=== comparator_scan_ctrl_flat ===
comparator_scan_ctrl_flat/class_map.png
Drawn at 2 px/micron.
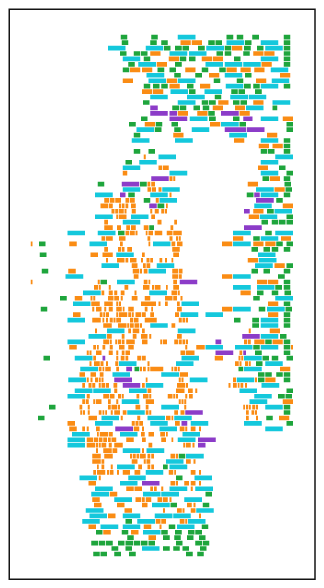
comparator_scan_ctrl_flat/m3.png
Drawn at 1.5 px/micron.
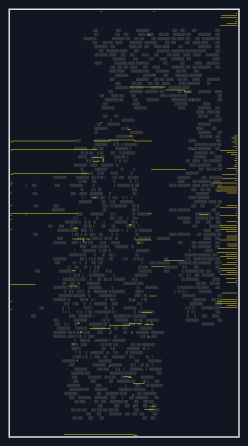
**src/rtl/comparator_scan_ctrl_pkg.sv**
```systemverilog
// Shared types for the comparator halfstrip scan controller.
package comptest_pkg;

    typedef enum logic [2:0] {
        IDLE,
        CONFIG,
        SETTLE,
        FIRE,
        WAIT_BUSY,
        WAIT_DONE,
        REPORT,
        DONE
    } scan_state_t;

    // {step padded to 8b, halfstrips_errcnt, compout_errcnt}
    localparam int RESULT_W = 72;

endpackage

```
**src/rtl/comparator_scan_ctrl_if.sv**
```systemverilog
// Injector handshake plus the result stream, bundled as one bus.
interface comparator_scan_ctrl_if;
    import comptest_pkg::*;

    logic                fire_pulse;
    logic                pulser_ready;
    logic [31:0]         halfstrips_expect;
    logic [31:0]         halfstrips_errcnt;
    logic [31:0]         compout_errcnt;
    logic                halfstrips_errcnt_rst;
    logic                compout_errcnt_rst;
    logic                result_valid;
    logic                result_ready;
    logic [RESULT_W-1:0] result_data;

    // Scan controller side
    modport master (
        output fire_pulse, halfstrips_expect, halfstrips_errcnt_rst, compout_errcnt_rst,
               result_valid, result_data,
        input  pulser_ready, halfstrips_errcnt, compout_errcnt, result_ready
    );

    // Injector / result consumer side
    modport slave (
        input  fire_pulse, halfstrips_expect, halfstrips_errcnt_rst, compout_errcnt_rst,
               result_valid, result_data,
        output pulser_ready, halfstrips_errcnt, compout_errcnt, result_ready
    );

endinterface

```
**src/rtl/comparator_scan_ctrl_timer.sv**
```systemverilog
// Cycle counter bounding each wait on a pulser_ready edge.
module scan_handshake_timer #(
    parameter int TIMEOUT = 255
) (
    input  logic clk,
    input  logic rst_n,
    input  logic clr,
    input  logic en,
    output logic expired
);
    localparam int TW = (TIMEOUT < 1) ? 1 : $clog2(TIMEOUT + 1);

    logic [TW-1:0] tcnt;

    // Clear wins over count; holds at TIMEOUT until cleared.
    always_ff @(posedge clk or negedge rst_n) begin
        if (!rst_n)
            tcnt <= '0;
        else if (clr)
            tcnt <= '0;
        else if (en && !expired)
            tcnt <= tcnt + 1'b1;
    end

    assign expired = (tcnt == TW'(TIMEOUT));

endmodule

```
**src/rtl/comparator_scan_ctrl.sv**
```systemverilog
// Halfstrip scan sequencer: per step, configure the injector, fire N pulses
// through the ready/fire handshake and post one result word.
module comparator_scan_ctrl
    import comptest_pkg::*;
#(
    parameter int STEP_W   = 5,
    parameter int NPULSE_W = 16,
    parameter int SETTLE_W = 8,
    parameter int TIMEOUT  = 255
) (
    input  logic                clk,
    input  logic                rst_n,
    input  logic                start,
    input  logic                abort,
    input  logic [STEP_W:0]     num_steps,
    input  logic [NPULSE_W-1:0] num_pulses,
    input  logic [SETTLE_W-1:0] settle_cycles,
    comparator_scan_ctrl_if.master bus,
    output logic [STEP_W-1:0]   step,
    output logic                busy,
    output logic                done,
    output logic                timeout_err
);
    localparam logic [STEP_W:0] MAX_STEPS = (STEP_W+1)'(2 ** STEP_W);

    scan_state_t state, next_state;

    logic [STEP_W:0]     nsteps_q;
    logic [NPULSE_W-1:0] npulse_q;
    logic [SETTLE_W-1:0] settle_q;
    logic [NPULSE_W-1:0] pcnt;
    logic [SETTLE_W-1:0] scnt;
    logic [STEP_W-1:0]   step_q;

    logic                fire_q, rst_q, valid_q, done_q, busy_q, tout_q;
    logic [31:0]         expect_q;
    logic [RESULT_W-1:0] data_q;

    logic tmr_clr, tmr_en, tmr_expired, timeout_hit;
    logic last_step, more_pulses;

    assign last_step   = ({1'b0, step_q} == (nsteps_q - 1'b1));
    assign more_pulses = (({1'b0, pcnt} + 1'b1) < {1'b0, npulse_q});

    scan_handshake_timer #(.TIMEOUT(TIMEOUT)) u_timer (
        .clk     (clk),
        .rst_n   (rst_n),
        .clr     (tmr_clr),
        .en      (tmr_en),
        .expired (tmr_expired)
    );

    // State register.
    always_ff @(posedge clk or negedge rst_n) begin
        if (!rst_n) state <= IDLE;
        else        state <= next_state;
    end

    // Next state and timer control; abort overrides everything.
    always_comb begin
        next_state  = state;
        tmr_clr     = 1'b0;
        tmr_en      = 1'b0;
        timeout_hit = 1'b0;
        case (state)
            IDLE:      if (start) next_state = (num_steps == '0) ? DONE : CONFIG;
            CONFIG:    next_state = SETTLE;
            SETTLE:    if (scnt == settle_q) next_state = (npulse_q == '0) ? REPORT : FIRE;
            FIRE: begin
                if (bus.pulser_ready) begin
                    tmr_clr    = 1'b1;
                    next_state = WAIT_BUSY;
                end
            end
            WAIT_BUSY: begin
                tmr_en = 1'b1;
                if (!bus.pulser_ready) begin
                    tmr_clr    = 1'b1;
                    next_state = WAIT_DONE;
                end else if (tmr_expired) begin
                    timeout_hit = 1'b1;
                    next_state  = REPORT;
                end
            end
            WAIT_DONE: begin
                tmr_en = 1'b1;
                if (bus.pulser_ready) begin
                    next_state = more_pulses ? FIRE : REPORT;
                end else if (tmr_expired) begin
                    timeout_hit = 1'b1;
                    next_state  = REPORT;
                end
            end
            REPORT:    if (valid_q && bus.result_ready) next_state = last_step ? DONE : CONFIG;
            DONE:      next_state = IDLE;
            default:   next_state = IDLE;
        endcase
        if (abort) begin
            next_state  = IDLE;
            timeout_hit = 1'b0;
        end
    end

    // Datapath and registered outputs, all derived from the current transition.
    always_ff @(posedge clk or negedge rst_n) begin
        if (!rst_n) begin
            nsteps_q <= '0;
            npulse_q <= '0;
            settle_q <= '0;
            pcnt     <= '0;
            scnt     <= '0;
            step_q   <= '0;
            fire_q   <= 1'b0;
            rst_q    <= 1'b0;
            valid_q  <= 1'b0;
            done_q   <= 1'b0;
            busy_q   <= 1'b0;
            tout_q   <= 1'b0;
            expect_q <= '0;
            data_q   <= '0;
        end else begin
            fire_q <= (state == FIRE) && (next_state == WAIT_BUSY);
            rst_q  <= (state == CONFIG) && !abort;
            done_q <= (next_state == DONE) && (state != DONE);
            busy_q <= !((next_state == IDLE) || (next_state == DONE));
            if (timeout_hit) tout_q <= 1'b1;

            case (state)
                IDLE: begin
                    if (start && !abort) begin
                        // Saturate so the step counter can never wrap.
                        nsteps_q <= (num_steps > MAX_STEPS) ? MAX_STEPS : num_steps;
                        npulse_q <= num_pulses;
                        settle_q <= settle_cycles;
                        step_q   <= '0;
                        tout_q   <= 1'b0;
                    end
                end
                CONFIG: begin
                    expect_q <= 32'h1 << step_q;
                    pcnt     <= '0;
                    scnt     <= '0;
                end
                SETTLE:    scnt <= scnt + 1'b1;
                WAIT_DONE: if (bus.pulser_ready) pcnt <= pcnt + 1'b1;
                REPORT:    if (next_state == CONFIG) step_q <= step_q + 1'b1;
                default: ;
            endcase

            // Counts are captured as REPORT is entered and held while valid.
            if ((next_state == REPORT) && (state != REPORT)) begin
                valid_q <= 1'b1;
                data_q  <= {8'(step_q), bus.halfstrips_errcnt, bus.compout_errcnt};
            end else if (abort || ((state == REPORT) && valid_q && bus.result_ready)) begin
                valid_q <= 1'b0;
            end
        end
    end

    assign bus.fire_pulse            = fire_q;
    assign bus.halfstrips_expect     = expect_q;
    assign bus.halfstrips_errcnt_rst = rst_q;
    assign bus.compout_errcnt_rst    = rst_q;
    assign bus.result_valid          = valid_q;
    assign bus.result_data           = data_q;
    assign step                      = step_q;
    assign busy                      = busy_q;
    assign done                      = done_q;
    assign timeout_err               = tout_q;

endmodule

```
**src/flat_wrapper.sv**
```systemverilog
// flat-port wrapper written by rule: the top's interface ports become plain ports
module comparator_scan_ctrl_flat import comptest_pkg::*;
#(
    parameter int STEP_W   = 5,
    parameter int NPULSE_W = 16,
    parameter int SETTLE_W = 8,
    parameter int TIMEOUT  = 255
)
  (clk, rst_n, start, abort, num_steps, num_pulses, settle_cycles, step, busy, done, timeout_err, bus_fire_pulse, bus_halfstrips_expect, bus_halfstrips_errcnt_rst, bus_compout_errcnt_rst, bus_result_valid, bus_result_data, bus_pulser_ready, bus_halfstrips_errcnt, bus_compout_errcnt, bus_result_ready);
  comparator_scan_ctrl_if bus_i ();
  input  logic clk;
  input  logic rst_n;
  input  logic start;
  input  logic abort;
  input  logic [STEP_W:0] num_steps;
  input  logic [NPULSE_W-1:0] num_pulses;
  input  logic [SETTLE_W-1:0] settle_cycles;
  output logic [STEP_W-1:0] step;
  output logic busy;
  output logic done;
  output logic timeout_err;
  output wire logic [$bits(bus_i.fire_pulse)-1:0] bus_fire_pulse;
  output wire logic [$bits(bus_i.halfstrips_expect)-1:0] bus_halfstrips_expect;
  output wire logic [$bits(bus_i.halfstrips_errcnt_rst)-1:0] bus_halfstrips_errcnt_rst;
  output wire logic [$bits(bus_i.compout_errcnt_rst)-1:0] bus_compout_errcnt_rst;
  output wire logic [$bits(bus_i.result_valid)-1:0] bus_result_valid;
  output wire logic [$bits(bus_i.result_data)-1:0] bus_result_data;
  input wire logic [$bits(bus_i.pulser_ready)-1:0] bus_pulser_ready;
  input wire logic [$bits(bus_i.halfstrips_errcnt)-1:0] bus_halfstrips_errcnt;
  input wire logic [$bits(bus_i.compout_errcnt)-1:0] bus_compout_errcnt;
  input wire logic [$bits(bus_i.result_ready)-1:0] bus_result_ready;
  assign bus_fire_pulse = bus_i.fire_pulse;
  assign bus_halfstrips_expect = bus_i.halfstrips_expect;
  assign bus_halfstrips_errcnt_rst = bus_i.halfstrips_errcnt_rst;
  assign bus_compout_errcnt_rst = bus_i.compout_errcnt_rst;
  assign bus_result_valid = bus_i.result_valid;
  assign bus_result_data = bus_i.result_data;
  assign bus_i.pulser_ready = bus_pulser_ready;
  assign bus_i.halfstrips_errcnt = bus_halfstrips_errcnt;
  assign bus_i.compout_errcnt = bus_compout_errcnt;
  assign bus_i.result_ready = bus_result_ready;
  comparator_scan_ctrl #(.STEP_W(STEP_W), .NPULSE_W(NPULSE_W), .SETTLE_W(SETTLE_W), .TIMEOUT(TIMEOUT)) u_core (.clk(clk), .rst_n(rst_n), .start(start), .abort(abort), .num_steps(num_steps), .num_pulses(num_pulses), .settle_cycles(settle_cycles), .bus(bus_i), .step(step), .busy(busy), .done(done), .timeout_err(timeout_err));
endmodule
```
**config.mk**
```make
export PLATFORM = sky130hd
export DESIGN_NAME = comparator_scan_ctrl_flat
export DESIGN_NICKNAME = d
export VERILOG_FILES = /design/src/rtl/comparator_scan_ctrl_pkg.sv /design/src/rtl/comparator_scan_ctrl_if.sv /design/src/rtl/comparator_scan_ctrl_timer.sv /design/src/rtl/comparator_scan_ctrl.sv /design/src/flat_wrapper.sv
export SDC_FILE = /design/constraint.sdc
export NUM_CORES = 1
export LEC_CHECK = 0
export ABC_AREA = 0
export CORE_ASPECT_RATIO = 2
export CORE_MARGIN = 10
export CORE_UTILIZATION = 25
export DETAILED_ROUTE_END_ITERATION = 10
export HOLD_SLACK_MARGIN = 0.15
export MAX_ROUTING_LAYER = met4
export SLEW_MARGIN = 20
export SYNTH_ARGS = -nofsm -noshare
export SYNTH_HDL_FRONTEND = slang
export SYNTH_HIERARCHICAL = 1
export SYNTH_SLANG_ARGS = --single-unit
export TNS_END_PERCENT = 100
```
**constraint.sdc**
```tcl
create_clock -name clk -period 7.4 [get_ports clk]
set_clock_uncertainty 0.1 [all_clocks]
set_input_delay 0.74 -clock clk [delete_from_list [all_inputs] [get_ports clk]]
set_output_delay 0.74 -clock clk [all_outputs]
set_load 0.005 [all_outputs]
```
==> impl_metrics.env <==
# physical design summary
export IMPL_clock_sinks=177
export IMPL_power_top_group="combinational cells"
export IMPL_adder_share_pct=3.58
export IMPL_synth_seq_share_pct=50.8
export IMPL_lay_top_count="clkdlybuf4s50_1"
export IMPL_intPower_mw=2.69
export IMPL_powerComb_mw=1.53
export IMPL_cp_data_arrival_time_ns=5.62
export IMPL_yosysChipArea_sq_mm=0.00873
export IMPL_cts_made_buffers=17
export IMPL_timing_hold_ws_ns=0.381
export IMPL_postLayoutCellArea_sq_mm=0.0118
export IMPL_die_w_microns=152
export IMPL_dp_hpwl_microns=20200
export IMPL_ys_warn_count=6
export IMPL_peakVddDrop_mv=0.158
export IMPL_compound_area_share_pct=9.55
export IMPL_status="finished clean"
export IMPL_grt_max_degree=72
export IMPL_ys_sh_xor_pct=2.91
export IMPL_fin_ws_ns=2.00
export IMPL_chipHeight_microns=284
About comparator_scan_ctrl_flat/class_map.png:
- purple: clock drivers and dummy loads (cells 31; share of their area 5.1%)
- green: remaining buffers and delay cells (cells 218; share of their area 19%)
- orange: remaining logic cells (cells 540; share of their area 36%)
- cyan: registers (cells 177; share of their area 40%)

About comparator_scan_ctrl_flat/m3.png:
- wire length on this layer: 1030 microns
- share of all routed wire: 3.9%
- main direction: horizontal

## layer usage
metal  wire length [microns]  GRT usage [%]  part of all wire [%]
met1                    9120           11.3                    35
met2                   15100           23.2                    57
met3                    1030           2.77                   3.9
met4                    1120           6.79                   4.3
met5                       0              -                     0
## worst max-delay path: cells and delay by family (launching register included)
family                   cells  cell delay [ns]
multiplexers                 1             0.34
XOR/XNOR                     1             0.18
buffers and inverters        1             0.54
flip-flops                   1             0.44
AND/OR/NAND/NOR              6             1.52
adder cells (fa/ha/maj)      2             0.57
AND-OR/OR-AND                3             1.48

=== output_sequencer ===
output_sequencer/route_heat.png
Drawn at 4 px/micron. 19 x 19 tiles, from dark purple (low) to yellow (high), scaled to the fullest tile. Values are wire area over tile area, all layers added.
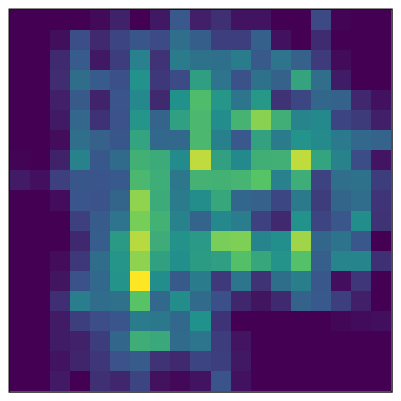
output_sequencer/class_map.png
Drawn at 4 px/micron.
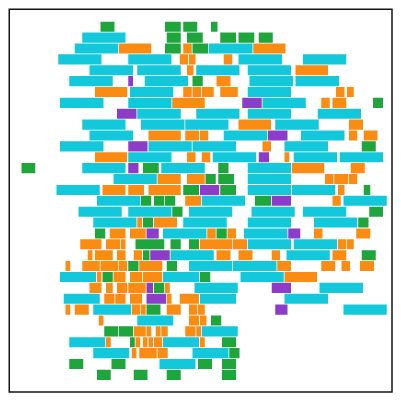
==> config.mk <==
export PLATFORM = sky130hd
export DESIGN_NAME = output_sequencer
export DESIGN_NICKNAME = d
export VERILOG_FILES = /design/src/rtl/output_sequencer.sv
export SDC_FILE = /design/constraint.sdc
export NUM_CORES = 1
export LEC_CHECK = 0
export CAP_MARGIN = 20
export CORE_UTILIZATION = 40
export CTS_BUF_LIST = sky130_fd_sc_hd__clkbuf_8
export CTS_CLUSTER_SIZE = 20
export DETAILED_ROUTE_END_ITERATION = 8
export GPL_TIMING_DRIVEN = 0
export PLACE_DENSITY = 0.67
export SYNTH_ARGS = -nofsm -noshare
export SYNTH_HDL_FRONTEND = slang
export SYNTH_SLANG_ARGS = --single-unit
==> constraint.sdc <==
create_clock -name CLK -period 2.04 [get_ports CLK]
set_input_delay 0.306 -clock CLK [delete_from_list [all_inputs] [get_ports CLK]]
set_output_delay 0.306 -clock CLK [all_outputs]
set_load 0.02 [all_outputs]
==> src/rtl/output_sequencer.sv <==
// Buffers DEPTH result words, then presents them one per PACE-cycle strobe, indexed by the downstream counter.
// Latency: Start to SHOW in 1 cycle, first NEW_OUTPUT PACE cycles later; writes are accepted only while IDLE and not full.
module output_sequencer #(
  parameter int DATA_W = 8,
  parameter int DEPTH  = 9,
  parameter int PACE   = 4
) (
  input  logic              CLK,
  input  logic              RST,
  input  logic              Load_Valid,
  input  logic [DATA_W-1:0] Load_Data,
  output logic              Load_Ready,
  input  logic              Start,
  input  logic              Clear,
  input  logic [3:0]        Count,
  input  logic              Done_Flag,
  output logic              En_Count,
  output logic              Show_DATA,
  output logic              NEW_OUTPUT,
  output logic [DATA_W-1:0] Data_Out,
  output logic              Busy,
  output logic              Seq_Done
);

  localparam int PW = $clog2(DEPTH + 1);
  localparam int AW = (DEPTH > 1) ? $clog2(DEPTH) : 1;
  localparam int TW = (PACE > 2) ? $clog2(PACE) : 1;
  localparam logic [PW-1:0] FULL    = PW'(DEPTH);
  localparam logic [3:0]    DEPTH_C = 4'(DEPTH);
  localparam logic [TW-1:0] RELOAD  = TW'(PACE - 1);

  typedef enum logic [1:0] {IDLE, SHOW, FINISH} state_t;

  state_t            state_q, state_d;
  logic [PW-1:0]     wr_ptr_q, wr_ptr_d;
  logic [TW-1:0]     timer_q, timer_d;
  logic              new_output_d;
  logic              wr_en;
  logic [DATA_W-1:0] buf_q [DEPTH];

  assign Load_Ready = (state_q == IDLE) && (wr_ptr_q < FULL);

  // Read is gated so a Count past the last word never indexes the buffer.
  assign Data_Out = ((state_q == SHOW) && (Count < DEPTH_C)) ? buf_q[Count[AW-1:0]] : '0;

  always_comb begin
    state_d      = state_q;
    wr_ptr_d     = wr_ptr_q;
    timer_d      = timer_q;
    new_output_d = 1'b0;
    wr_en        = 1'b0;
    if (Clear) begin
      state_d  = IDLE;
      wr_ptr_d = '0;
      timer_d  = '0;
    end else begin
      case (state_q)
        IDLE: begin
          if (Load_Valid && Load_Ready) begin
            wr_en    = 1'b1;
            wr_ptr_d = wr_ptr_q + PW'(1);
          end
          // Fullness is judged on the registered pointer, so a same-cycle last write does not count.
          if (Start && (wr_ptr_q == FULL)) begin
            state_d = SHOW;
            timer_d = RELOAD;
          end
        end
        SHOW: begin
          if (Done_Flag) begin
            state_d = FINISH;
          end else if (timer_q == '0) begin
            new_output_d = 1'b1;
            timer_d      = RELOAD;
          end else begin
            timer_d = timer_q - TW'(1);
          end
        end
        FINISH: ;
        default: state_d = IDLE;
      endcase
    end
  end

  always_ff @(posedge CLK or negedge RST) begin
    if (!RST) begin
      state_q    <= IDLE;
      wr_ptr_q   <= '0;
      timer_q    <= '0;
      En_Count   <= 1'b0;
      Show_DATA  <= 1'b0;
      NEW_OUTPUT <= 1'b0;
      Busy       <= 1'b0;
      Seq_Done   <= 1'b0;
    end else begin
      state_q    <= state_d;
      wr_ptr_q   <= wr_ptr_d;
      timer_q    <= timer_d;
      En_Count   <= (state_d != IDLE);
      Show_DATA  <= (state_d == SHOW);
      NEW_OUTPUT <= new_output_d;
      Busy       <= (state_d != IDLE);
      Seq_Done   <= (state_d == FINISH);
    end
  end

  always_ff @(posedge CLK) begin
    if (wr_en) begin
      buf_q[wr_ptr_q[AW-1:0]] <= Load_Data;
    end
  end

endmodule

==> impl_metrics.env <==
# physical design summary
export IMPL_status="finished clean"
export IMPL_leakagePower_nw=1.52
export IMPL_fp_row_count=33
export IMPL_hp_class="in -> async"
export IMPL_syn_area_sq_mm=0.00348
export IMPL_n_all_inverters=6
export IMPL_overflow=0
export IMPL_seqPwrFrac_pct=59.3
export IMPL_num_tap_cells=105
export IMPL_ios=32
export IMPL_netSwitchingPower_uw=740
export IMPL_intPower_mw=2.45
export IMPL_yosysMostFrequentCell="edfxtp_1"
export IMPL_core_region_area_sq_mm=0.00834
export IMPL_syn_inst=209
export IMPL_holdBufCountCts=0
export IMPL_nMultiInputCombCells=110
export IMPL_yosys_cells=209
export IMPL_synth_seq_share_pct=70.7
export IMPL_power_total_mw=3.19
export IMPL_met3_length_microns=322
export IMPL_grt_max_degree=16
export IMPL_adder_share_pct=1.80
export IMPL_insertion_delay_ns=0.35
About output_sequencer/route_heat.png:
- densest ninth of the die: centre
- mean over tiles: 0.12
- fullest tile: 0.46
- nearly empty tiles: 24%
- emptiest ninth of the die: lower right
Routed WL: 6990 microns
Vias: 2002
WL/cell: 18.5 microns
Total GRT Usage: 16.9%

About output_sequencer/class_map.png:
- green: remaining buffers and delay cells (cells 57; share of their area 12%)
- orange: remaining logic cells (cells 116; share of their area 25%)
- cyan: registers (cells 84; share of their area 58%)
- purple: clock drivers and dummy loads (cells 16; share of their area 4.1%)

## path summary, 6_finish.rpt
| path | cells past startpoint | startpoint | endpoint |
|---|---|---|---|
| min | 1 | RST | timer_q[0]$_DFFE_PN0P_ |
| max | 6 | Count[2] | Data_Out[1] |
| min reg2reg | 2 | timer_q[0]$_DFFE_PN0P_ | timer_q[0]$_DFFE_PN0P_ |
| min in group CLK | 2 | Clear | timer_q[0]$_DFFE_PN0P_ |
| max in group asynchronous | 1 | RST | wr_ptr_q[3]$_DFFE_PN0P_ |
| max reg2reg | 8 | wr_ptr_q[0]$_DFFE_PN0P_ | buf_q[1][1]$_DFFE_PP_ |

=== uart_rx_flat ===
uart_rx_flat/clock_nets.png
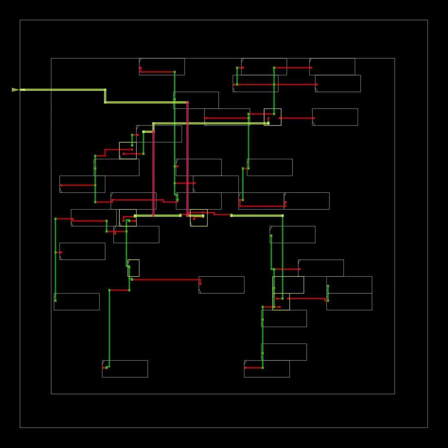
uart_rx_flat/sizing.png
Drawn at 4 px/micron.
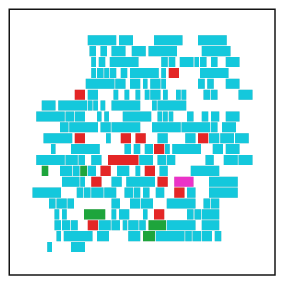
<file path="src/rtl/uart_rx_if.sv">
// Serial receiver bus: line, oversample tick and enable in; received byte, handshake and status out.
interface uart_rx_if;
    logic       baud_uart;
    logic       enable_rx;
    logic       rxd;
    logic       rx_ack;
    logic [7:0] d_out;
    logic       data_valid;
    logic       receiving;
    logic       framing_error;
    logic       parity_error;
    logic       overrun;

    modport master (
        output baud_uart, enable_rx, rxd, rx_ack,
        input  d_out, data_valid, receiving, framing_error, parity_error, overrun
    );

    modport slave (
        input  baud_uart, enable_rx, rxd, rx_ack,
        output d_out, data_valid, receiving, framing_error, parity_error, overrun
    );
endinterface

</file>
<file path="src/rtl/uart_rx.sv">
// Oversampling 8-bit UART receiver with sticky error flags and a valid/ack handshake.
// Define UART_RX_PARITY_EN to expect an even parity bit between the data bits and the stop bit.
//
// state     | meaning
// IDLE      | line idle, waiting for a falling edge
// START     | qualifying the start bit at its midpoint
// DATA      | sampling 8 data bits, LSB first
// PARITY    | sampling the even parity bit (UART_RX_PARITY_EN only)
// STOP      | sampling the stop bit
// WAIT_IDLE | framing error seen, waiting for the line to return high
module uart_rx #(
    parameter int OVERSAMPLE = 16
) (
    input  logic clk,
    input  logic rst_n,
    uart_rx_if.slave bus
);

    localparam int CW = $clog2(OVERSAMPLE);
    localparam logic [CW-1:0] HALF_LAST = CW'(OVERSAMPLE / 2 - 1);
    localparam logic [CW-1:0] FULL_LAST = CW'(OVERSAMPLE - 1);

`ifdef UART_RX_PARITY_EN
    typedef enum logic [2:0] {IDLE, START, DATA, PARITY, STOP, WAIT_IDLE} state_e;
`else
    typedef enum logic [2:0] {IDLE, START, DATA, STOP, WAIT_IDLE} state_e;
`endif

    state_e        state_q, state_d;
    logic [1:0]    sync_q;
    logic [CW-1:0] cnt_q, cnt_d;
    logic [2:0]    bit_q, bit_d;
    logic [7:0]    shift_q, shift_d;
    logic [7:0]    dout_q, dout_d;
    logic          valid_q, valid_d;
    logic          fe_q, fe_d;
    logic          ov_q, ov_d;
`ifdef UART_RX_PARITY_EN
    logic          pe_q, pe_d;
`endif

    logic rxd_s;
    logic tick;
    logic at_half;
    logic at_full;

    assign rxd_s   = sync_q[1];
    assign tick    = bus.baud_uart;
    assign at_half = (cnt_q == HALF_LAST);
    assign at_full = (cnt_q == FULL_LAST);

    always_comb begin
        state_d = state_q;
        cnt_d   = cnt_q;
        bit_d   = bit_q;
        shift_d = shift_q;
        dout_d  = dout_q;
        valid_d = valid_q;
        fe_d    = fe_q;
        ov_d    = ov_q;
`ifdef UART_RX_PARITY_EN
        pe_d    = pe_q;
`endif

        // Acknowledge clears first so that a set event later in this block wins.
        if (bus.rx_ack) begin
            valid_d = 1'b0;
            fe_d    = 1'b0;
            ov_d    = 1'b0;
`ifdef UART_RX_PARITY_EN
            pe_d    = 1'b0;
`endif
        end

        if (!bus.enable_rx) begin
            state_d = IDLE;
            cnt_d   = '0;
            bit_d   = '0;
        end else begin
            unique case (state_q)
                IDLE: begin
                    if (!rxd_s) begin
                        state_d = START;
                        cnt_d   = '0;
                    end
                end
                START: begin
                    if (tick) begin
                        if (at_half) begin
                            cnt_d   = '0;
                            bit_d   = '0;
                            state_d = rxd_s ? IDLE : DATA;
                        end else begin
                            cnt_d = cnt_q + 1'b1;
                        end
                    end
                end
                DATA: begin
                    if (tick) begin
                        if (at_full) begin
                            cnt_d   = '0;
                            shift_d = {rxd_s, shift_q[7:1]};
                            bit_d   = bit_q + 3'd1;
                            if (bit_q == 3'd7) begin
`ifdef UART_RX_PARITY_EN
                                state_d = PARITY;
`else
                                state_d = STOP;
`endif
                            end
                        end else begin
                            cnt_d = cnt_q + 1'b1;
                        end
                    end
                end
`ifdef UART_RX_PARITY_EN
                PARITY: begin
                    if (tick) begin
                        if (at_full) begin
                            cnt_d   = '0;
                            state_d = STOP;
                            if ((^shift_q) ^ rxd_s) begin
                                pe_d = 1'b1;
                            end
                        end else begin
                            cnt_d = cnt_q + 1'b1;
                        end
                    end
                end
`endif
                STOP: begin
                    if (tick) begin
                        if (at_full) begin
                            cnt_d = '0;
                            if (rxd_s) begin
                                dout_d  = shift_q;
                                valid_d = 1'b1;
                                if (valid_q && !bus.rx_ack) begin
                                    ov_d = 1'b1;
                                end
                                state_d = IDLE;
                            end else begin
                                fe_d    = 1'b1;
                                state_d = WAIT_IDLE;
                            end
                        end else begin
                            cnt_d = cnt_q + 1'b1;
                        end
                    end
                end
                WAIT_IDLE: begin
                    if (rxd_s) begin
                        state_d = IDLE;
                    end
                end
                default: begin
                    state_d = IDLE;
                    cnt_d   = '0;
                end
            endcase
        end
    end

    always_ff @(posedge clk) begin
        if (!rst_n) begin
            state_q <= IDLE;
            sync_q  <= 2'b11;
            cnt_q   <= '0;
            bit_q   <= '0;
            shift_q <= '0;
            dout_q  <= '0;
            valid_q <= 1'b0;
            fe_q    <= 1'b0;
            ov_q    <= 1'b0;
`ifdef UART_RX_PARITY_EN
            pe_q    <= 1'b0;
`endif
        end else begin
            state_q <= state_d;
            sync_q  <= {sync_q[0], bus.rxd};
            cnt_q   <= cnt_d;
            bit_q   <= bit_d;
            shift_q <= shift_d;
            dout_q  <= dout_d;
            valid_q <= valid_d;
            fe_q    <= fe_d;
            ov_q    <= ov_d;
`ifdef UART_RX_PARITY_EN
            pe_q    <= pe_d;
`endif
        end
    end

    assign bus.d_out         = dout_q;
    assign bus.data_valid    = valid_q;
    assign bus.receiving     = (state_q != IDLE);
    assign bus.framing_error = fe_q;
    assign bus.overrun       = ov_q;
`ifdef UART_RX_PARITY_EN
    assign bus.parity_error  = pe_q;
`else
    assign bus.parity_error  = 1'b0;
`endif

endmodule

</file>
<file path="src/flat_wrapper.sv">
// flat-port wrapper written by rule: the top's interface ports become plain ports
module uart_rx_flat 
#(
    parameter int OVERSAMPLE = 16
)
  (clk, rst_n, bus_baud_uart, bus_enable_rx, bus_rxd, bus_rx_ack, bus_d_out, bus_data_valid, bus_receiving, bus_framing_error, bus_parity_error, bus_overrun);
  uart_rx_if bus_i ();
  input  logic clk;
  input  logic rst_n;
  input wire logic [$bits(bus_i.baud_uart)-1:0] bus_baud_uart;
  input wire logic [$bits(bus_i.enable_rx)-1:0] bus_enable_rx;
  input wire logic [$bits(bus_i.rxd)-1:0] bus_rxd;
  input wire logic [$bits(bus_i.rx_ack)-1:0] bus_rx_ack;
  output wire logic [$bits(bus_i.d_out)-1:0] bus_d_out;
  output wire logic [$bits(bus_i.data_valid)-1:0] bus_data_valid;
  output wire logic [$bits(bus_i.receiving)-1:0] bus_receiving;
  output wire logic [$bits(bus_i.framing_error)-1:0] bus_framing_error;
  output wire logic [$bits(bus_i.parity_error)-1:0] bus_parity_error;
  output wire logic [$bits(bus_i.overrun)-1:0] bus_overrun;
  assign bus_i.baud_uart = bus_baud_uart;
  assign bus_i.enable_rx = bus_enable_rx;
  assign bus_i.rxd = bus_rxd;
  assign bus_i.rx_ack = bus_rx_ack;
  assign bus_d_out = bus_i.d_out;
  assign bus_data_valid = bus_i.data_valid;
  assign bus_receiving = bus_i.receiving;
  assign bus_framing_error = bus_i.framing_error;
  assign bus_parity_error = bus_i.parity_error;
  assign bus_overrun = bus_i.overrun;
  uart_rx #(.OVERSAMPLE(OVERSAMPLE)) u_core (.clk(clk), .rst_n(rst_n), .bus(bus_i));
endmodule
</file>
<file path="config.mk">
export PLATFORM = sky130hd
export DESIGN_NAME = uart_rx_flat
export DESIGN_NICKNAME = d
export VERILOG_FILES = /design/src/rtl/uart_rx_if.sv /design/src/rtl/uart_rx.sv /design/src/flat_wrapper.sv
export SDC_FILE = /design/constraint.sdc
export NUM_CORES = 1
export LEC_CHECK = 0
export CORE_MARGIN = 5
export CORE_UTILIZATION = 45
export CTS_CLUSTER_SIZE = 14
export DETAILED_ROUTE_END_ITERATION = 7
export MAX_ROUTING_LAYER = met4
export PLACE_DENSITY = 0.67
export SYNTH_ARGS = -nofsm -noshare
export SYNTH_HDL_FRONTEND = slang
export SYNTH_SLANG_ARGS = --single-unit
</file>
<file path="constraint.sdc">
create_clock -name clk -period 1.9 [get_ports clk]
set_clock_uncertainty 0.1 [all_clocks]
set_input_delay 0.38 -clock clk [delete_from_list [all_inputs] [get_ports clk]]
set_output_delay 0.38 -clock clk [all_outputs]
set_load 0.03 [all_outputs]
</file>
==> impl_metrics.env <==
# physical design summary
export IMPL_area_leaders="dfxtp_1, nand2_1, nand3_1"
export IMPL_diodes=0
export IMPL_ys_flop_type="dfxtp_1"
export IMPL_track_usage_pct=15.4
export IMPL_peakVddDrop_mv=0.504
export IMPL_slew_violations=0
export IMPL_power_total_mw=1.09
export IMPL_max_freq_ghz=0.544
export IMPL_gp_congestion=0.797
export IMPL_ys_warn_count=0
export IMPL_postLayoutCellArea_sq_mm=0.00170
export IMPL_core_region_area_sq_mm=0.00303
export IMPL_cts_tree="done"
export IMPL_min_from="u_core.sync_q[0]$_SDFF_PN1_"
export IMPL_yosysTopAreaCellShare_pct=43.9
export IMPL_status="finished clean"
export IMPL_cp_num_cells=1
export IMPL_fp_row_count=20
export IMPL_postPlaceCellArea_sq_mm=0.00165
export IMPL_num_tap_cells=44
export IMPL_largest_class="logic gates"
export IMPL_power_per_cell_area_mw_per_mm2=643
export IMPL_warning_count=26
export IMPL_cts_htree_levels=2
About uart_rx_flat/clock_nets.png:
clock buf count: 6
Inserted Clock Buffers: 5

About uart_rx_flat/sizing.png:
- cyan: x1 and smaller (cells 165; most used dfxtp_1)
- green: x2 (cells 5)
- red: x3 and x4 (cells 15; most used buf_4)
- magenta: x6 and larger (cells 1; most used clkbuf_8)
Signal buffers: 26
Area growth, synth to finish: 20.0%

state kept, by name, indices dropped and copies added (netlist names):
| signal | flops |
|---|---|
| u_core.bit_q | 3 |
| u_core.bus.d_out | 8 |
| u_core.bus.overrun | 1 |
| u_core.shift_q | 8 |
| u_core.state_q | 3 |
| u_core.cnt_q | 4 |
| u_core.bus.data_valid | 1 |
| u_core.sync_q | 2 |
| u_core.bus.framing_error | 1 |
power breakdown:
group	internal (mW)	switching, mW	total (mW)
clock	0.171	0.214	0.385
sequential	0.652	0.00227	0.654
combinational	0.0234	0.0281	0.0515
total	0.846	0.244	1.09

=== pdm_cic_decimator ===
pdm_cic_decimator/class_map.png
Drawn at 2 px/micron.
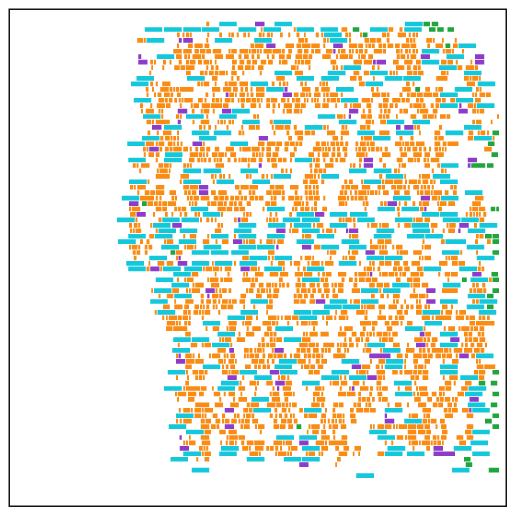
pdm_cic_decimator/clock_nets.png
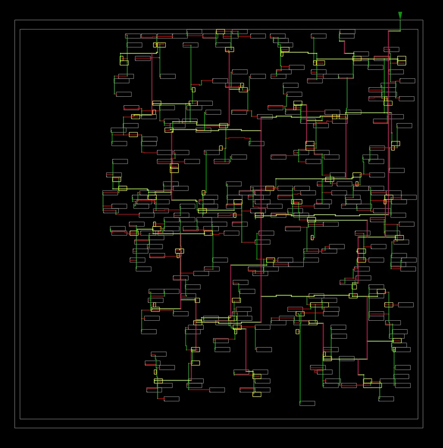
pdm_cic_decimator/m3.png
Drawn at 1.5 px/micron.
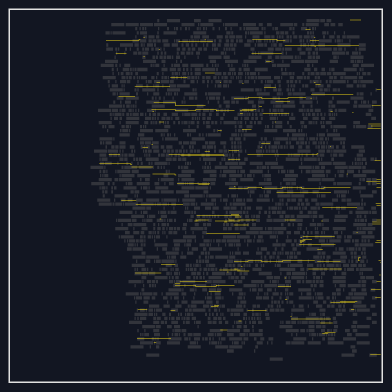
==> src/rtl/pdm_cic_decimator.sv <==
// PDM microphone front end: generates the PDM clock, samples the 1-bit stream and
// decimates it through an ORDER-stage CIC filter into saturated signed 16-bit PCM.
module pdm_cic_decimator #(
  parameter int DECIMATION = 64,
  parameter int ORDER      = 4,
  parameter int DIV_WIDTH  = 8
) (
  input  logic                 clk_i,
  input  logic                 rst_n_i,
  input  logic                 enable_i,
  input  logic [DIV_WIDTH-1:0] clock_divisor_i,
  input  logic                 pdm_data_i,
  output logic                 pdm_clk_o,
  output logic                 pdm_lrsel_o,
  output logic [15:0]          pcm_sample_o,
  output logic                 pcm_valid_o,
  input  logic                 pcm_ready_i,
  output logic                 overrun_o
);

  localparam int LOG2D = $clog2(DECIMATION);
  localparam int W     = ORDER * LOG2D + 2;
  localparam int SH    = ORDER * LOG2D - 15;
  localparam int SHR   = (SH > 0) ? SH : 0;
  localparam int SHL   = (SH < 0) ? -SH : 0;
  localparam int EW    = W + 16;
  localparam int SUW   = $clog2(ORDER + 1);
  localparam logic [SUW-1:0]   SU_DONE   = SUW'(ORDER);
  localparam logic [LOG2D-1:0] DCNT_LAST = LOG2D'(DECIMATION - 1);

  function automatic logic [15:0] sat16(input logic [EW-1:0] v);
    logic [15:0] r;
    if ((v[EW-1:15] == {(EW-15){1'b0}}) || (v[EW-1:15] == {(EW-15){1'b1}})) begin
      r = v[15:0];
    end else if (v[EW-1]) begin
      r = 16'h8000;
    end else begin
      r = 16'h7fff;
    end
    return r;
  endfunction

  logic [DIV_WIDTH-1:0]    div_q, div_d;
  logic                    pclk_q, pclk_d;
  logic [LOG2D-1:0]        dcnt_q, dcnt_d;
  logic                    wrap_q, wrap_d;
  logic [ORDER-1:0][W-1:0] integ_q, integ_d;
  logic [W-1:0]            dec_q, dec_d;
  logic                    dec_vld_q, dec_vld_d;
  logic [ORDER-1:0][W-1:0] dly_q, dly_d;
  logic [SUW-1:0]          su_q, su_d;
  logic [15:0]             sample_q, sample_d;
  logic                    valid_q, valid_d;
  logic                    ovr_q, ovr_d;

  logic                    samp_edge_s;
  logic                    load_s;
  logic [W-1:0]            x_s;
  logic [W-1:0]            acc_s;
  logic [W-1:0]            stage_s;
  logic [ORDER-1:0][W-1:0] cin_s;
  logic signed [EW-1:0]    ext_s;
  logic signed [EW-1:0]    shifted_s;

  // Next-state logic: divider, integrators, decimation latch, comb cascade and handshake.
  always_comb begin
    div_d       = div_q;
    pclk_d      = pclk_q;
    dcnt_d      = dcnt_q;
    wrap_d      = 1'b0;
    integ_d     = integ_q;
    dec_d       = dec_q;
    dec_vld_d   = 1'b0;
    dly_d       = dly_q;
    su_d        = su_q;
    sample_d    = sample_q;
    valid_d     = valid_q;
    ovr_d       = 1'b0;
    samp_edge_s = 1'b0;
    load_s      = 1'b0;
    x_s         = pdm_data_i ? W'(1) : {W{1'b1}};
    acc_s       = x_s;
    stage_s     = dec_q;
    cin_s       = dly_q;
    for (int k = 0; k < ORDER; k++) begin
      cin_s[k] = stage_s;
      stage_s  = stage_s - dly_q[k];
    end
    ext_s     = {{16{stage_s[W-1]}}, stage_s};
    shifted_s = (ext_s >>> SHR) <<< SHL;

    if (!enable_i) begin
      div_d     = {DIV_WIDTH{1'b0}};
      pclk_d    = 1'b0;
      dcnt_d    = {LOG2D{1'b0}};
      integ_d   = {(ORDER*W){1'b0}};
      dec_d     = {W{1'b0}};
      dly_d     = {(ORDER*W){1'b0}};
      su_d      = {SUW{1'b0}};
      sample_d  = 16'h0000;
      valid_d   = 1'b0;
    end else begin
      // The divisor is only sampled at a reload, so a change never shortens a half-period.
      if (div_q == {DIV_WIDTH{1'b0}}) begin
        pclk_d      = ~pclk_q;
        div_d       = clock_divisor_i;
        samp_edge_s = ~pclk_q;
      end else begin
        div_d = div_q - DIV_WIDTH'(1);
      end

      // Integrators wrap modulo 2^W by design; the comb differences undo the wrap.
      if (samp_edge_s) begin
        for (int k = 0; k < ORDER; k++) begin
          integ_d[k] = integ_q[k] + acc_s;
          acc_s      = integ_d[k];
        end
        dcnt_d = dcnt_q + LOG2D'(1);
        wrap_d = (dcnt_q == DCNT_LAST);
      end else begin
        wrap_d = 1'b0;
      end

      if (wrap_q) begin
        dec_d     = integ_q[ORDER-1];
        dec_vld_d = 1'b1;
      end else begin
        dec_vld_d = 1'b0;
      end

      if (dec_vld_q) begin
        dly_d = cin_s;
        if (su_q == SU_DONE) begin
          load_s = 1'b1;
        end else begin
          su_d = su_q + SUW'(1);
        end
      end else begin
        load_s = 1'b0;
      end

      if (load_s) begin
        sample_d = sat16(shifted_s);
        valid_d  = 1'b1;
        ovr_d    = valid_q & ~pcm_ready_i;
      end else if (valid_q && pcm_ready_i) begin
        valid_d = 1'b0;
      end else begin
        valid_d = valid_q;
      end
    end
  end

  // State registers with asynchronous clear.
  always_ff @(posedge clk_i or negedge rst_n_i) begin
    if (!rst_n_i) begin
      div_q     <= {DIV_WIDTH{1'b0}};
      pclk_q    <= 1'b0;
      dcnt_q    <= {LOG2D{1'b0}};
      wrap_q    <= 1'b0;
      integ_q   <= {(ORDER*W){1'b0}};
      dec_q     <= {W{1'b0}};
      dec_vld_q <= 1'b0;
      dly_q     <= {(ORDER*W){1'b0}};
      su_q      <= {SUW{1'b0}};
      sample_q  <= 16'h0000;
      valid_q   <= 1'b0;
      ovr_q     <= 1'b0;
    end else begin
      div_q     <= div_d;
      pclk_q    <= pclk_d;
      dcnt_q    <= dcnt_d;
      wrap_q    <= wrap_d;
      integ_q   <= integ_d;
      dec_q     <= dec_d;
      dec_vld_q <= dec_vld_d;
      dly_q     <= dly_d;
      su_q      <= su_d;
      sample_q  <= sample_d;
      valid_q   <= valid_d;
      ovr_q     <= ovr_d;
    end
  end

  assign pdm_clk_o    = pclk_q;
  assign pdm_lrsel_o  = 1'b0;
  assign pcm_sample_o = sample_q;
  assign pcm_valid_o  = valid_q;
  assign overrun_o    = ovr_q;

endmodule

==> config.mk <==
export PLATFORM = sky130hd
export DESIGN_NAME = pdm_cic_decimator
export DESIGN_NICKNAME = d
export VERILOG_FILES = /design/src/rtl/pdm_cic_decimator.sv
export SDC_FILE = /design/constraint.sdc
export NUM_CORES = 1
export LEC_CHECK = 0
export CORE_MARGIN = 3
export CORE_UTILIZATION = 35
export CTS_BUF_LIST = sky130_fd_sc_hd__clkbuf_8
export DETAILED_ROUTE_END_ITERATION = 8
export SLEW_MARGIN = 20
export SYNTH_ARGS = -nofsm -noshare
export SYNTH_HDL_FRONTEND = slang
export SYNTH_SLANG_ARGS = --single-unit
==> constraint.sdc <==
create_clock -name clk_i -period 15.6 [get_ports clk_i]
set_input_delay 3.12 -clock clk_i [delete_from_list [all_inputs] [get_ports clk_i]]
set_output_delay 3.12 -clock clk_i [all_outputs]
set_load 0.1 [all_outputs]
==> impl_metrics.env <==
# physical design summary
export IMPL_status="finished clean"
export IMPL_antenna_found_initial=1
export IMPL_rsz0062_at_grt="no"
export IMPL_area_leaders="dfrtp_1, ha_1, mux2i_1"
export IMPL_period_minus_slack_ns=10.50
export IMPL_ys_sh_simple_pct=15.9
export IMPL_die_w_microns=248
export IMPL_vias=16400
export IMPL_timing_hold_ws_ns=0.504
export IMPL_fin_skew_ns=0.0181
export IMPL_slew_violations=0
export IMPL_r2r_slack_ns=7.02
export IMPL_mappedNetlistNets=2562
export IMPL_buf_share_pct=1.74
export IMPL_cts_tree="done"
export IMPL_p_sw_share_pct=45.1
export IMPL_root_buffer="clkbuf_8"
export IMPL_dpl_cell_count=3048
export IMPL_holdBufCountCts=0
export IMPL_max_slew_margin_rel_pct=31.7
export IMPL_p_comb_share_pct=58.3
export IMPL_fin_ws_ns=5.10
export IMPL_reg2reg_from="dec_q[0]$_DFFE_PN0P_"
export IMPL_route_met2_wl_microns=21000
export IMPL_die_area_sq_mm=0.0614
export IMPL_clock_sinks=272
export IMPL_cap_viol_max_count=0
## Picture notes: pdm_cic_decimator/class_map.png
- orange: remaining logic cells (cells 1980; share of their area 62%)
- green: remaining buffers and delay cells (cells 40; share of their area 1.8%)
- purple: clock drivers and dummy loads (cells 92; share of their area 4.8%)
- cyan: registers (cells 272; share of their area 32%)

## Picture notes: pdm_cic_decimator/clock_nets.png
Flops: 272
clock buf count: 62

## Picture notes: pdm_cic_decimator/m3.png
- share of all routed wire: 3.3%
- wire length on this layer: 1510 microns

-- worst max-delay path: cells and delay by family --
kind                     cells  cell delay (ns)
AND-OR/OR-AND               17             3.59
adder cells (fa/ha/maj)      4             1.52
XOR/XNOR                     3             0.34
multiplexers                 2             0.35
AND/OR/NAND/NOR              7             1.31
buffers and inverters        3             0.78
-- power groups by stage --
stage                     logic, mW  registers (mW)  clock network, mW
after global routing           2.56           0.915              0.777
after global placement         2.20           0.909                  0
final                          2.26           0.901              0.717
after floorplan                1.83           0.893                  0
after CTS                      2.27           0.902              0.747
after detailed placement       2.26           0.913                  0

=== write_back_stage ===
write_back_stage/route_heat.png
Drawn at 3 px/micron. 25 x 25 tiles, from dark purple (low) to yellow (high), scaled to the fullest tile. Values are wire area over tile area, all layers added.
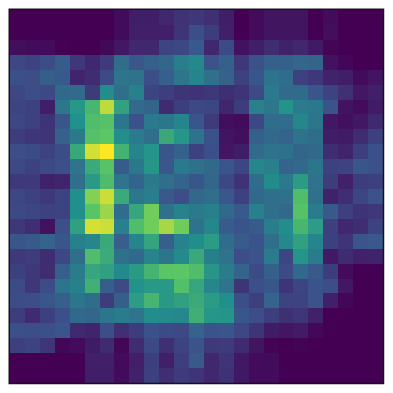
write_back_stage/clock_nets.png
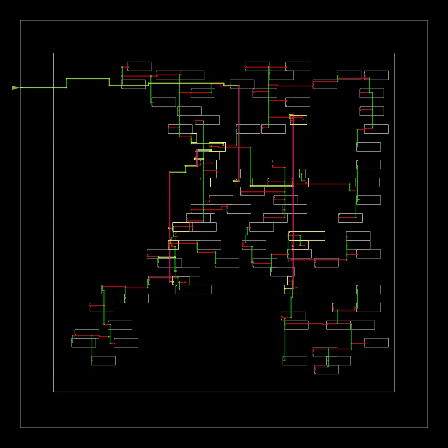
### config.mk
export PLATFORM = sky130hd
export DESIGN_NAME = write_back_stage
export DESIGN_NICKNAME = d
export VERILOG_FILES = /design/src/rtl/write_back_stage.sv
export SDC_FILE = /design/constraint.sdc
export NUM_CORES = 1
export LEC_CHECK = 0
export ABC_AREA = 1
export CAP_MARGIN = 40
export CORE_MARGIN = 10
export CORE_UTILIZATION = 52
export CTS_BUF_LIST = sky130_fd_sc_hd__clkbuf_8
export CTS_CLUSTER_SIZE = 40
export DETAILED_ROUTE_END_ITERATION = 10
export GPL_ROUTABILITY_DRIVEN = 0
export PLACE_DENSITY = 0.91
export SYNTH_ARGS = -nofsm -noshare
export SYNTH_HDL_FRONTEND = slang
export SYNTH_SLANG_ARGS = --single-unit
### constraint.sdc
create_clock -name clk -period 2.7 [get_ports clk]
set_input_delay 0.675 -clock clk [delete_from_list [all_inputs] [get_ports clk]]
set_output_delay 0.675 -clock clk [all_outputs]
set_load 0.02 [all_outputs]
### src/rtl/write_back_stage.sv
// ----------------------------------------------------------------------------
// write_back_stage
//   Final pipeline stage: MEM/WB register plus result select. Drives the
//   register-file write port (write_result / write_addr / register_write),
//   formats load data, produces link addresses, counts retired instructions
//   and detects halt, after which the pipeline drains and then parks in
//   HALTED until reset.
//
// Parameters
//   DRAIN_CYCLES   cycles spent in DRAIN after a halt retires (1..15)
//
// Ports
//   clk             in   rising-edge clock
//   reset           in   synchronous, active-high reset
//   valid_in        in   MEM stage presents a valid instruction
//   stall           in   hold the WB register (no capture, no retire)
//   reg_write_in    in   instruction writes a register
//   mem_to_reg      in   result comes from formatted load data
//   link            in   result is pc_in + 8 (overrides mem_to_reg)
//   load_type [2:0] in   0 lw, 1 lh, 2 lhu, 3 lb, 4 lbu, 5-7 lw
//   dest_addr [4:0] in   destination register
//   alu_result[31:0]in   ALU output; [1:0] is the load byte offset
//   mem_data  [31:0]in   aligned word read from data memory
//   pc_in     [31:0]in   PC of the instruction
//   halt_in         in   instruction is the halt word
//   write_result[31:0] out  data to register file
//   write_addr  [4:0]  out  register-file write address
//   register_write     out  register-file write enable (one cycle per instr)
//   misaligned         out  sticky: odd-offset halfword load seen
//   retired_count[31:0]out  retired instruction count (wraps)
//   halted             out  pipeline has drained after halt
// ----------------------------------------------------------------------------
module write_back_stage #(
    parameter int DRAIN_CYCLES = 4
) (
    input  logic        clk,
    input  logic        reset,
    input  logic        valid_in,
    input  logic        stall,
    input  logic        reg_write_in,
    input  logic        mem_to_reg,
    input  logic        link,
    input  logic [2:0]  load_type,
    input  logic [4:0]  dest_addr,
    input  logic [31:0] alu_result,
    input  logic [31:0] mem_data,
    input  logic [31:0] pc_in,
    input  logic        halt_in,
    output logic [31:0] write_result,
    output logic [4:0]  write_addr,
    output logic        register_write,
    output logic        misaligned,
    output logic [31:0] retired_count,
    output logic        halted
);

    typedef enum logic [1:0] {
        RUN    = 2'd0,
        DRAIN  = 2'd1,
        HALTED = 2'd2
    } state_t;

    localparam logic [3:0] DRAIN_LAST = 4'(DRAIN_CYCLES);

    state_t      state, state_next;
    logic [3:0]  drain_cnt;
    logic        capture;
    logic [1:0]  offset;
    logic [7:0]  byte_val;
    logic [15:0] half_val;
    logic [31:0] load_value;
    logic [31:0] selected;
    logic        is_half;
    logic        bad_half;

    assign capture  = (state == RUN) && valid_in && !stall;
    assign offset   = alu_result[1:0];
    assign byte_val = mem_data[{offset, 3'b000} +: 8];
    assign half_val = mem_data[{offset[1], 4'b0000} +: 16];
    assign is_half  = (load_type == 3'd1) || (load_type == 3'd2);
    // An odd-offset halfword load is dropped rather than written with garbage.
    assign bad_half = mem_to_reg && is_half && offset[0];

    // NOTE: every signal assigned in always_comb gets a default first so no
    // path leaves it unassigned (which would infer a latch).
    always_comb begin
        load_value = mem_data;
        case (load_type)
            3'd1:    load_value = {{16{half_val[15]}}, half_val};
            3'd2:    load_value = {16'h0000, half_val};
            3'd3:    load_value = {{24{byte_val[7]}}, byte_val};
            3'd4:    load_value = {24'h000000, byte_val};
            default: load_value = mem_data;
        endcase
    end

    always_comb begin
        selected = alu_result;
        if (link)
            selected = pc_in + 32'd8;
        else if (mem_to_reg)
            selected = load_value;
    end

    always_comb begin
        state_next = state;
        case (state)
            RUN:     if (capture && halt_in) state_next = DRAIN;
            // Counter counts edges spent in DRAIN; leaving on the edge where it
            // already holds DRAIN_CYCLES puts halted high DRAIN_CYCLES+1 edges
            // after the halt was captured.
            DRAIN:   if (drain_cnt == DRAIN_LAST) state_next = HALTED;
            HALTED:  state_next = HALTED;
            default: state_next = RUN;
        endcase
    end

    // NOTE: sequential state uses non-blocking assignments so every register
    // sees the pre-edge values of the others, independent of statement order.
    always_ff @(posedge clk) begin
        if (reset) begin
            state     <= RUN;
            drain_cnt <= 4'd0;
        end else begin
            state <= state_next;
            if (state == DRAIN)
                drain_cnt <= drain_cnt + 4'd1;
            else
                drain_cnt <= 4'd0;
        end
    end

    always_ff @(posedge clk) begin
        if (reset) begin
            write_result   <= 32'd0;
            write_addr     <= 5'd0;
            register_write <= 1'b0;
            misaligned     <= 1'b0;
            retired_count  <= 32'd0;
        end else begin
            // Write enable is a one-cycle pulse; bubbles, stalls, DRAIN and
            // HALTED all fall through to this default.
            register_write <= 1'b0;
            if (capture) begin
                write_result   <= selected;
                write_addr     <= dest_addr;
                register_write <= reg_write_in && (dest_addr != 5'd0)
                                  && !bad_half && !halt_in;
                retired_count  <= retired_count + 32'd1;
                if (bad_half)
                    misaligned <= 1'b1;
            end
        end
    end

    assign halted = (state == HALTED);

endmodule

==> impl_metrics.env <==
# physical design summary
export IMPL_yosysChipArea_sq_mm=0.00565
export IMPL_cap_viol_max_count=0
export IMPL_cp_startpoint="pc_in[3]"
export IMPL_wire_per_inst_microns=15.8
export IMPL_status="finished clean"
export IMPL_num_tap_cells=140
export IMPL_clock_path_buffers=2
export IMPL_syn_avg_cell_area_sq_um=5.86
export IMPL_period_used_pct=87.2
export IMPL_compound_area_share_pct=14.7
export IMPL_tns_ns=0
export IMPL_r2r_end="retired_count[9]$_SDFFE_PP0P_"
export IMPL_post_route_drc_count=0
export IMPL_dpl_cell_count=1264
export IMPL_rsz0062_at_grt="no"
export IMPL_reg2reg_from="state[0]$_SDFFE_PP0P_"
export IMPL_track_usage_pct=25.0
## Picture notes: write_back_stage/route_heat.png
- fullest tile: 0.89
- mean over tiles: 0.23
- tiles over half the peak: 11%
- emptiest ninth of the die: lower right

## Picture notes: write_back_stage/clock_nets.png
Clock Skew: 0.0100 ns
Inserted Clock Buffers: 9
clock buf count: 9
clock distribution power: 963 uW

[Yosys cell counts (all sizes together) (2+ instances only)]
master	n
a211oi	2
a21oi	55
a22oi	2
a31oi	5
buf	15
clkbuf	21
clkinv	2
dfxtp	77
ha	8
inv	88
nand2	290
nand3	57
nand3b	7
nand4	11
nor2	183
nor3	23
o21ai	80
o21bai	3
o31ai	2
xnor2	8
xor2	18
[power by group]
part / total, mW / internal (mW) / switching, mW
Clock: 0.963 / 0.517 / 0.446
Combinational: 1.28 / 0.554 / 0.725
Sequential: 1.34 / 1.26 / 0.0838

=== mesh_inject_arbiter ===
mesh_inject_arbiter/m3.png
Drawn at 3 px/micron.
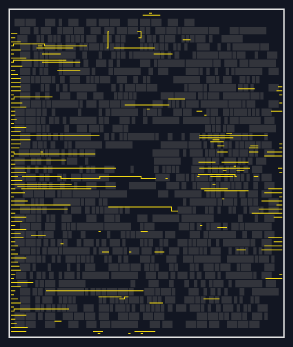
mesh_inject_arbiter/sizing.png
Drawn at 2 px/micron.
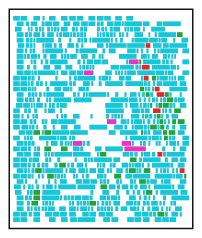
mesh_inject_arbiter/route_heat.png
Drawn at 3 px/micron. 18 x 22 tiles, from dark purple (low) to yellow (high), scaled to the fullest tile. Values are wire area over tile area, all layers added.
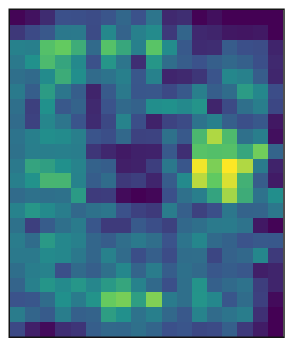
### src/rtl/mesh_inject_arbiter.sv
`default_nettype none
`ifndef MESH_W
`define MESH_W 32
`endif
// ============================================================================
// mesh_inject_arbiter: credit-limited round-robin share of a router local port
// Revision: 1.0
// ============================================================================
module mesh_inject_arbiter #(
  parameter int W               = `MESH_W,
  parameter int X_SIZE          = 8,
  parameter int Y_SIZE          = 8,
  parameter int NUM_REQ         = 4,
  parameter int MAX_OUTSTANDING = 4,
  localparam int XW = $clog2(X_SIZE),
  localparam int YW = $clog2(Y_SIZE),
  localparam int IW = $clog2(NUM_REQ),
  localparam int CW = $clog2(MAX_OUTSTANDING + 1)
) (
  input  logic                  clk,
  input  logic                  rst,
  input  logic [NUM_REQ-1:0]    i_req_valid,
  input  logic [NUM_REQ*XW-1:0] i_req_dst_x,
  input  logic [NUM_REQ*YW-1:0] i_req_dst_y,
  input  logic [NUM_REQ*W-1:0]  i_req_payload,
  output logic [NUM_REQ-1:0]    o_req_ready,
  output logic                  o_l_valid,
  output logic [XW-1:0]         o_l_dst_x,
  output logic [YW-1:0]         o_l_dst_y,
  output logic [W-1:0]          o_l_payload,
  input  logic                  i_l_ready,
  input  logic                  i_resp_valid,
  input  logic [IW-1:0]         i_resp_idx,
  output logic                  o_credit_err
);

  localparam logic [CW-1:0] MAX_C  = CW'(MAX_OUTSTANDING);
  localparam logic [IW:0]   NREQ_C = (IW+1)'(NUM_REQ);
  localparam logic [IW-1:0] LAST_C = IW'(NUM_REQ - 1);

  logic [NUM_REQ-1:0][CW-1:0] cnt_q, cnt_d;
  logic [IW-1:0]              rr_ptr_q, rr_ptr_d;
  logic                       l_valid_q, l_valid_d;
  logic [XW-1:0]              l_dst_x_q, l_dst_x_d;
  logic [YW-1:0]              l_dst_y_q, l_dst_y_d;
  logic [W-1:0]               l_payload_q, l_payload_d;
  logic                       credit_err_q, credit_err_d;

  logic [NUM_REQ-1:0] elig, grant, inc_v, dec_v;
  logic [IW-1:0]      grant_idx;
  logic [IW:0]        scan;
  logic               load, accept, ret_ok;
  logic [XW-1:0]      sel_x;
  logic [YW-1:0]      sel_y;
  logic [W-1:0]       sel_payload;

  always_comb begin
    elig = '0;
    for (int i = 0; i < NUM_REQ; i++) begin
      elig[i] = i_req_valid[i] && (cnt_q[i] < MAX_C);
    end
  end

  // Scan from the farthest offset down so the closest eligible index to rr_ptr wins.
  always_comb begin
    grant     = '0;
    grant_idx = '0;
    scan      = '0;
    for (int k = NUM_REQ - 1; k >= 0; k--) begin
      scan = {1'b0, rr_ptr_q} + (IW+1)'(k);
      if (scan >= NREQ_C) begin
        scan = scan - NREQ_C;
      end
      if (elig[scan[IW-1:0]]) begin
        grant                 = '0;
        grant[scan[IW-1:0]]   = 1'b1;
        grant_idx             = scan[IW-1:0];
      end
    end
  end

  assign load        = !l_valid_q || i_l_ready;
  assign o_req_ready = (load && !rst) ? grant : '0;
  assign accept      = |o_req_ready;

  always_comb begin
    sel_x       = '0;
    sel_y       = '0;
    sel_payload = '0;
    for (int i = 0; i < NUM_REQ; i++) begin
      if (grant[i]) begin
        sel_x       = i_req_dst_x[i*XW +: XW];
        sel_y       = i_req_dst_y[i*YW +: YW];
        sel_payload = i_req_payload[i*W +: W];
      end
    end
  end

  always_comb begin
    l_valid_d   = l_valid_q;
    l_dst_x_d   = l_dst_x_q;
    l_dst_y_d   = l_dst_y_q;
    l_payload_d = l_payload_q;
    rr_ptr_d    = rr_ptr_q;
    if (accept) begin
      l_valid_d   = 1'b1;
      l_dst_x_d   = sel_x;
      l_dst_y_d   = sel_y;
      l_payload_d = sel_payload;
      rr_ptr_d    = (grant_idx == LAST_C) ? '0 : grant_idx + 1'b1;
    end else if (l_valid_q && i_l_ready) begin
      l_valid_d = 1'b0;
    end

    // A return against an empty or nonexistent counter is dropped and flagged.
    inc_v  = '0;
    dec_v  = '0;
    ret_ok = 1'b0;
    for (int i = 0; i < NUM_REQ; i++) begin
      inc_v[i] = accept && grant[i];
      dec_v[i] = i_resp_valid && (i_resp_idx == IW'(i)) && (cnt_q[i] != '0);
      ret_ok   = ret_ok | dec_v[i];
      cnt_d[i] = cnt_q[i] + CW'(inc_v[i]) - CW'(dec_v[i]);
    end
    credit_err_d = credit_err_q || (i_resp_valid && !ret_ok);
  end

  always_ff @(posedge clk or posedge rst) begin
    if (rst) begin
      cnt_q        <= '0;
      rr_ptr_q     <= '0;
      l_valid_q    <= 1'b0;
      l_dst_x_q    <= '0;
      l_dst_y_q    <= '0;
      l_payload_q  <= '0;
      credit_err_q <= 1'b0;
    end else begin
      cnt_q        <= cnt_d;
      rr_ptr_q     <= rr_ptr_d;
      l_valid_q    <= l_valid_d;
      l_dst_x_q    <= l_dst_x_d;
      l_dst_y_q    <= l_dst_y_d;
      l_payload_q  <= l_payload_d;
      credit_err_q <= credit_err_d;
    end
  end

  assign o_l_valid    = l_valid_q;
  assign o_l_dst_x    = l_dst_x_q;
  assign o_l_dst_y    = l_dst_y_q;
  assign o_l_payload  = l_payload_q;
  assign o_credit_err = credit_err_q;

endmodule
`default_nettype wire

### config.mk
export PLATFORM = sky130hd
export DESIGN_NAME = mesh_inject_arbiter
export DESIGN_NICKNAME = d
export VERILOG_FILES = /design/src/rtl/mesh_inject_arbiter.sv
export SDC_FILE = /design/constraint.sdc
export NUM_CORES = 1
export LEC_CHECK = 0
export ABC_AREA = 1
export CORE_ASPECT_RATIO = 1.2
export CORE_UTILIZATION = 45
export DETAILED_ROUTE_END_ITERATION = 7
export HOLD_SLACK_MARGIN = 0.15
export PLACE_DENSITY_LB_ADDON = 0.2
export SETUP_SLACK_MARGIN = 0.3
export SYNTH_ARGS = -nofsm -noshare
export SYNTH_HDL_FRONTEND = slang
export SYNTH_SLANG_ARGS = --single-unit
### constraint.sdc
create_clock -name clk -period 6.9 [get_ports clk]
set_clock_uncertainty 0.2 [all_clocks]
set_input_delay 1.725 -clock clk [delete_from_list [all_inputs] [get_ports clk]]
set_output_delay 1.725 -clock clk [all_outputs]
set_load 0.02 [all_outputs]
==> impl_metrics.env <==
# physical design summary
export IMPL_postPlaceCellArea_sq_mm=0.00634
export IMPL_slew_violations=0
export IMPL_period_minus_slack_ns=5.80
export IMPL_cp_slowest_cell="clkdlybuf4s50_1"
export IMPL_num_tap_cells=120
export IMPL_setup_viol=0
export IMPL_yosysTopAreaCellShare_pct=31.6
export IMPL_path_cells="clkdlybuf4s50_1 -> nand3_1 -> nand3_1 -> nand2_1 -> nor2_4 -> nand2_1 -> nand3_1 -> nand3_1 -> inv_1 -> clkdlybuf4s50_1"
export IMPL_cp_num_buf_inv=3
export IMPL_compound_area_share_pct=11.0
export IMPL_regArea_sq_mm=0.00135
export IMPL_yosys_cells=625
export IMPL_clock_sinks=54
export IMPL_ys_flop_type="dfrtp_1"
export IMPL_nets=988
export IMPL_syn_inst=625
export IMPL_grt_pass1_vias=4748
export IMPL_status="finished clean"
export IMPL_final_instance_count_excl_fill=927
## Picture notes: mesh_inject_arbiter/m3.png
- longest straight run: 34.7 microns
- share of all routed wire: 7.0%
- wire length on this layer: 951 microns
- nets with wire on the layer: 138
- main direction: horizontal

## Picture notes: mesh_inject_arbiter/sizing.png
- green: x2 (cells 42; most used nand3_2)
- red: x3 and x4 (cells 8; most used buf_4)
- cyan: x1 and smaller (cells 751; most used clkdlybuf4s50_1)
- magenta: x6 and larger (cells 6; most used clkbuf_8)
post-route cell area: 0.00644 sq mm
setup ws final: 1.10 ns
Signal buffers: 210
Area growth, synth to finish: 50.4%

## Picture notes: mesh_inject_arbiter/route_heat.png
- tiles over half the peak: 14%
- mean over tiles: 0.23
- densest ninth of the die: middle right
- nearly empty tiles: 3.0%
- fullest tile: 0.66

-- cells in the final DEF (no fill, tap or decap), drive strengths merged --
cell type	netlist	layout
o211ai	1	1
clkinv	4	4
nor2	46	46
nand3	137	137
a21oi	44	44
dfrtp	54	54
fa	4	4
buf	21	5
xnor2	4	4
nand2	115	115
nand4	1	1
or2	2	2
clkbuf	15	7
nor3	1	1
bufinv	0	1
xor2	5	5
ha	16	16
o311ai	2	2
inv	109	109
o21ai	43	43
clkdlybuf4s50	0	205
a31o	1	1

=== reg_write_arbiter ===
reg_write_arbiter/clock_nets.png
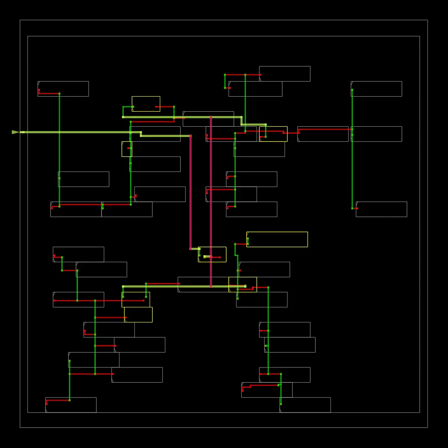
reg_write_arbiter/sizing.png
Drawn at 4 px/micron.
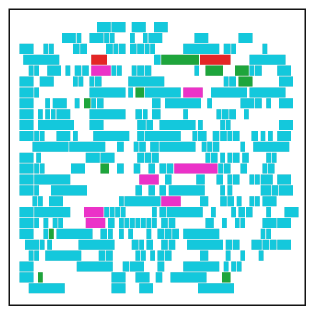
### src/rtl/reg_write_arbiter.sv
// ---------------------------------------------------------------------------
// reg_write_arbiter
//
// Shares the single write port of the register file between two requesters:
// ALU writeback (data write) and the move unit (register-to-register copy).
// It also keeps a per-register busy scoreboard so decode can stall on reads
// of registers whose write is still in flight.
//
// Ports
//   clk, reset        : system clock; asynchronous active-high reset
//   alu_valid/ready   : ALU write request handshake (ready is combinational)
//   alu_dest/alu_data : ALU destination register and write data
//   mov_valid/ready   : move request handshake (ready is combinational)
//   mov_dest/mov_src  : move destination and source registers
//   reserve_en/num    : decode marks a register busy
//   check_num/busy    : decode asks whether a register is busy
//   busy_any          : at least one register is busy
//   write_enabled, reg_to_reg, reg_write_number, reg_from_number,
//   reg_write_data    : registered command to the register file
// ---------------------------------------------------------------------------
module reg_write_arbiter #(
    parameter int W = 8,
    parameter int D = 4
) (
    input  logic         clk,
    input  logic         reset,
    input  logic         alu_valid,
    output logic         alu_ready,
    input  logic [D-1:0] alu_dest,
    input  logic [W-1:0] alu_data,
    input  logic         mov_valid,
    output logic         mov_ready,
    input  logic [D-1:0] mov_dest,
    input  logic [D-1:0] mov_src,
    input  logic         reserve_en,
    input  logic [D-1:0] reserve_num,
    input  logic [D-1:0] check_num,
    output logic         check_busy,
    output logic         busy_any,
    output logic         write_enabled,
    output logic         reg_to_reg,
    output logic [D-1:0] reg_write_number,
    output logic [D-1:0] reg_from_number,
    output logic [W-1:0] reg_write_data
);

    localparam int NREG = 2 ** D;

    typedef enum logic {
        GRANT_ALU = 1'b0,
        GRANT_MOV = 1'b1
    } grant_t;

    grant_t            last_grant_q;
    logic [NREG-1:0]   busy_q;
    logic [NREG-1:0]   busy_d;
    logic              we_q;
    logic              r2r_q;
    logic [D-1:0]      wnum_q;
    logic [D-1:0]      fnum_q;
    logic [W-1:0]      wdata_q;

    logic              alu_elig_s;
    logic              mov_elig_s;
    logic              grant_alu_s;
    logic              grant_mov_s;
    logic [NREG-1:0]   set_mask_s;
    logic [NREG-1:0]   clr_mask_s;

    // Eligibility and round-robin grant; nothing is accepted while in reset.
    always_comb begin
        alu_elig_s  = 1'b0;
        mov_elig_s  = 1'b0;
        grant_alu_s = 1'b0;
        grant_mov_s = 1'b0;
        if (reset) begin
            alu_elig_s = 1'b0;
            mov_elig_s = 1'b0;
        end else begin
            alu_elig_s = alu_valid;
            // A move whose source is still being written would copy stale data.
            mov_elig_s = mov_valid & ~busy_q[mov_src];
        end
        case ({alu_elig_s, mov_elig_s})
            2'b10:   grant_alu_s = 1'b1;
            2'b01:   grant_mov_s = 1'b1;
            2'b11: begin
                // Tie: the requester that was not granted last goes first.
                grant_alu_s = (last_grant_q == GRANT_MOV);
                grant_mov_s = (last_grant_q == GRANT_ALU);
            end
            default: begin
                grant_alu_s = 1'b0;
                grant_mov_s = 1'b0;
            end
        endcase
    end

    // Scoreboard next state: the command driven this cycle retires its
    // destination at the clock edge, but a same-cycle reservation wins.
    always_comb begin
        set_mask_s = {NREG{1'b0}};
        clr_mask_s = {NREG{1'b0}};
        if (reserve_en) begin
            set_mask_s[reserve_num] = 1'b1;
        end else begin
            set_mask_s = {NREG{1'b0}};
        end
        if (we_q | r2r_q) begin
            clr_mask_s[wnum_q] = 1'b1;
        end else begin
            clr_mask_s = {NREG{1'b0}};
        end
        busy_d = (busy_q & ~clr_mask_s) | set_mask_s;
    end

    // Grant pointer and scoreboard state.
    always_ff @(posedge clk or posedge reset) begin
        if (reset) begin
            last_grant_q <= GRANT_MOV;
            busy_q       <= {NREG{1'b0}};
        end else begin
            busy_q <= busy_d;
            if (grant_alu_s) begin
                last_grant_q <= GRANT_ALU;
            end else if (grant_mov_s) begin
                last_grant_q <= GRANT_MOV;
            end else begin
                last_grant_q <= last_grant_q;
            end
        end
    end

    // Registered command to the register file; index/data hold when idle.
    always_ff @(posedge clk or posedge reset) begin
        if (reset) begin
            we_q    <= 1'b0;
            r2r_q   <= 1'b0;
            wnum_q  <= {D{1'b0}};
            fnum_q  <= {D{1'b0}};
            wdata_q <= {W{1'b0}};
        end else begin
            we_q  <= grant_alu_s;
            r2r_q <= grant_mov_s;
            if (grant_alu_s) begin
                wnum_q  <= alu_dest;
                wdata_q <= alu_data;
            end else if (grant_mov_s) begin
                wnum_q <= mov_dest;
                fnum_q <= mov_src;
            end else begin
                wnum_q <= wnum_q;
            end
        end
    end

    assign alu_ready        = grant_alu_s;
    assign mov_ready        = grant_mov_s;
    assign check_busy       = busy_q[check_num];
    assign busy_any         = |busy_q;
    assign write_enabled    = we_q;
    assign reg_to_reg       = r2r_q;
    assign reg_write_number = wnum_q;
    assign reg_from_number  = fnum_q;
    assign reg_write_data   = wdata_q;

endmodule

### config.mk
export PLATFORM = sky130hd
export DESIGN_NAME = reg_write_arbiter
export DESIGN_NICKNAME = d
export VERILOG_FILES = /design/src/rtl/reg_write_arbiter.sv
export SDC_FILE = /design/constraint.sdc
export NUM_CORES = 1
export LEC_CHECK = 0
export ABC_AREA = 1
export CORE_UTILIZATION = 37
export DETAILED_ROUTE_END_ITERATION = 8
export GPL_TIMING_DRIVEN = 0
export REMOVE_ABC_BUFFERS = 1
export SYNTH_ARGS = -nofsm -noshare
export SYNTH_HDL_FRONTEND = slang
export SYNTH_SLANG_ARGS = --single-unit
export TNS_END_PERCENT = 50
### constraint.sdc
create_clock -name clk -period 4.48 [get_ports clk]
set_input_delay 0.448 -clock clk [delete_from_list [all_inputs] [get_ports clk]]
set_output_delay 0.448 -clock clk [all_outputs]
set_load 0.05 [all_outputs]
==> impl_metrics.env <==
# physical design summary
export IMPL_status="finished clean"
export IMPL_drt_total_wl_microns=4730
export IMPL_top_usage_layer="met2"
export IMPL_cts_setup_buffers=0
export IMPL_cp_startpoint="mov_src[0]"
export IMPL_holdBufCountCts=0
export IMPL_area_leaders="dfrtp_1, nand2_1, o21ai_0"
export IMPL_fillers=500
export IMPL_period_used_pct=80.6
export IMPL_buf_share_pct=20.7
export IMPL_tns_ns=0
export IMPL_required_ns=4.03
export IMPL_vias_per_cell=4.89
export IMPL_die_w_microns=73.6
export IMPL_nMultiInputCombCells=173
export IMPL_num_tap_cells=67
export IMPL_netSwitchingPower_uw=534
export IMPL_comb_area_sq_um=835
export IMPL_grt_pass1_vias=1792
export IMPL_whs_endpoint="reg_write_data[3]$_DFFE_PP0P_"
export IMPL_post_route_drc_count=0
export IMPL_gr_usage_met2_pct=32.2
export IMPL_final_util_pct=54.3
export IMPL_top_register="busy_q"
export IMPL_track_usage_pct=20.2
export IMPL_root_buffer="clkbuf_8"
About reg_write_arbiter/clock_nets.png:
clock distribution power: 293 uW
clock buf count: 6
Sink Count: 35
Clock Skew: 0.00733 ns
Inserted Clock Buffers: 5

About reg_write_arbiter/sizing.png:
- magenta: x6 and larger (cells 7; most used clkbuf_8)
- red: x3 and x4 (cells 2)
- green: x2 (cells 10)
- cyan: x1 and smaller (cells 294; most used nand2_1)

## worst max-delay path, delay by kind of cell
kind	cells	cell delay, ns
buf+inv	4	1.83
simple gates	7	0.89
## kinds of logic after synthesis
group | synth area share [%]
AND-OR/OR-AND | 14.4
buffers and inverters | 9.88
flip-flops | 46.2
AND/OR/NAND/NOR | 29.5
## metal layers
| metal | wire length [microns] | vias up |
|---|---|---|
| met5 | 0 | - |
| met4 | 89 | 0 |
| met3 | 363 | 9 |
| met2 | 2180 | 70 |
| met1 | 2100 | 832 |
| li1 | - | 948 |

=== min_seq_sched_flat ===
$ cat src/rtl/min_seq_sched_if.sv
// Operand/result stream bundle for min_seq_sched.
// MIN_SEQ_MAX_EN adds the running-maximum result fields.
interface min_seq_sched_if #(
   parameter int WIDTH = 8,
   parameter int CNT_W = 5
);
   logic             start;
   logic [CNT_W-1:0] len;
   logic             in_valid;
   logic [WIDTH-1:0] in_data;
   logic             in_ready;
   logic             out_valid;
   logic             out_ready;
   logic [WIDTH-1:0] out_min;
   logic [CNT_W-1:0] out_idx;
   logic             busy;
`ifdef MIN_SEQ_MAX_EN
   logic [WIDTH-1:0] out_max;
   logic [CNT_W-1:0] out_max_idx;

   modport master (
      output start, len, in_valid, in_data, out_ready,
      input  in_ready, out_valid, out_min, out_idx, busy, out_max, out_max_idx
   );
   modport slave (
      input  start, len, in_valid, in_data, out_ready,
      output in_ready, out_valid, out_min, out_idx, busy, out_max, out_max_idx
   );
`else
   modport master (
      output start, len, in_valid, in_data, out_ready,
      input  in_ready, out_valid, out_min, out_idx, busy
   );
   modport slave (
      input  start, len, in_valid, in_data, out_ready,
      output in_ready, out_valid, out_min, out_idx, busy
   );
`endif
endinterface

$ cat src/rtl/min_seq_sched.sv
// Time-shared minimum search: folds a job of len operands through one compare/select stage.
// Define MIN_SEQ_MAX_EN to also track the maximum and its index in parallel.
module min_seq_sched #(
   parameter int WIDTH = 8,
   parameter int MAX_N = 16,
   parameter int CNT_W = 5
) (
   input logic            clk,
   input logic            rst,
   min_seq_sched_if.slave bus
);

   localparam logic [1:0] ST_IDLE  = 2'd0;
   localparam logic [1:0] ST_ACCUM = 2'd1;
   localparam logic [1:0] ST_DONE  = 2'd2;

   localparam logic [CNT_W-1:0] CNT_ZERO = {CNT_W{1'b0}};
   localparam logic [CNT_W-1:0] CNT_ONE  = {{(CNT_W-1){1'b0}}, 1'b1};
   localparam logic [CNT_W-1:0] CNT_MAX  = CNT_W'(MAX_N);
   localparam logic [WIDTH-1:0] DAT_ZERO = {WIDTH{1'b0}};

   logic [1:0]       state_r;
   logic [1:0]       state_nx_s;
   logic [CNT_W-1:0] len_r;
   logic [CNT_W-1:0] cnt_r;
   logic [WIDTH-1:0] run_min_r;
   logic [CNT_W-1:0] run_idx_r;
   logic [WIDTH-1:0] out_min_r;
   logic [CNT_W-1:0] out_idx_r;
   logic [WIDTH-1:0] cand_min_s;
   logic [CNT_W-1:0] cand_idx_s;
   logic             in_ready_r;
   logic             out_valid_r;
   logic             busy_r;
   logic             len_ok_s;
   logic             hs_s;
   logic             last_s;
   logic             load_s;

`ifdef MIN_SEQ_MAX_EN
   logic [WIDTH-1:0] run_max_r;
   logic [CNT_W-1:0] run_max_idx_r;
   logic [WIDTH-1:0] out_max_r;
   logic [CNT_W-1:0] out_max_idx_r;
   logic [WIDTH-1:0] cand_max_s;
   logic [CNT_W-1:0] cand_max_idx_s;
`endif

   // Handshake qualifiers and the next running-minimum candidate.
   always_comb begin
      len_ok_s = (bus.len != CNT_ZERO) && (bus.len <= CNT_MAX);
      load_s   = (state_r == ST_IDLE) && bus.start && len_ok_s;
      // in_ready_r is only ever high while accumulating.
      hs_s     = in_ready_r && bus.in_valid;
      last_s   = (cnt_r == (len_r - CNT_ONE));
      // Strict compare keeps the earliest index on ties.
      if ((cnt_r == CNT_ZERO) || (run_min_r > bus.in_data)) begin
         cand_min_s = bus.in_data;
         cand_idx_s = cnt_r;
      end else begin
         cand_min_s = run_min_r;
         cand_idx_s = run_idx_r;
      end
   end

`ifdef MIN_SEQ_MAX_EN
   // Next running-maximum candidate, same tie rule as the minimum.
   always_comb begin
      if ((cnt_r == CNT_ZERO) || (bus.in_data > run_max_r)) begin
         cand_max_s     = bus.in_data;
         cand_max_idx_s = cnt_r;
      end else begin
         cand_max_s     = run_max_r;
         cand_max_idx_s = run_max_idx_r;
      end
   end
`endif

   // Sequencer next-state decode; out_ready wins over start in DONE.
   always_comb begin
      state_nx_s = state_r;
      case (state_r)
         ST_IDLE: begin
            if (load_s) begin
               state_nx_s = ST_ACCUM;
            end else begin
               state_nx_s = ST_IDLE;
            end
         end
         ST_ACCUM: begin
            if (hs_s && last_s) begin
               state_nx_s = ST_DONE;
            end else begin
               state_nx_s = ST_ACCUM;
            end
         end
         ST_DONE: begin
            if (bus.out_ready) begin
               state_nx_s = ST_IDLE;
            end else begin
               state_nx_s = ST_DONE;
            end
         end
         default: begin
            state_nx_s = ST_IDLE;
         end
      endcase
   end

   // State register and registered handshake/status outputs.
   always_ff @(posedge clk) begin
      if (rst) begin
         state_r     <= ST_IDLE;
         in_ready_r  <= 1'b0;
         out_valid_r <= 1'b0;
         busy_r      <= 1'b0;
      end else begin
         state_r     <= state_nx_s;
         in_ready_r  <= (state_nx_s == ST_ACCUM);
         out_valid_r <= (state_nx_s == ST_DONE);
         busy_r      <= (state_nx_s != ST_IDLE);
      end
   end

   // Job length, operand counter, running minimum and published result.
   always_ff @(posedge clk) begin
      if (rst) begin
         len_r     <= CNT_ZERO;
         cnt_r     <= CNT_ZERO;
         run_min_r <= DAT_ZERO;
         run_idx_r <= CNT_ZERO;
         out_min_r <= DAT_ZERO;
         out_idx_r <= CNT_ZERO;
      end else begin
         if (load_s) begin
            len_r <= bus.len;
            cnt_r <= CNT_ZERO;
         end else if (hs_s) begin
            cnt_r     <= cnt_r + CNT_ONE;
            run_min_r <= cand_min_s;
            run_idx_r <= cand_idx_s;
         end
         // Result is published on the final handshake so it lines up with out_valid.
         if (hs_s && last_s) begin
            out_min_r <= cand_min_s;
            out_idx_r <= cand_idx_s;
         end
      end
   end

`ifdef MIN_SEQ_MAX_EN
   // Running maximum and its published result.
   always_ff @(posedge clk) begin
      if (rst) begin
         run_max_r     <= DAT_ZERO;
         run_max_idx_r <= CNT_ZERO;
         out_max_r     <= DAT_ZERO;
         out_max_idx_r <= CNT_ZERO;
      end else begin
         if (hs_s) begin
            run_max_r     <= cand_max_s;
            run_max_idx_r <= cand_max_idx_s;
         end
         if (hs_s && last_s) begin
            out_max_r     <= cand_max_s;
            out_max_idx_r <= cand_max_idx_s;
         end
      end
   end

   assign bus.out_max     = out_max_r;
   assign bus.out_max_idx = out_max_idx_r;
`endif

   assign bus.in_ready  = in_ready_r;
   assign bus.out_valid = out_valid_r;
   assign bus.busy      = busy_r;
   assign bus.out_min   = out_min_r;
   assign bus.out_idx   = out_idx_r;

endmodule

$ cat src/flat_wrapper.sv
// flat-port wrapper written by rule: the top's interface ports become plain ports
module min_seq_sched_flat 
#(
   parameter int WIDTH = 8,
   parameter int MAX_N = 16,
   parameter int CNT_W = 5
)
  (clk, rst, bus_start, bus_len, bus_in_valid, bus_in_data, bus_out_ready, bus_in_ready, bus_out_valid, bus_out_min, bus_out_idx, bus_busy);
  min_seq_sched_if #(.WIDTH(WIDTH), .CNT_W(CNT_W)) bus_i ();
  input logic clk;
  input logic rst;
  input wire logic [$bits(bus_i.start)-1:0] bus_start;
  input wire logic [$bits(bus_i.len)-1:0] bus_len;
  input wire logic [$bits(bus_i.in_valid)-1:0] bus_in_valid;
  input wire logic [$bits(bus_i.in_data)-1:0] bus_in_data;
  input wire logic [$bits(bus_i.out_ready)-1:0] bus_out_ready;
  output wire logic [$bits(bus_i.in_ready)-1:0] bus_in_ready;
  output wire logic [$bits(bus_i.out_valid)-1:0] bus_out_valid;
  output wire logic [$bits(bus_i.out_min)-1:0] bus_out_min;
  output wire logic [$bits(bus_i.out_idx)-1:0] bus_out_idx;
  output wire logic [$bits(bus_i.busy)-1:0] bus_busy;
  assign bus_i.start = bus_start;
  assign bus_i.len = bus_len;
  assign bus_i.in_valid = bus_in_valid;
  assign bus_i.in_data = bus_in_data;
  assign bus_i.out_ready = bus_out_ready;
  assign bus_in_ready = bus_i.in_ready;
  assign bus_out_valid = bus_i.out_valid;
  assign bus_out_min = bus_i.out_min;
  assign bus_out_idx = bus_i.out_idx;
  assign bus_busy = bus_i.busy;
  min_seq_sched #(.WIDTH(WIDTH), .MAX_N(MAX_N), .CNT_W(CNT_W)) u_core (.clk(clk), .rst(rst), .bus(bus_i));
endmodule
$ cat config.mk
export PLATFORM = sky130hd
export DESIGN_NAME = min_seq_sched_flat
export DESIGN_NICKNAME = d
export VERILOG_FILES = /design/src/rtl/min_seq_sched_if.sv /design/src/rtl/min_seq_sched.sv /design/src/flat_wrapper.sv
export SDC_FILE = /design/constraint.sdc
export NUM_CORES = 1
export LEC_CHECK = 0
export CORE_ASPECT_RATIO = 1.4
export CORE_UTILIZATION = 48
export CTS_CLUSTER_SIZE = 28
export DETAILED_ROUTE_END_ITERATION = 8
export GPL_ROUTABILITY_DRIVEN = 0
export PLACE_DENSITY_LB_ADDON = 0.2
export RECOVER_POWER = 25
export SLEW_MARGIN = 20
export SYNTH_ARGS = -nofsm -noshare
export SYNTH_HDL_FRONTEND = slang
export SYNTH_SLANG_ARGS = --single-unit
export TNS_END_PERCENT = 100
$ cat constraint.sdc
create_clock -name clk -period 1.9 [get_ports clk]
set_input_delay 0.19 -clock clk [delete_from_list [all_inputs] [get_ports clk]]
set_output_delay 0.19 -clock clk [all_outputs]
set_load 0.05 [all_outputs]
min_seq_sched_flat/m3.png
Drawn at 4 px/micron.
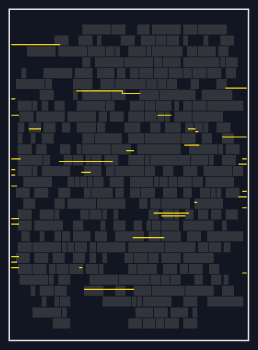
- nets with wire on the layer: 27
- wire length on this layer: 123 microns
- main direction: horizontal
met3 Track Usage GR: 3.89%
Routed WL: 4470 microns
Vias: 1784

min_seq_sched_flat/class_map.png
Drawn at 6 px/micron.
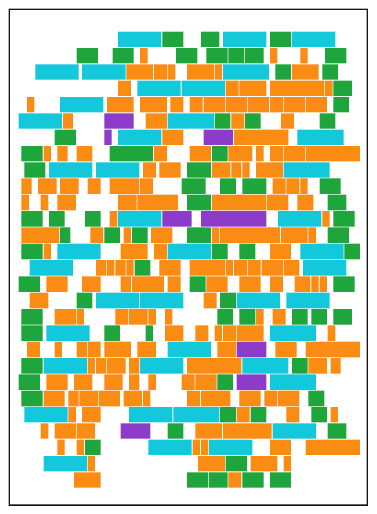
- orange: remaining logic cells (cells 172; share of their area 47%)
- purple: clock drivers and dummy loads (cells 8; share of their area 3.8%)
- green: remaining buffers and delay cells (cells 74; share of their area 22%)
- cyan: registers (cells 41; share of their area 27%)
Seq/total area: 26.7%
post-route cell area: 0.00311 sq mm

==> impl_metrics.env <==
# physical design summary
export IMPL_compound_area_share_pct=12.0
export IMPL_rr_worst_depth=9
export IMPL_postCtsResizedCells=27
export IMPL_ys_warn_count=0
export IMPL_tightest_slew_ns=0.500
export IMPL_comb_area_sq_mm=0.00139
export IMPL_status="finished, violations left"
export IMPL_setup_viol=12
export IMPL_cp_num_buf_inv=2
export IMPL_rsz0062_at_grt="yes"
export IMPL_p_clk_share_pct=37.6
export IMPL_clock_path_buffers=2
export IMPL_violations="setup timing"
export IMPL_fin_ws_ns=-0.0591
export IMPL_cp_slowest_cell="dfxtp_2"
export IMPL_crit_fanout=3
export IMPL_antenna_found_initial=0
export IMPL_r2r_slack_ns=-0.06
export IMPL_postPlaceCellArea_sq_mm=0.00284
export IMPL_track_usage_pct=19.4
export IMPL_cp_startpoint="u_core.run_min_r[5]$_SDFFE_PP0P_"
export IMPL_power_total_mw=1.93
export IMPL_syn_area_sq_mm=0.00222
export IMPL_cts_tree="done"
export IMPL_reg2reg_from="u_core.run_min_r[5]$_SDFFE_PP0P_"
export IMPL_final_instance_count_excl_fill=355
export IMPL_fillers=346
export IMPL_max_slew_margin_rel_pct=66.6
export IMPL_seqPwrFrac_pct=46.2
min_seq_sched_flat/clock_nets.png
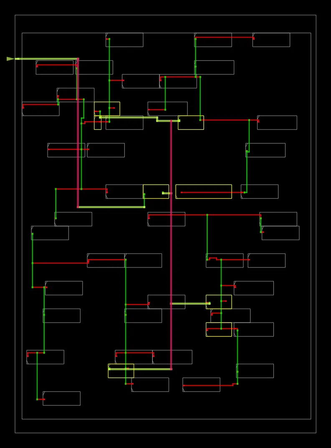
clock distribution power: 728 uW
clock latency at the later pin of the worst-skew pair: 0.29 ns
Clock Skew: 0.00310 ns
Inserted Clock Buffers: 5

==> routing by layer <==
| metal | up-vias | track usage [%] | share of wire, % |
|---|---|---|---|
| met3 | 14 | 3.89 | 2.8 |
| met2 | 37 | 36.3 | 52 |
| li1 | 905 | - | - |
| met1 | 828 | 19.8 | 42 |
| met4 | 0 | 10.2 | 3.5 |
| met5 | - | 0 | 0 |

=== axi_chk_fifo ===
axi_chk_fifo/route_heat.png
Drawn at 3 px/micron. 20 x 23 tiles, from dark purple (low) to yellow (high), scaled to the fullest tile. Values are wire area over tile area, all layers added.
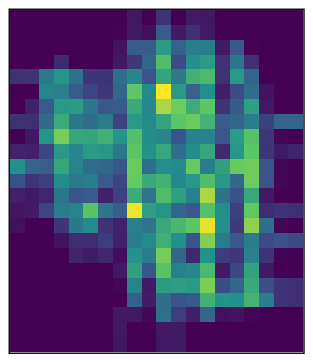
axi_chk_fifo/class_map.png
Drawn at 4 px/micron.
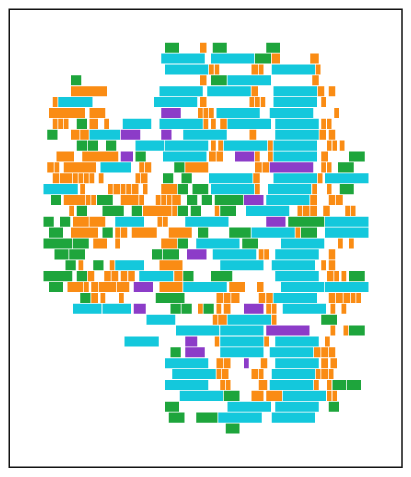
File: src/rtl/axi_chk_fifo.sv
// Small synchronous FIFO used for the outstanding-AW queue and the completed-ID queue.
// A push into a full FIFO is accepted only when a pop happens in the same cycle.
module axi_chk_fifo #(
  parameter int WIDTH = 8,
  parameter int DEPTH = 8,
  localparam int PTR_W = $clog2(DEPTH),
  localparam int CNT_W = PTR_W + 1
) (
  input  logic             aclk,
  input  logic             arst,
  input  logic             push,
  input  logic             pop,
  input  logic [WIDTH-1:0] din,
  output logic             full,
  output logic             empty,
  output logic [CNT_W-1:0] count,
  output logic [WIDTH-1:0] head
);

  logic [WIDTH-1:0] mem [DEPTH];
  logic [PTR_W-1:0] wr_ptr;
  logic [PTR_W-1:0] rd_ptr;
  logic             do_push;
  logic             do_pop;

  assign full    = (count == CNT_W'(DEPTH));
  assign empty   = (count == '0);
  assign do_pop  = pop && !empty;
  assign do_push = push && (!full || do_pop);
  assign head    = mem[rd_ptr];

  always_ff @(posedge aclk) begin
    if (do_push) mem[wr_ptr] <= din;
  end

  always_ff @(posedge aclk) begin
    if (arst) begin
      wr_ptr <= '0;
      rd_ptr <= '0;
      count  <= '0;
    end else begin
      if (do_push) wr_ptr <= wr_ptr + PTR_W'(1);
      if (do_pop)  rd_ptr <= rd_ptr + PTR_W'(1);
      count <= count + CNT_W'(do_push) - CNT_W'(do_pop);
    end
  end

endmodule

File: config.mk
export PLATFORM = sky130hd
export DESIGN_NAME = axi_chk_fifo
export DESIGN_NICKNAME = d
export VERILOG_FILES = /design/src/rtl/axi_chk_fifo.sv
export SDC_FILE = /design/constraint.sdc
export NUM_CORES = 1
export LEC_CHECK = 0
export ABC_AREA = 1
export ABC_CLOCK_PERIOD_IN_PS = 1900
export CORE_ASPECT_RATIO = 1.2
export CORE_MARGIN = 8
export CORE_UTILIZATION = 40
export CTS_BUF_LIST = sky130_fd_sc_hd__clkbuf_8
export CTS_CLUSTER_SIZE = 12
export DETAILED_ROUTE_END_ITERATION = 10
export PLACE_DENSITY = 0.62
export SLEW_MARGIN = 25
export SYNTH_ARGS = -nofsm -noshare
export SYNTH_HDL_FRONTEND = slang
export SYNTH_SLANG_ARGS = --single-unit
File: constraint.sdc
create_clock -name aclk -period 1.9 [get_ports aclk]
set_clock_uncertainty 0.15 [all_clocks]
set_input_delay 0.38 -clock aclk [delete_from_list [all_inputs] [get_ports aclk]]
set_output_delay 0.38 -clock aclk [all_outputs]
set_load 0.05 [all_outputs]
==> impl_metrics.env <==
# physical design summary
export IMPL_p_clk_share_pct=21.3
export IMPL_fin_ws_ns=-0.0977
export IMPL_chipHeight_microns=114
export IMPL_powerComb_mw=2.84
export IMPL_yosysChipArea_sq_mm=0.00321
export IMPL_nets=379
export IMPL_antenna_found_initial=0
export IMPL_lay_top_count="edfxtp_1"
export IMPL_adder_share_pct=3.35
export IMPL_slew_violations=0
export IMPL_cts_tree="done"
export IMPL_fp_util_pct=40.3
export IMPL_cts_htree_levels=3
export IMPL_worstHoldPathCells=2
export IMPL_reg2reg_from="count[3]$_SDFF_PP0_"
export IMPL_violations="setup timing"
export IMPL_finalHoldViolCount=0
export IMPL_p_sw_share_pct=37.1
export IMPL_cts_made_buffers=9
export IMPL_ys_sh_simple_pct=15.5
export IMPL_compound_area_share_pct=9.20
export IMPL_rsz0062_at_grt="yes"
export IMPL_setup_viol=11
export IMPL_clock_sinks=77
export IMPL_root_buffer="clkbuf_8"
export IMPL_rr_worst_depth=11
export IMPL_status="finished, violations left"
export IMPL_postPlaceCellArea_sq_mm=0.00385
export IMPL_max_freq_ghz=0.501
Notes on axi_chk_fifo/route_heat.png above:
- nearly empty tiles: 33%
- densest ninth of the die: centre
- tiles over half the peak: 20%
- emptiest ninth of the die: lower left
WL/cell: 14.8 microns
Total GRT Usage: 12.3%

Notes on axi_chk_fifo/class_map.png above:
- purple: clock drivers and dummy loads (cells 16; share of their area 5.2%)
- green: remaining buffers and delay cells (cells 71; share of their area 17%)
- orange: remaining logic cells (cells 200; share of their area 27%)
- cyan: registers (cells 77; share of their area 51%)
core footprint: 0.00797 sq mm
final core utilization: 55.3%
Row Count: 36
post-route cell area: 0.00441 sq mm
Seq/total area: 49.9%

-- layout make-up --
type	instances	area, sq um
sequential	77	2200
clock inverter	7	97.6
inverter	17	68.8
clock buffer	9	124
timing repair buffer	71	722
multi-input combinational	183	1080
fill	661	3560
tap	95	119
-- cells in the mapped netlist (all sizes together) --
cell / n
clkbuf: 3
nand2: 43
buf: 8
o21ai: 50
ha: 7
a21oi: 9
inv: 17
nor2: 61
nor3b: 1
dfxtp: 13
nor3: 4
fa: 1
edfxtp: 64
xor2: 1
nand3: 6
-- registers in the layout, summed over array words and instances, names as in the netlist, named ones only --
name,count
mem,64
count,4
rd_ptr,3
wr_ptr,3

=== branch_predictor_gshare ===
===== config.mk =====
export PLATFORM = sky130hd
export DESIGN_NAME = branch_predictor_gshare
export DESIGN_NICKNAME = d
export VERILOG_FILES = /design/src/rtl/branch_predictor_gshare_pkg.sv /design/src/rtl/branch_predictor_gshare_sat_counter.sv /design/src/rtl/branch_predictor_gshare.sv
export SDC_FILE = /design/constraint.sdc
export NUM_CORES = 1
export LEC_CHECK = 0
export CAP_MARGIN = 5
export CORE_ASPECT_RATIO = 0.7
export CORE_MARGIN = 3
export CORE_UTILIZATION = 60
export CTS_BUF_LIST = sky130_fd_sc_hd__clkbuf_4 sky130_fd_sc_hd__clkbuf_8 sky130_fd_sc_hd__clkbuf_16
export DETAILED_ROUTE_END_ITERATION = 8
export GPL_ROUTABILITY_DRIVEN = 0
export PLACE_DENSITY_LB_ADDON = 0.08
export SYNTH_ARGS = -nofsm -noshare
export SYNTH_HDL_FRONTEND = slang
export SYNTH_HIERARCHICAL = 1
export SYNTH_SLANG_ARGS = --single-unit

===== constraint.sdc =====
create_clock -name clk -period 6.05 [get_ports clk]
set_clock_uncertainty 0.15 [all_clocks]
set_input_delay 1.21 -clock clk [delete_from_list [all_inputs] [get_ports clk]]
set_output_delay 1.21 -clock clk [all_outputs]
set_load 0.03 [all_outputs]

===== src/rtl/branch_predictor_gshare_pkg.sv =====
// branch_predictor_gshare_pkg: shared branch types, predictor defaults and counter init helper
package branch_predictor_gshare_pkg;
  localparam int ADDR_WIDTH = 32;
  localparam int BP_INDEX_BITS = 8;
  localparam int BP_COUNTER_BITS = 2;
  localparam int BP_HISTORY_BITS = 8;
  typedef enum logic {NOT_TAKEN = 1'b0, TAKEN = 1'b1} BranchOutcome;
  // weakly not-taken: MSB clear, all lower bits set (0 for a 1-bit counter)
  function automatic logic [3:0] bp_counter_init(input int bits);
    return 4'((1 << (bits - 1)) - 1);
  endfunction
endpackage


===== src/rtl/branch_predictor_gshare_sat_counter.sv =====
// bp_sat_counter_next: next value of one saturating up/down counter
module bp_sat_counter_next
  import branch_predictor_gshare_pkg::*;
#(
  parameter int WIDTH = 2
) (
  input  logic [WIDTH-1:0] value,
  input  BranchOutcome     outcome,
  output logic [WIDTH-1:0] value_next
);
  always_comb
    value_next = outcome == TAKEN ? (&value ? value : value + WIDTH'(1))
                                  : (|value ? value - WIDTH'(1) : value);
endmodule


===== src/rtl/branch_predictor_gshare.sv =====
// branch_predictor_gshare: gshare/bimodal table of saturating counters with
// committed global history and saturating branch/mispredict statistics
module branch_predictor_gshare
  import branch_predictor_gshare_pkg::*;
#(
  parameter int INDEX_BITS   = BP_INDEX_BITS,
  parameter int COUNTER_BITS = BP_COUNTER_BITS,
  parameter int HISTORY_BITS = BP_HISTORY_BITS,
  parameter bit USE_HISTORY  = 1'b1,
  parameter int STAT_BITS    = 32
) (
  input  logic                  clk,
  input  logic                  rst_n,
  input  logic                  i_req_valid,
  input  logic [ADDR_WIDTH-1:0] i_req_pc,
  input  logic [ADDR_WIDTH-1:0] i_req_target,
  output BranchOutcome          o_req_prediction,
  input  logic                  i_fb_valid,
  input  logic [ADDR_WIDTH-1:0] i_fb_pc,
  input  BranchOutcome          i_fb_prediction,
  input  BranchOutcome          i_fb_outcome,
  output logic [STAT_BITS-1:0]  o_stat_branches,
  output logic [STAT_BITS-1:0]  o_stat_mispredicts
);
  localparam int ENTRIES = 1 << INDEX_BITS;
  localparam logic [COUNTER_BITS-1:0] INIT = COUNTER_BITS'(bp_counter_init(COUNTER_BITS));
  logic [COUNTER_BITS-1:0] pht [ENTRIES];
  logic [HISTORY_BITS-1:0] ghr;
  logic [INDEX_BITS-1:0]   hist_mask, req_idx, fb_idx;
  logic [COUNTER_BITS-1:0] fb_next;
  logic                    unused;
  assign unused = ^{i_req_valid, i_req_target, i_req_pc, i_fb_pc};
  assign hist_mask = USE_HISTORY ? INDEX_BITS'(ghr) : '0;
  assign req_idx = i_req_pc[INDEX_BITS+1:2] ^ hist_mask;
  assign fb_idx = i_fb_pc[INDEX_BITS+1:2] ^ hist_mask;
  assign o_req_prediction = BranchOutcome'(pht[req_idx][COUNTER_BITS-1]);
  bp_sat_counter_next #(.WIDTH(COUNTER_BITS)) u_next (
    .value(pht[fb_idx]),
    .outcome(i_fb_outcome),
    .value_next(fb_next)
  );
  // truncating the concatenation keeps the newest HISTORY_BITS outcomes, also for width 1
  always_ff @(posedge clk or negedge rst_n)
    if (!rst_n) begin
      for (int i = 0; i < ENTRIES; i++) pht[i] <= INIT;
      ghr <= '0;
      o_stat_branches <= '0;
      o_stat_mispredicts <= '0;
    end else if (i_fb_valid) begin
      pht[fb_idx] <= fb_next;
      ghr <= HISTORY_BITS'({ghr, i_fb_outcome == TAKEN});
      o_stat_branches <= &o_stat_branches ? o_stat_branches : o_stat_branches + STAT_BITS'(1);
      if (i_fb_prediction != i_fb_outcome)
        o_stat_mispredicts <= &o_stat_mispredicts ? o_stat_mispredicts
                                                  : o_stat_mispredicts + STAT_BITS'(1);
    end
endmodule


branch_predictor_gshare/m3.png
Drawn at 1.5 px/micron.
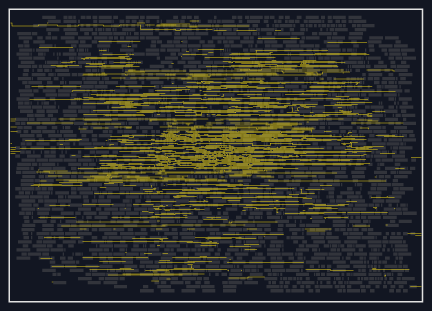
- nets with wire on the layer: 350
- wire length on this layer: 12200 microns
- share of all routed wire: 13%
- longest straight run: 128 microns
Routed WL: 94900 microns
Vias: 22100
met3 Track Usage GR: 14.0%

==> impl_metrics.env <==
# physical design summary
export IMPL_status="finished, violations left"
export IMPL_violations="DRC"
export IMPL_cp_data_arrival_time_ns=4.43
export IMPL_r2r_end="pht[288]$_DFFE_PN1P_"
export IMPL_postCtsResizedCells=0
export IMPL_whs_endpoint="o_stat_mispredicts[26]$_DFFE_PN0P_"
export IMPL_min_from="o_stat_mispredicts[26]$_DFFE_PN0P_"
export IMPL_buffers=200
export IMPL_critPathTopFamily="buffers and inverters"
export IMPL_synth_seq_share_pct=49.3
export IMPL_reg2reg_from="ghr[6]$_DFFE_PN0P_"
export IMPL_area_leaders="dfrtp_1, dfstp_2, mux2_2"
export IMPL_post_route_drc_count=4
export IMPL_track_usage_pct=35.8
export IMPL_path_cells="clkdlybuf4s50_1 -> xnor2_2 -> buf_12 -> mux2i_1 -> o22ai_1 -> o21ai_0 -> nand3_1 -> nor4_1 -> nor4_1 -> buf_4 -> buf_12"
export IMPL_ys_flop_type="dfrtp_1"
export IMPL_power_per_cell_area_mw_per_mm2=388
export IMPL_top_usage_layer="met1"
export IMPL_synth_area_leader_cell="dfrtp_1"
## sequential cells by signal (all words and copies together) (netlist names)
signal              count
ghr                     8
o_stat_branches        32
o_stat_mispredicts     32
pht                   512
## per-stage QoR
step,worst slack (ns),util [%],power (mW),instance area (sq um),std cells
after detailed placement,0.253,65.4,9.49,32500,3138
after CTS,0.576,69.5,13.3,34500,3246
final,0.259,69.5,13.4,34500,3246
after global routing,0.363,69.5,13.8,34500,3246
after floorplan,1.08,-,7.76,30300,2449
after global placement,0.309,65.4,9.34,32500,3138

=== add_sched32 ===
add_sched32/class_map.png
Drawn at 4 px/micron.
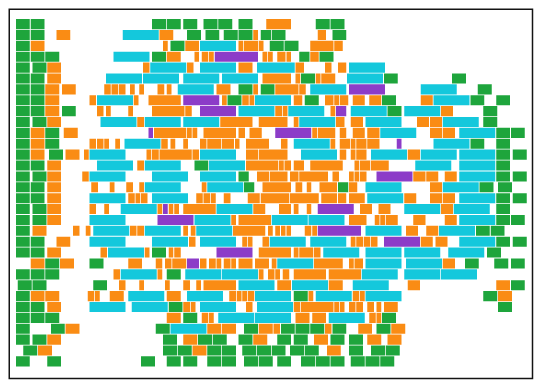
add_sched32/route_heat.png
Drawn at 3 px/micron. 26 x 18 tiles, from dark purple (low) to yellow (high), scaled to the fullest tile. Values are wire area over tile area, all layers added.
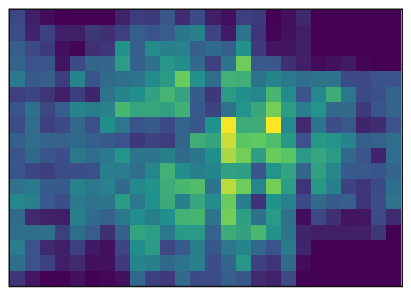
==> config.mk <==
export PLATFORM = sky130hd
export DESIGN_NAME = add_sched32
export DESIGN_NICKNAME = d
export VERILOG_FILES = /design/src/rtl/add_sched32.sv
export SDC_FILE = /design/constraint.sdc
export NUM_CORES = 1
export LEC_CHECK = 0
export CORE_ASPECT_RATIO = 0.7
export CORE_UTILIZATION = 46
export DETAILED_ROUTE_END_ITERATION = 8
export PLACE_DENSITY = 0.91
export SKIP_CTS_REPAIR_TIMING = 1
export SLEW_MARGIN = 10
export SYNTH_ARGS = -nofsm -noshare
export SYNTH_HDL_FRONTEND = slang
export SYNTH_SLANG_ARGS = --single-unit
==> constraint.sdc <==
create_clock -name clk -period 6.1 [get_ports clk]
set_input_delay 1.22 -clock clk [delete_from_list [all_inputs] [get_ports clk]]
set_output_delay 1.22 -clock clk [all_outputs]
set_load 0.05 [all_outputs]
==> src/rtl/add_sched32.sv <==
`timescale 1ns/1ps
// add_sched32: two-requester multi-byte add/subtract sequencer that walks
// operand bytes LSB-first through one shared 8-bit ripple-carry adder.

// 8-bit ripple-carry adder shared by both requesters.
module rca8b (
  input  logic [7:0] a_i,
  input  logic [7:0] b_i,
  input  logic       cin_i,
  output logic [7:0] sum_o,
  output logic       cout_o
);

  logic [8:0] c;

  // Ripple the carry bit by bit.
  always_comb begin
    c     = '0;
    sum_o = '0;
    c[0]  = cin_i;
    for (int i = 0; i < 8; i++) begin
      sum_o[i] = a_i[i] ^ b_i[i] ^ c[i];
      c[i+1]   = (a_i[i] & b_i[i]) | (c[i] & (a_i[i] ^ b_i[i]));
    end
    cout_o = c[8];
  end

endmodule

module add_sched32 #(
  parameter int unsigned NBYTES = 4
) (
  input  logic                clk,
  input  logic                rst,
  input  logic                req0_valid,
  output logic                req0_ready,
  input  logic [8*NBYTES-1:0] req0_a,
  input  logic [8*NBYTES-1:0] req0_b,
  input  logic                req0_sub,
  input  logic                req1_valid,
  output logic                req1_ready,
  input  logic [8*NBYTES-1:0] req1_a,
  input  logic [8*NBYTES-1:0] req1_b,
  input  logic                req1_sub,
  output logic                rsp_valid,
  input  logic                rsp_ready,
  output logic                rsp_id,
  output logic [8*NBYTES-1:0] rsp_sum,
  output logic                rsp_cout,
  output logic                rsp_ovf,
  output logic                busy
);

  localparam int unsigned W  = 8 * NBYTES;
  localparam int unsigned KW = $clog2(NBYTES);
  localparam int unsigned BW = KW + 3;

  typedef enum logic [1:0] {
    IDLE = 2'd0,
    RUN  = 2'd1,
    DONE = 2'd2
  } state_e;

  state_e        state_q, state_d;
  logic          lg_q, lg_d;
  logic [KW-1:0] k_q, k_d;
  logic [W-1:0]  a_q, a_d;
  logic [W-1:0]  b_q, b_d;
  logic [W-1:0]  sum_q, sum_d;
  logic          sub_q, sub_d;
  logic          carry_q, carry_d;
  logic          id_q, id_d;
  logic          cout_q, cout_d;
  logic          ovf_q, ovf_d;

  logic          grant0, grant1;
  logic          acc0, acc1;
  logic          last_byte;
  logic [BW-1:0] bidx;
  logic [7:0]    add_a, add_b, add_s;
  logic          add_cin, add_cout;

  // Round-robin: on contention the requester that did not win last goes first.
  assign grant0 = req0_valid & (~req1_valid | lg_q);
  assign grant1 = req1_valid & (~req0_valid | ~lg_q);

  assign req0_ready = (state_q == IDLE) & grant0 & ~rst;
  assign req1_ready = (state_q == IDLE) & grant1 & ~rst;
  assign acc0       = req0_valid & req0_ready;
  assign acc1       = req1_valid & req1_ready;

  // Byte k operand select; subtract is A + ~B + 1 with the +1 as first carry-in.
  assign bidx      = {k_q, 3'b000};
  assign last_byte = (k_q == KW'(NBYTES - 1));
  assign add_a     = a_q[bidx +: 8];
  assign add_b     = b_q[bidx +: 8] ^ {8{sub_q}};
  assign add_cin   = (k_q == '0) ? sub_q : carry_q;

  rca8b u_rca8b (
    .a_i    (add_a),
    .b_i    (add_b),
    .cin_i  (add_cin),
    .sum_o  (add_s),
    .cout_o (add_cout)
  );

  // Next-state: accept in IDLE, one byte per cycle in RUN, hold result in DONE.
  always_comb begin
    state_d = state_q;
    lg_d    = lg_q;
    k_d     = k_q;
    a_d     = a_q;
    b_d     = b_q;
    sum_d   = sum_q;
    sub_d   = sub_q;
    carry_d = carry_q;
    id_d    = id_q;
    cout_d  = cout_q;
    ovf_d   = ovf_q;
    unique case (state_q)
      IDLE: begin
        if (acc0 | acc1) begin
          a_d     = acc1 ? req1_a   : req0_a;
          b_d     = acc1 ? req1_b   : req0_b;
          sub_d   = acc1 ? req1_sub : req0_sub;
          id_d    = acc1;
          lg_d    = acc1;
          k_d     = '0;
          sum_d   = '0;
          state_d = RUN;
        end
      end
      RUN: begin
        sum_d[bidx +: 8] = add_s;
        carry_d          = add_cout;
        k_d              = k_q + KW'(1);
        if (last_byte) begin
          cout_d  = add_cout;
          ovf_d   = (a_q[W-1] ~^ add_b[7]) & (add_s[7] ^ a_q[W-1]);
          k_d     = '0;
          state_d = DONE;
        end
      end
      DONE: begin
        if (rsp_ready) begin
          state_d = IDLE;
        end
      end
      default: state_d = IDLE;
    endcase
  end

  // State and datapath registers; reset drops any in-flight operation.
  always_ff @(posedge clk or posedge rst) begin
    if (rst) begin
      state_q <= IDLE;
      lg_q    <= 1'b1;
      k_q     <= '0;
      a_q     <= '0;
      b_q     <= '0;
      sum_q   <= '0;
      sub_q   <= 1'b0;
      carry_q <= 1'b0;
      id_q    <= 1'b0;
      cout_q  <= 1'b0;
      ovf_q   <= 1'b0;
    end else begin
      state_q <= state_d;
      lg_q    <= lg_d;
      k_q     <= k_d;
      a_q     <= a_d;
      b_q     <= b_d;
      sum_q   <= sum_d;
      sub_q   <= sub_d;
      carry_q <= carry_d;
      id_q    <= id_d;
      cout_q  <= cout_d;
      ovf_q   <= ovf_d;
    end
  end

  assign rsp_valid = (state_q == DONE);
  assign busy      = (state_q != IDLE);
  assign rsp_id    = id_q;
  assign rsp_sum   = sum_q;
  assign rsp_cout  = cout_q;
  assign rsp_ovf   = ovf_q;

endmodule

==> impl_metrics.env <==
# physical design summary
export IMPL_intPower_mw=2.27
export IMPL_compound_area_share_pct=12.8
export IMPL_status="finished clean"
export IMPL_die_area_sq_mm=0.0120
export IMPL_gr_usage_met2_pct=39.4
export IMPL_grt_max_degree=135
export IMPL_regArea_sq_mm=0.00265
export IMPL_cp_num_buf_inv=2
export IMPL_cts_tree="done"
export IMPL_overflow=0
export IMPL_peakVddDrop_mv=0.317
export IMPL_yosysMostFrequentCell="dfrtp_1"
export IMPL_period_minus_slack_ns=5.11
export IMPL_max_slew_margin_rel_pct=28.2
export IMPL_synth_cell_type_count=38
export IMPL_ys_sh_simple_pct=8.78
export IMPL_fillers=798
export IMPL_clock_cell_area_share_pct=4.20
export IMPL_final_antenna_net_count=0
export IMPL_post_route_drc_count=0
export IMPL_fp_row_count=32
export IMPL_max_freq_ghz=0.196
export IMPL_route_met2_wl_microns=6560
export IMPL_synth_area_leader_cell="dfrtp_1"
Notes on add_sched32/class_map.png above:
- cyan: registers (cells 106; share of their area 37%)
- green: remaining buffers and delay cells (cells 178; share of their area 24%)
- orange: remaining logic cells (cells 325; share of their area 35%)
- purple: clock drivers and dummy loads (cells 16; share of their area 4.3%)

Notes on add_sched32/route_heat.png above:
- tiles over half the peak: 18%
- mean over tiles: 0.19
- densest ninth of the die: centre
- nearly empty tiles: 11%
Total GRT Usage: 24.7%
Routed WL: 13800 microns
Vias: 4229

-- layout by cell type (no fill, tap or decap), types with 2 or more instances in the layout --
cell,instances
nand3_1,3
mux4_2,16
o21ai_0,61
nor2_1,2
and2_1,2
dfrtp_1,105
mux2i_1,66
clkbuf_16,9
xor2_1,5
a22o_1,20
inv_1,8
fa_1,8
nand2b_1,3
ha_1,4
nand2_1,81
and3_1,3
xnor2_1,2
nor3_1,3
or2_2,2
o21ai_1,8
buf_4,5
clkdlybuf4s50_1,173
bufinv_16,2
a21o_1,4
clkbuf_1,3
o2bb2ai_1,12

=== apb_rr_requester_arbiter ===
apb_rr_requester_arbiter/sizing.png
Drawn at 2 px/micron.
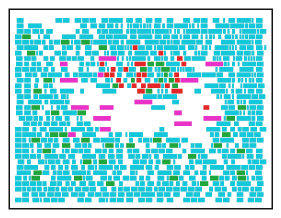
apb_rr_requester_arbiter/m3.png
Drawn at 3 px/micron.
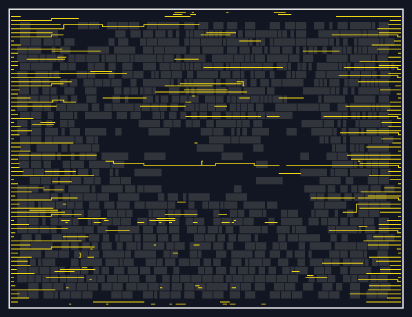
**src/rtl/apb_rr_requester_arbiter.sv**
```systemverilog
// Round-robin arbiter sharing one APB completer among NUM_REQ requesters.
// Optional ACCESS timeout abort enabled by defining APB_TIMEOUT_EN.
module apb_rr_requester_arbiter #(
  parameter int NUM_REQ        = 4,
  parameter int ADDR_W         = 10,
  parameter int DATA_W         = 32,
  parameter int TIMEOUT_CYCLES = 16
) (
  input  logic                       clk,
  input  logic                       reset,
  input  logic [NUM_REQ-1:0]         req_i,
  input  logic [NUM_REQ-1:0]         req_write_i,
  input  logic [NUM_REQ*ADDR_W-1:0]  req_addr_i,
  input  logic [NUM_REQ*DATA_W-1:0]  req_wdata_i,
  output logic [NUM_REQ-1:0]         gnt_o,
  output logic [NUM_REQ-1:0]         done_o,
  output logic [DATA_W-1:0]          rdata_o,
  output logic                       err_o,
  output logic                       psel_o,
  output logic                       penable_o,
  output logic                       pwrite_o,
  output logic [ADDR_W-1:0]          paddr_o,
  output logic [DATA_W-1:0]          pwdata_o,
  input  logic                       pready_i,
  input  logic [DATA_W-1:0]          prdata_i
);

  localparam int IW = $clog2(NUM_REQ);

  typedef enum logic [1:0] {
    ST_IDLE,
    ST_SETUP,
    ST_ACCESS
  } state_t;

  state_t              state_q, state_d;
  logic [IW-1:0]       last_q, sel_q, pick;
  logic                found, grant, complete, abort;
  logic                timeout_hit;
  logic                wr_q;
  logic [ADDR_W-1:0]   addr_q;
  logic [DATA_W-1:0]   wdata_q, rdata_q;
  logic [NUM_REQ-1:0]  done_q;

  // first requester at or after last_q+1, wrapping
  always_comb begin
    int j;
    found = 1'b0;
    pick  = last_q;
    j     = 0;
    for (int i = 1; i <= NUM_REQ; i++) begin
      j = int'(last_q) + i;
      if (j >= NUM_REQ) j = j - NUM_REQ;
      if (!found && req_i[IW'(j)]) begin
        found = 1'b1;
        pick  = IW'(j);
      end
    end
  end

  // next-state, grant strobe and completion qualifiers
  always_comb begin
    state_d  = state_q;
    grant    = 1'b0;
    complete = 1'b0;
    abort    = 1'b0;
    gnt_o    = '0;
    unique case (state_q)
      ST_IDLE: begin
        if (found && !reset) begin
          grant        = 1'b1;
          gnt_o[pick]  = 1'b1;
          state_d      = ST_SETUP;
        end
      end
      ST_SETUP: state_d = ST_ACCESS;
      ST_ACCESS: begin
        if (pready_i) begin
          complete = 1'b1;
          state_d  = ST_IDLE;
        end else if (timeout_hit) begin
          abort   = 1'b1;
          state_d = ST_IDLE;
        end
      end
      default: state_d = ST_IDLE;
    endcase
  end

  // state, pointer and captured transfer
  always_ff @(posedge clk) begin
    if (reset) begin
      state_q <= ST_IDLE;
      last_q  <= IW'(NUM_REQ - 1);
      sel_q   <= '0;
      wr_q    <= 1'b0;
      addr_q  <= '0;
      wdata_q <= '0;
    end else begin
      state_q <= state_d;
      if (grant) begin
        last_q  <= pick;
        sel_q   <= pick;
        wr_q    <= req_write_i[pick];
        addr_q  <= req_addr_i[int'(pick)*ADDR_W +: ADDR_W];
        wdata_q <= req_wdata_i[int'(pick)*DATA_W +: DATA_W];
      end
    end
  end

  // completion pulse and read data return
  always_ff @(posedge clk) begin
    if (reset) begin
      done_q  <= '0;
      rdata_q <= '0;
    end else begin
      done_q <= '0;
      if (complete || abort)
        done_q <= NUM_REQ'(1) << sel_q;
      if (complete && !wr_q)
        rdata_q <= prdata_i;
    end
  end

`ifdef APB_TIMEOUT_EN
  localparam int CW = $clog2(TIMEOUT_CYCLES + 1);

  logic [CW-1:0] cnt_q;
  logic          err_q;

  assign timeout_hit = (cnt_q == CW'(TIMEOUT_CYCLES));

  // ACCESS cycle counter, 1 on the first ACCESS cycle
  always_ff @(posedge clk) begin
    if (reset) begin
      cnt_q <= '0;
    end else if (state_q == ST_SETUP) begin
      cnt_q <= CW'(1);
    end else if (state_q == ST_ACCESS && !timeout_hit) begin
      cnt_q <= cnt_q + CW'(1);
    end
  end

  // error pulse accompanies an aborted completion
  always_ff @(posedge clk) begin
    if (reset) err_q <= 1'b0;
    else       err_q <= abort;
  end

  assign err_o = err_q;
`else
  logic unused_timeout;

  assign unused_timeout = TIMEOUT_CYCLES[0];
  assign timeout_hit    = 1'b0;
  assign err_o          = 1'b0;
`endif

  assign psel_o    = (state_q != ST_IDLE);
  assign penable_o = (state_q == ST_ACCESS);
  assign pwrite_o  = psel_o & wr_q;
  assign paddr_o   = psel_o ? addr_q : '0;
  assign pwdata_o  = (psel_o && wr_q) ? wdata_q : '0;
  assign done_o    = done_q;
  assign rdata_o   = rdata_q;

endmodule

```
**config.mk**
```make
export PLATFORM = sky130hd
export DESIGN_NAME = apb_rr_requester_arbiter
export DESIGN_NICKNAME = d
export VERILOG_FILES = /design/src/rtl/apb_rr_requester_arbiter.sv
export SDC_FILE = /design/constraint.sdc
export NUM_CORES = 1
export LEC_CHECK = 0
export CORE_ASPECT_RATIO = 0.75
export CORE_MARGIN = 2
export CORE_UTILIZATION = 42
export CTS_CLUSTER_DIAMETER = 60
export DETAILED_ROUTE_END_ITERATION = 7
export PLACE_DENSITY = 0.93
export SLEW_MARGIN = 40
export SYNTH_ARGS = -nofsm -noshare
export SYNTH_HDL_FRONTEND = slang
export SYNTH_SLANG_ARGS = --single-unit
```
**constraint.sdc**
```tcl
create_clock -name clk -period 3.7 [get_ports clk]
set_input_delay 0.74 -clock clk [delete_from_list [all_inputs] [get_ports clk]]
set_output_delay 0.74 -clock clk [all_outputs]
set_load 0.02 [all_outputs]
```
==> impl_metrics.env <==
# physical design summary
export IMPL_vias=5650
export IMPL_status="finished clean"
export IMPL_adder_share_pct=0
export IMPL_grt_use_met3_pct=10.1
export IMPL_synthArstFlopShare_pct=0
export IMPL_p_seq_mw=1.10
export IMPL_clock_cell_area_share_pct=3.61
export IMPL_gp_congestion=0.902
export IMPL_ys_sh_xor_pct=0
export IMPL_clk_pin_slew_ns=0.07
export IMPL_ys_flop_type="dfxtp_1"
export IMPL_drive_gt1_share_pct=10.2
export IMPL_core_region_area_sq_mm=0.0117
export IMPL_met3_length_microns=1940
export IMPL_synth_cell_type_count=39
export IMPL_regArea_sq_mm=0.00170
export IMPL_max_freq_ghz=0.280
export IMPL_yosys_cells=595
export IMPL_period_minus_slack_ns=3.57
export IMPL_drt_total_wl_microns=19000
export IMPL_crit_fanout=4
export IMPL_n_all_inverters=1
About apb_rr_requester_arbiter/sizing.png:
- green: x2 (cells 49; most used o211ai_2)
- red: x3 and x4 (cells 24; most used buf_4)
- cyan: x1 and smaller (cells 776; most used clkdlybuf4s50_1)
- magenta: x6 and larger (cells 15; most used clkbuf_16)
setup ws final: 0.132 ns
Signal buffers: 314
post-route cell area: 0.00835 sq mm
Area growth, synth to finish: 65.0%

About apb_rr_requester_arbiter/m3.png:
- wire length on this layer: 1940 microns
- main direction: horizontal
- share of all routed wire: 10%
- nets with wire on the layer: 199
- longest straight run: 38.4 microns

-- final timing paths --
path / start / to / slack, ns / cells after the start
min reg2reg: rdata_o[1]$_SDFFE_PP0P_ / rdata_o[1]$_SDFFE_PP0P_ / 0.45 / 2
min: rdata_o[1]$_SDFFE_PP0P_ / rdata_o[1]$_SDFFE_PP0P_ / 0.45 / 2
max reg2reg: last_q[0]$_SDFFE_PP1P_ / wdata_q[20]$_SDFFE_PP0P_ / 1.56 / 6
max: req_i[3] / gnt_o[1] / 0.13 / 6

=== fatorial_controlador ===
fatorial_controlador/sizing.png
Drawn at 2 px/micron.
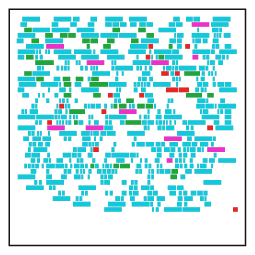
fatorial_controlador/clock_nets.png
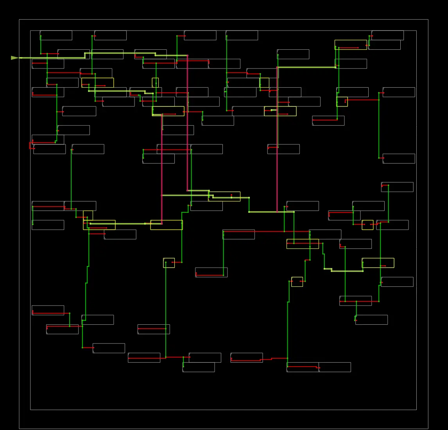
$ cat config.mk
export PLATFORM = sky130hd
export DESIGN_NAME = fatorial_controlador
export DESIGN_NICKNAME = d
export VERILOG_FILES = /design/src/rtl/fatorial_controlador.sv
export SDC_FILE = /design/constraint.sdc
export NUM_CORES = 1
export LEC_CHECK = 0
export CORE_MARGIN = 3
export CORE_UTILIZATION = 40
export CTS_BUF_LIST = sky130_fd_sc_hd__clkbuf_4 sky130_fd_sc_hd__clkbuf_8 sky130_fd_sc_hd__clkbuf_16
export DETAILED_ROUTE_END_ITERATION = 7
export PLACE_DENSITY = 0.55
export SYNTH_ARGS = -nofsm -noshare
export SYNTH_HDL_FRONTEND = slang
export SYNTH_SLANG_ARGS = --single-unit
$ cat constraint.sdc
create_clock -name clk -period 4.26 [get_ports clk]
set_clock_uncertainty 0.2 [all_clocks]
set_input_delay 0.639 -clock clk [delete_from_list [all_inputs] [get_ports clk]]
set_output_delay 0.639 -clock clk [all_outputs]
set_load 0.02 [all_outputs]
$ cat src/rtl/fatorial_controlador.sv
// Sequencing controller for the 8-bit factorial datapath: computes n! mod 2^RES_W
// with an iterative shift-add multiplier and a start/done handshake.
//
// state  | meaning
// OCIOSO | idle, waiting for start
// CARGA  | initialise acc/prod/bit index, skip straight to FIM for n <= 1
// MULT   | one shift-add step per cycle over the N_W bits of cnt
// DECR   | fold product into acc, flag overflow, decrement cnt
// FIM    | present resultado with a one-cycle done pulse
module fatorial_controlador #(
  parameter int N_W   = 8,
  parameter int RES_W = 16
) (
  input  logic             clk,
  input  logic             rst_n,
  input  logic             start,
  input  logic [N_W-1:0]   n,
  output logic             busy,
  output logic             done,
  output logic [RES_W-1:0] resultado,
  output logic             overflow,
  output logic [1:0]       sel_operando
);

  localparam int BIT_W  = (N_W > 1) ? $clog2(N_W) : 1;
  localparam int PROD_W = RES_W + N_W;

  typedef enum logic [2:0] {
    OCIOSO = 3'd0,
    CARGA  = 3'd1,
    MULT   = 3'd2,
    DECR   = 3'd3,
    FIM    = 3'd4
  } state_t;

  state_t            state, state_nxt;
  logic [RES_W-1:0]  acc, acc_nxt;
  logic [RES_W-1:0]  res_q, res_nxt;
  logic [N_W-1:0]    cnt, cnt_nxt, cnt_dec;
  logic [PROD_W-1:0] prod, prod_nxt, addend;
  logic [BIT_W-1:0]  bit_idx, bit_nxt;
  logic              ovf_q, ovf_nxt;
  logic [1:0]        sel_q, sel_nxt;

  assign cnt_dec = cnt - N_W'(1);
  assign addend  = {{N_W{1'b0}}, acc} << bit_idx;

  always_comb begin
    state_nxt = state;
    acc_nxt   = acc;
    res_nxt   = res_q;
    cnt_nxt   = cnt;
    prod_nxt  = prod;
    bit_nxt   = bit_idx;
    ovf_nxt   = ovf_q;
    sel_nxt   = 2'd0;

    case (state)
      OCIOSO: begin
        if (start) begin
          cnt_nxt   = n;
          ovf_nxt   = 1'b0;
          state_nxt = CARGA;
        end
      end
      CARGA: begin
        acc_nxt  = RES_W'(1);
        prod_nxt = '0;
        bit_nxt  = '0;
        if (cnt <= N_W'(1)) state_nxt = FIM;
        else                state_nxt = MULT;
      end
      MULT: begin
        if (cnt[bit_idx]) prod_nxt = prod + addend;
        if (bit_idx == BIT_W'(N_W - 1)) state_nxt = DECR;
        else                            bit_nxt   = bit_idx + BIT_W'(1);
      end
      DECR: begin
        acc_nxt  = prod[RES_W-1:0];
        if (|prod[PROD_W-1:RES_W]) ovf_nxt = 1'b1;
        cnt_nxt  = cnt_dec;
        prod_nxt = '0;
        bit_nxt  = '0;
        if (cnt_dec <= N_W'(1)) state_nxt = FIM;
        else                    state_nxt = MULT;
      end
      FIM: begin
        state_nxt = OCIOSO;
      end
      default: begin
        state_nxt = OCIOSO;
      end
    endcase

    // resultado is captured on entry to FIM so it is already valid while done is high
    if (state_nxt == FIM) res_nxt = acc_nxt;

    case (state_nxt)
      MULT:    sel_nxt = 2'd1;
      DECR:    sel_nxt = 2'd2;
      FIM:     sel_nxt = 2'd3;
      default: sel_nxt = 2'd0;
    endcase
  end

  always_ff @(posedge clk or negedge rst_n) begin
    if (!rst_n) begin
      state   <= OCIOSO;
      acc     <= RES_W'(1);
      res_q   <= '0;
      cnt     <= '0;
      prod    <= '0;
      bit_idx <= '0;
      ovf_q   <= 1'b0;
      sel_q   <= 2'd0;
    end else begin
      state   <= state_nxt;
      acc     <= acc_nxt;
      res_q   <= res_nxt;
      cnt     <= cnt_nxt;
      prod    <= prod_nxt;
      bit_idx <= bit_nxt;
      ovf_q   <= ovf_nxt;
      sel_q   <= sel_nxt;
    end
  end

  assign busy         = (state != OCIOSO) && (state != FIM);
  assign done         = (state == FIM);
  assign resultado    = res_q;
  assign overflow     = ovf_q;
  assign sel_operando = sel_q;

endmodule

==> impl_metrics.env <==
# physical design summary
export IMPL_status="finished clean"
export IMPL_chipHeight_microns=117
export IMPL_final_util_pct=47.0
export IMPL_drt_total_wl_microns=12400
export IMPL_die_area_sq_mm=0.0138
export IMPL_diodes=0
export IMPL_p_seq_mw=1.28
export IMPL_seqPwrFrac_pct=26.8
export IMPL_setup_viol=0
export IMPL_highest_layer="met4"
export IMPL_netSwitchingPower_mw=2.25
export IMPL_fillers=1179
export IMPL_dp_hpwl_microns=8890
export IMPL_die_w_microns=117
export IMPL_fp_row_count=40
export IMPL_gp_congestion=0.903
export IMPL_synth_area_leader_cell="dfrtp_1"
About fatorial_controlador/sizing.png:
- red: x3 and x4 (cells 15; most used buf_4)
- cyan: x1 and smaller (cells 510; most used nand2_1)
- magenta: x6 and larger (cells 11; most used clkbuf_16)
- green: x2 (cells 43; most used mux2_2)

About fatorial_controlador/clock_nets.png:
clock distribution power: 718 uW
Inserted Clock Buffers: 9
clock latency at the later pin of the worst-skew pair: 0.34 ns
Flops: 73

[critical path, cell delays in order (launching register included)]
cell and delay, ns:
dfrtp_2 0.50, buf_4 0.26, mux2_2 0.37, o21ai_0 0.29
o21ai_0 0.18, ha_1 0.41, nand4_1 0.21, nor3_1 0.34
nor4b_2 0.13, a211oi_1 0.38, mux2i_1 0.24, o311ai_0 0.14
[registers in the layout, indices dropped and copies added, names as in the netlist]
name,flops
prod,24
bit_idx,3
resultado,16
acc,16
state,3
sel_operando,2
cnt,8
overflow,1
[repair_timing]
item / CTS / global route
gates resized: 0 / 1
setup endpoints to repair: 0 / 1
hold buffers: 0 / 0


==> gallery <==
Metal 3.
shot_01.png
Drawn at 6 px/micron.
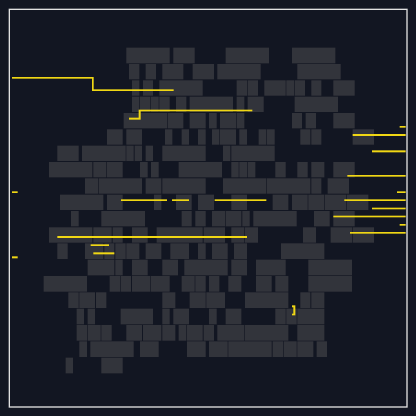
shot_02.png
Drawn at 3 px/micron.
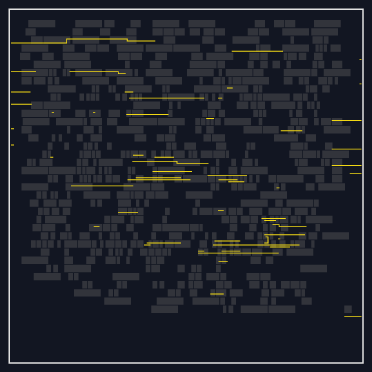
shot_03.png
Drawn at 4 px/micron.
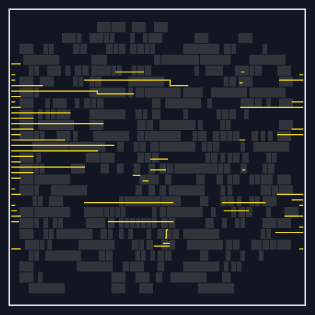
shot_04.png
Drawn at 3 px/micron.
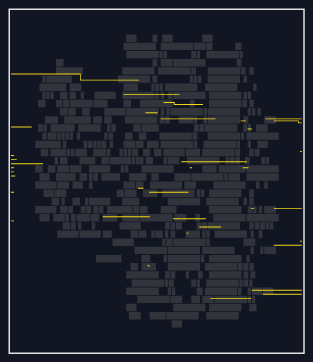
shot_05.png
Drawn at 3 px/micron.
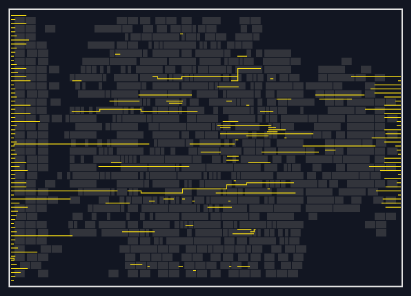
shot_06.png
Drawn at 3 px/micron.
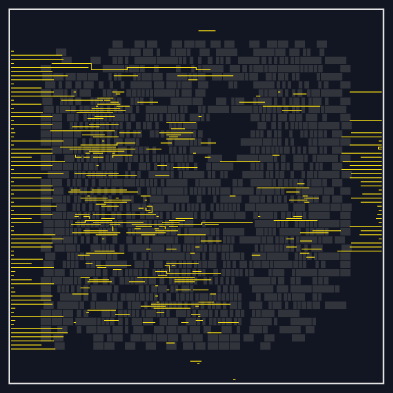
- shot_05.png = add_sched32
- shot_03.png = reg_write_arbiter
- shot_06.png = write_back_stage
- shot_04.png = axi_chk_fifo
- shot_01.png = uart_rx_flat
- shot_02.png = fatorial_controlador


## Gallery

Cells coloured by class.
Plate I
Drawn at 6 px/micron.
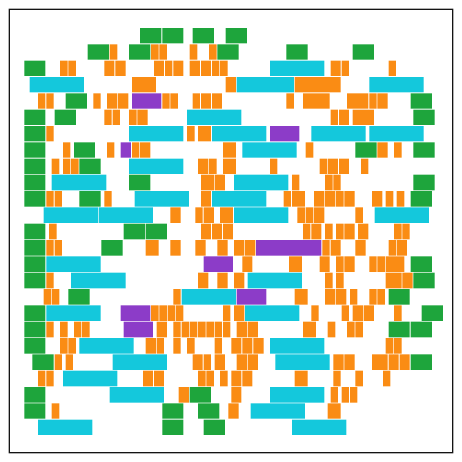
Plate II
Drawn at 1.5 px/micron.
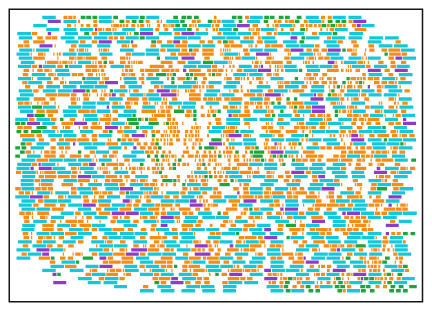
Plate III
Drawn at 4 px/micron.
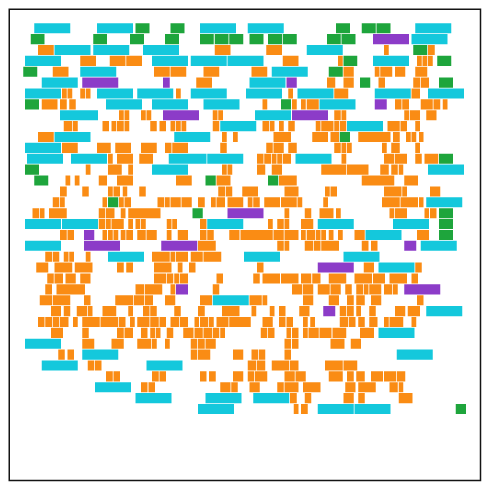
Plate IV
Drawn at 4 px/micron.
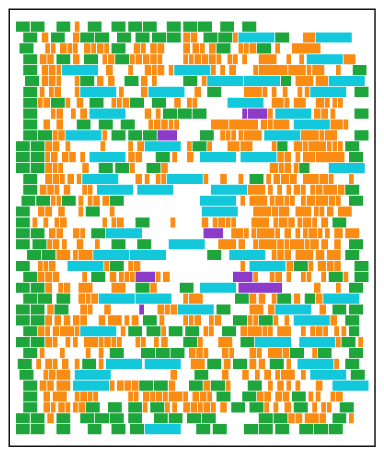
Plate V
Drawn at 4 px/micron.
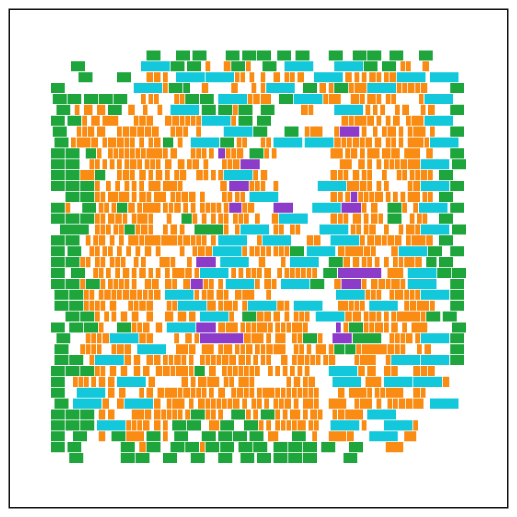
Plate VI
Drawn at 4 px/micron.
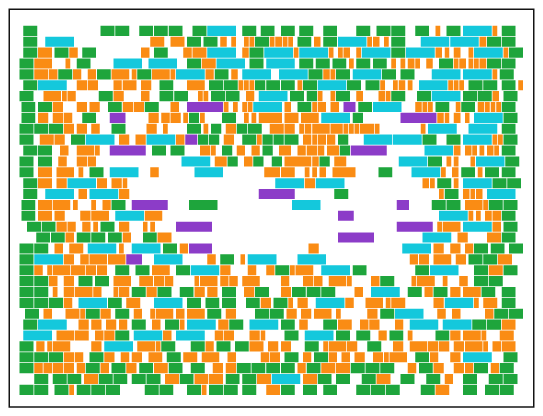
Plate I comes from reg_write_arbiter.
Plate V comes from write_back_stage.
Plate IV comes from mesh_inject_arbiter.
Plate III comes from fatorial_controlador.
Plate VI comes from apb_rr_requester_arbiter.
Plate II comes from branch_predictor_gshare.
Of these, most cells: Plate II
Of these, fewest cells: Plate I

Key to Plate VI:
- orange: remaining logic cells (cells 449; share of their area 37%)
- green: remaining buffers and delay cells (cells 314; share of their area 38%)
- cyan: registers (cells 85; share of their area 21%)
- purple: clock drivers and dummy loads (cells 16; share of their area 3.7%)

Power is estimated from default activity; no workload was simulated.
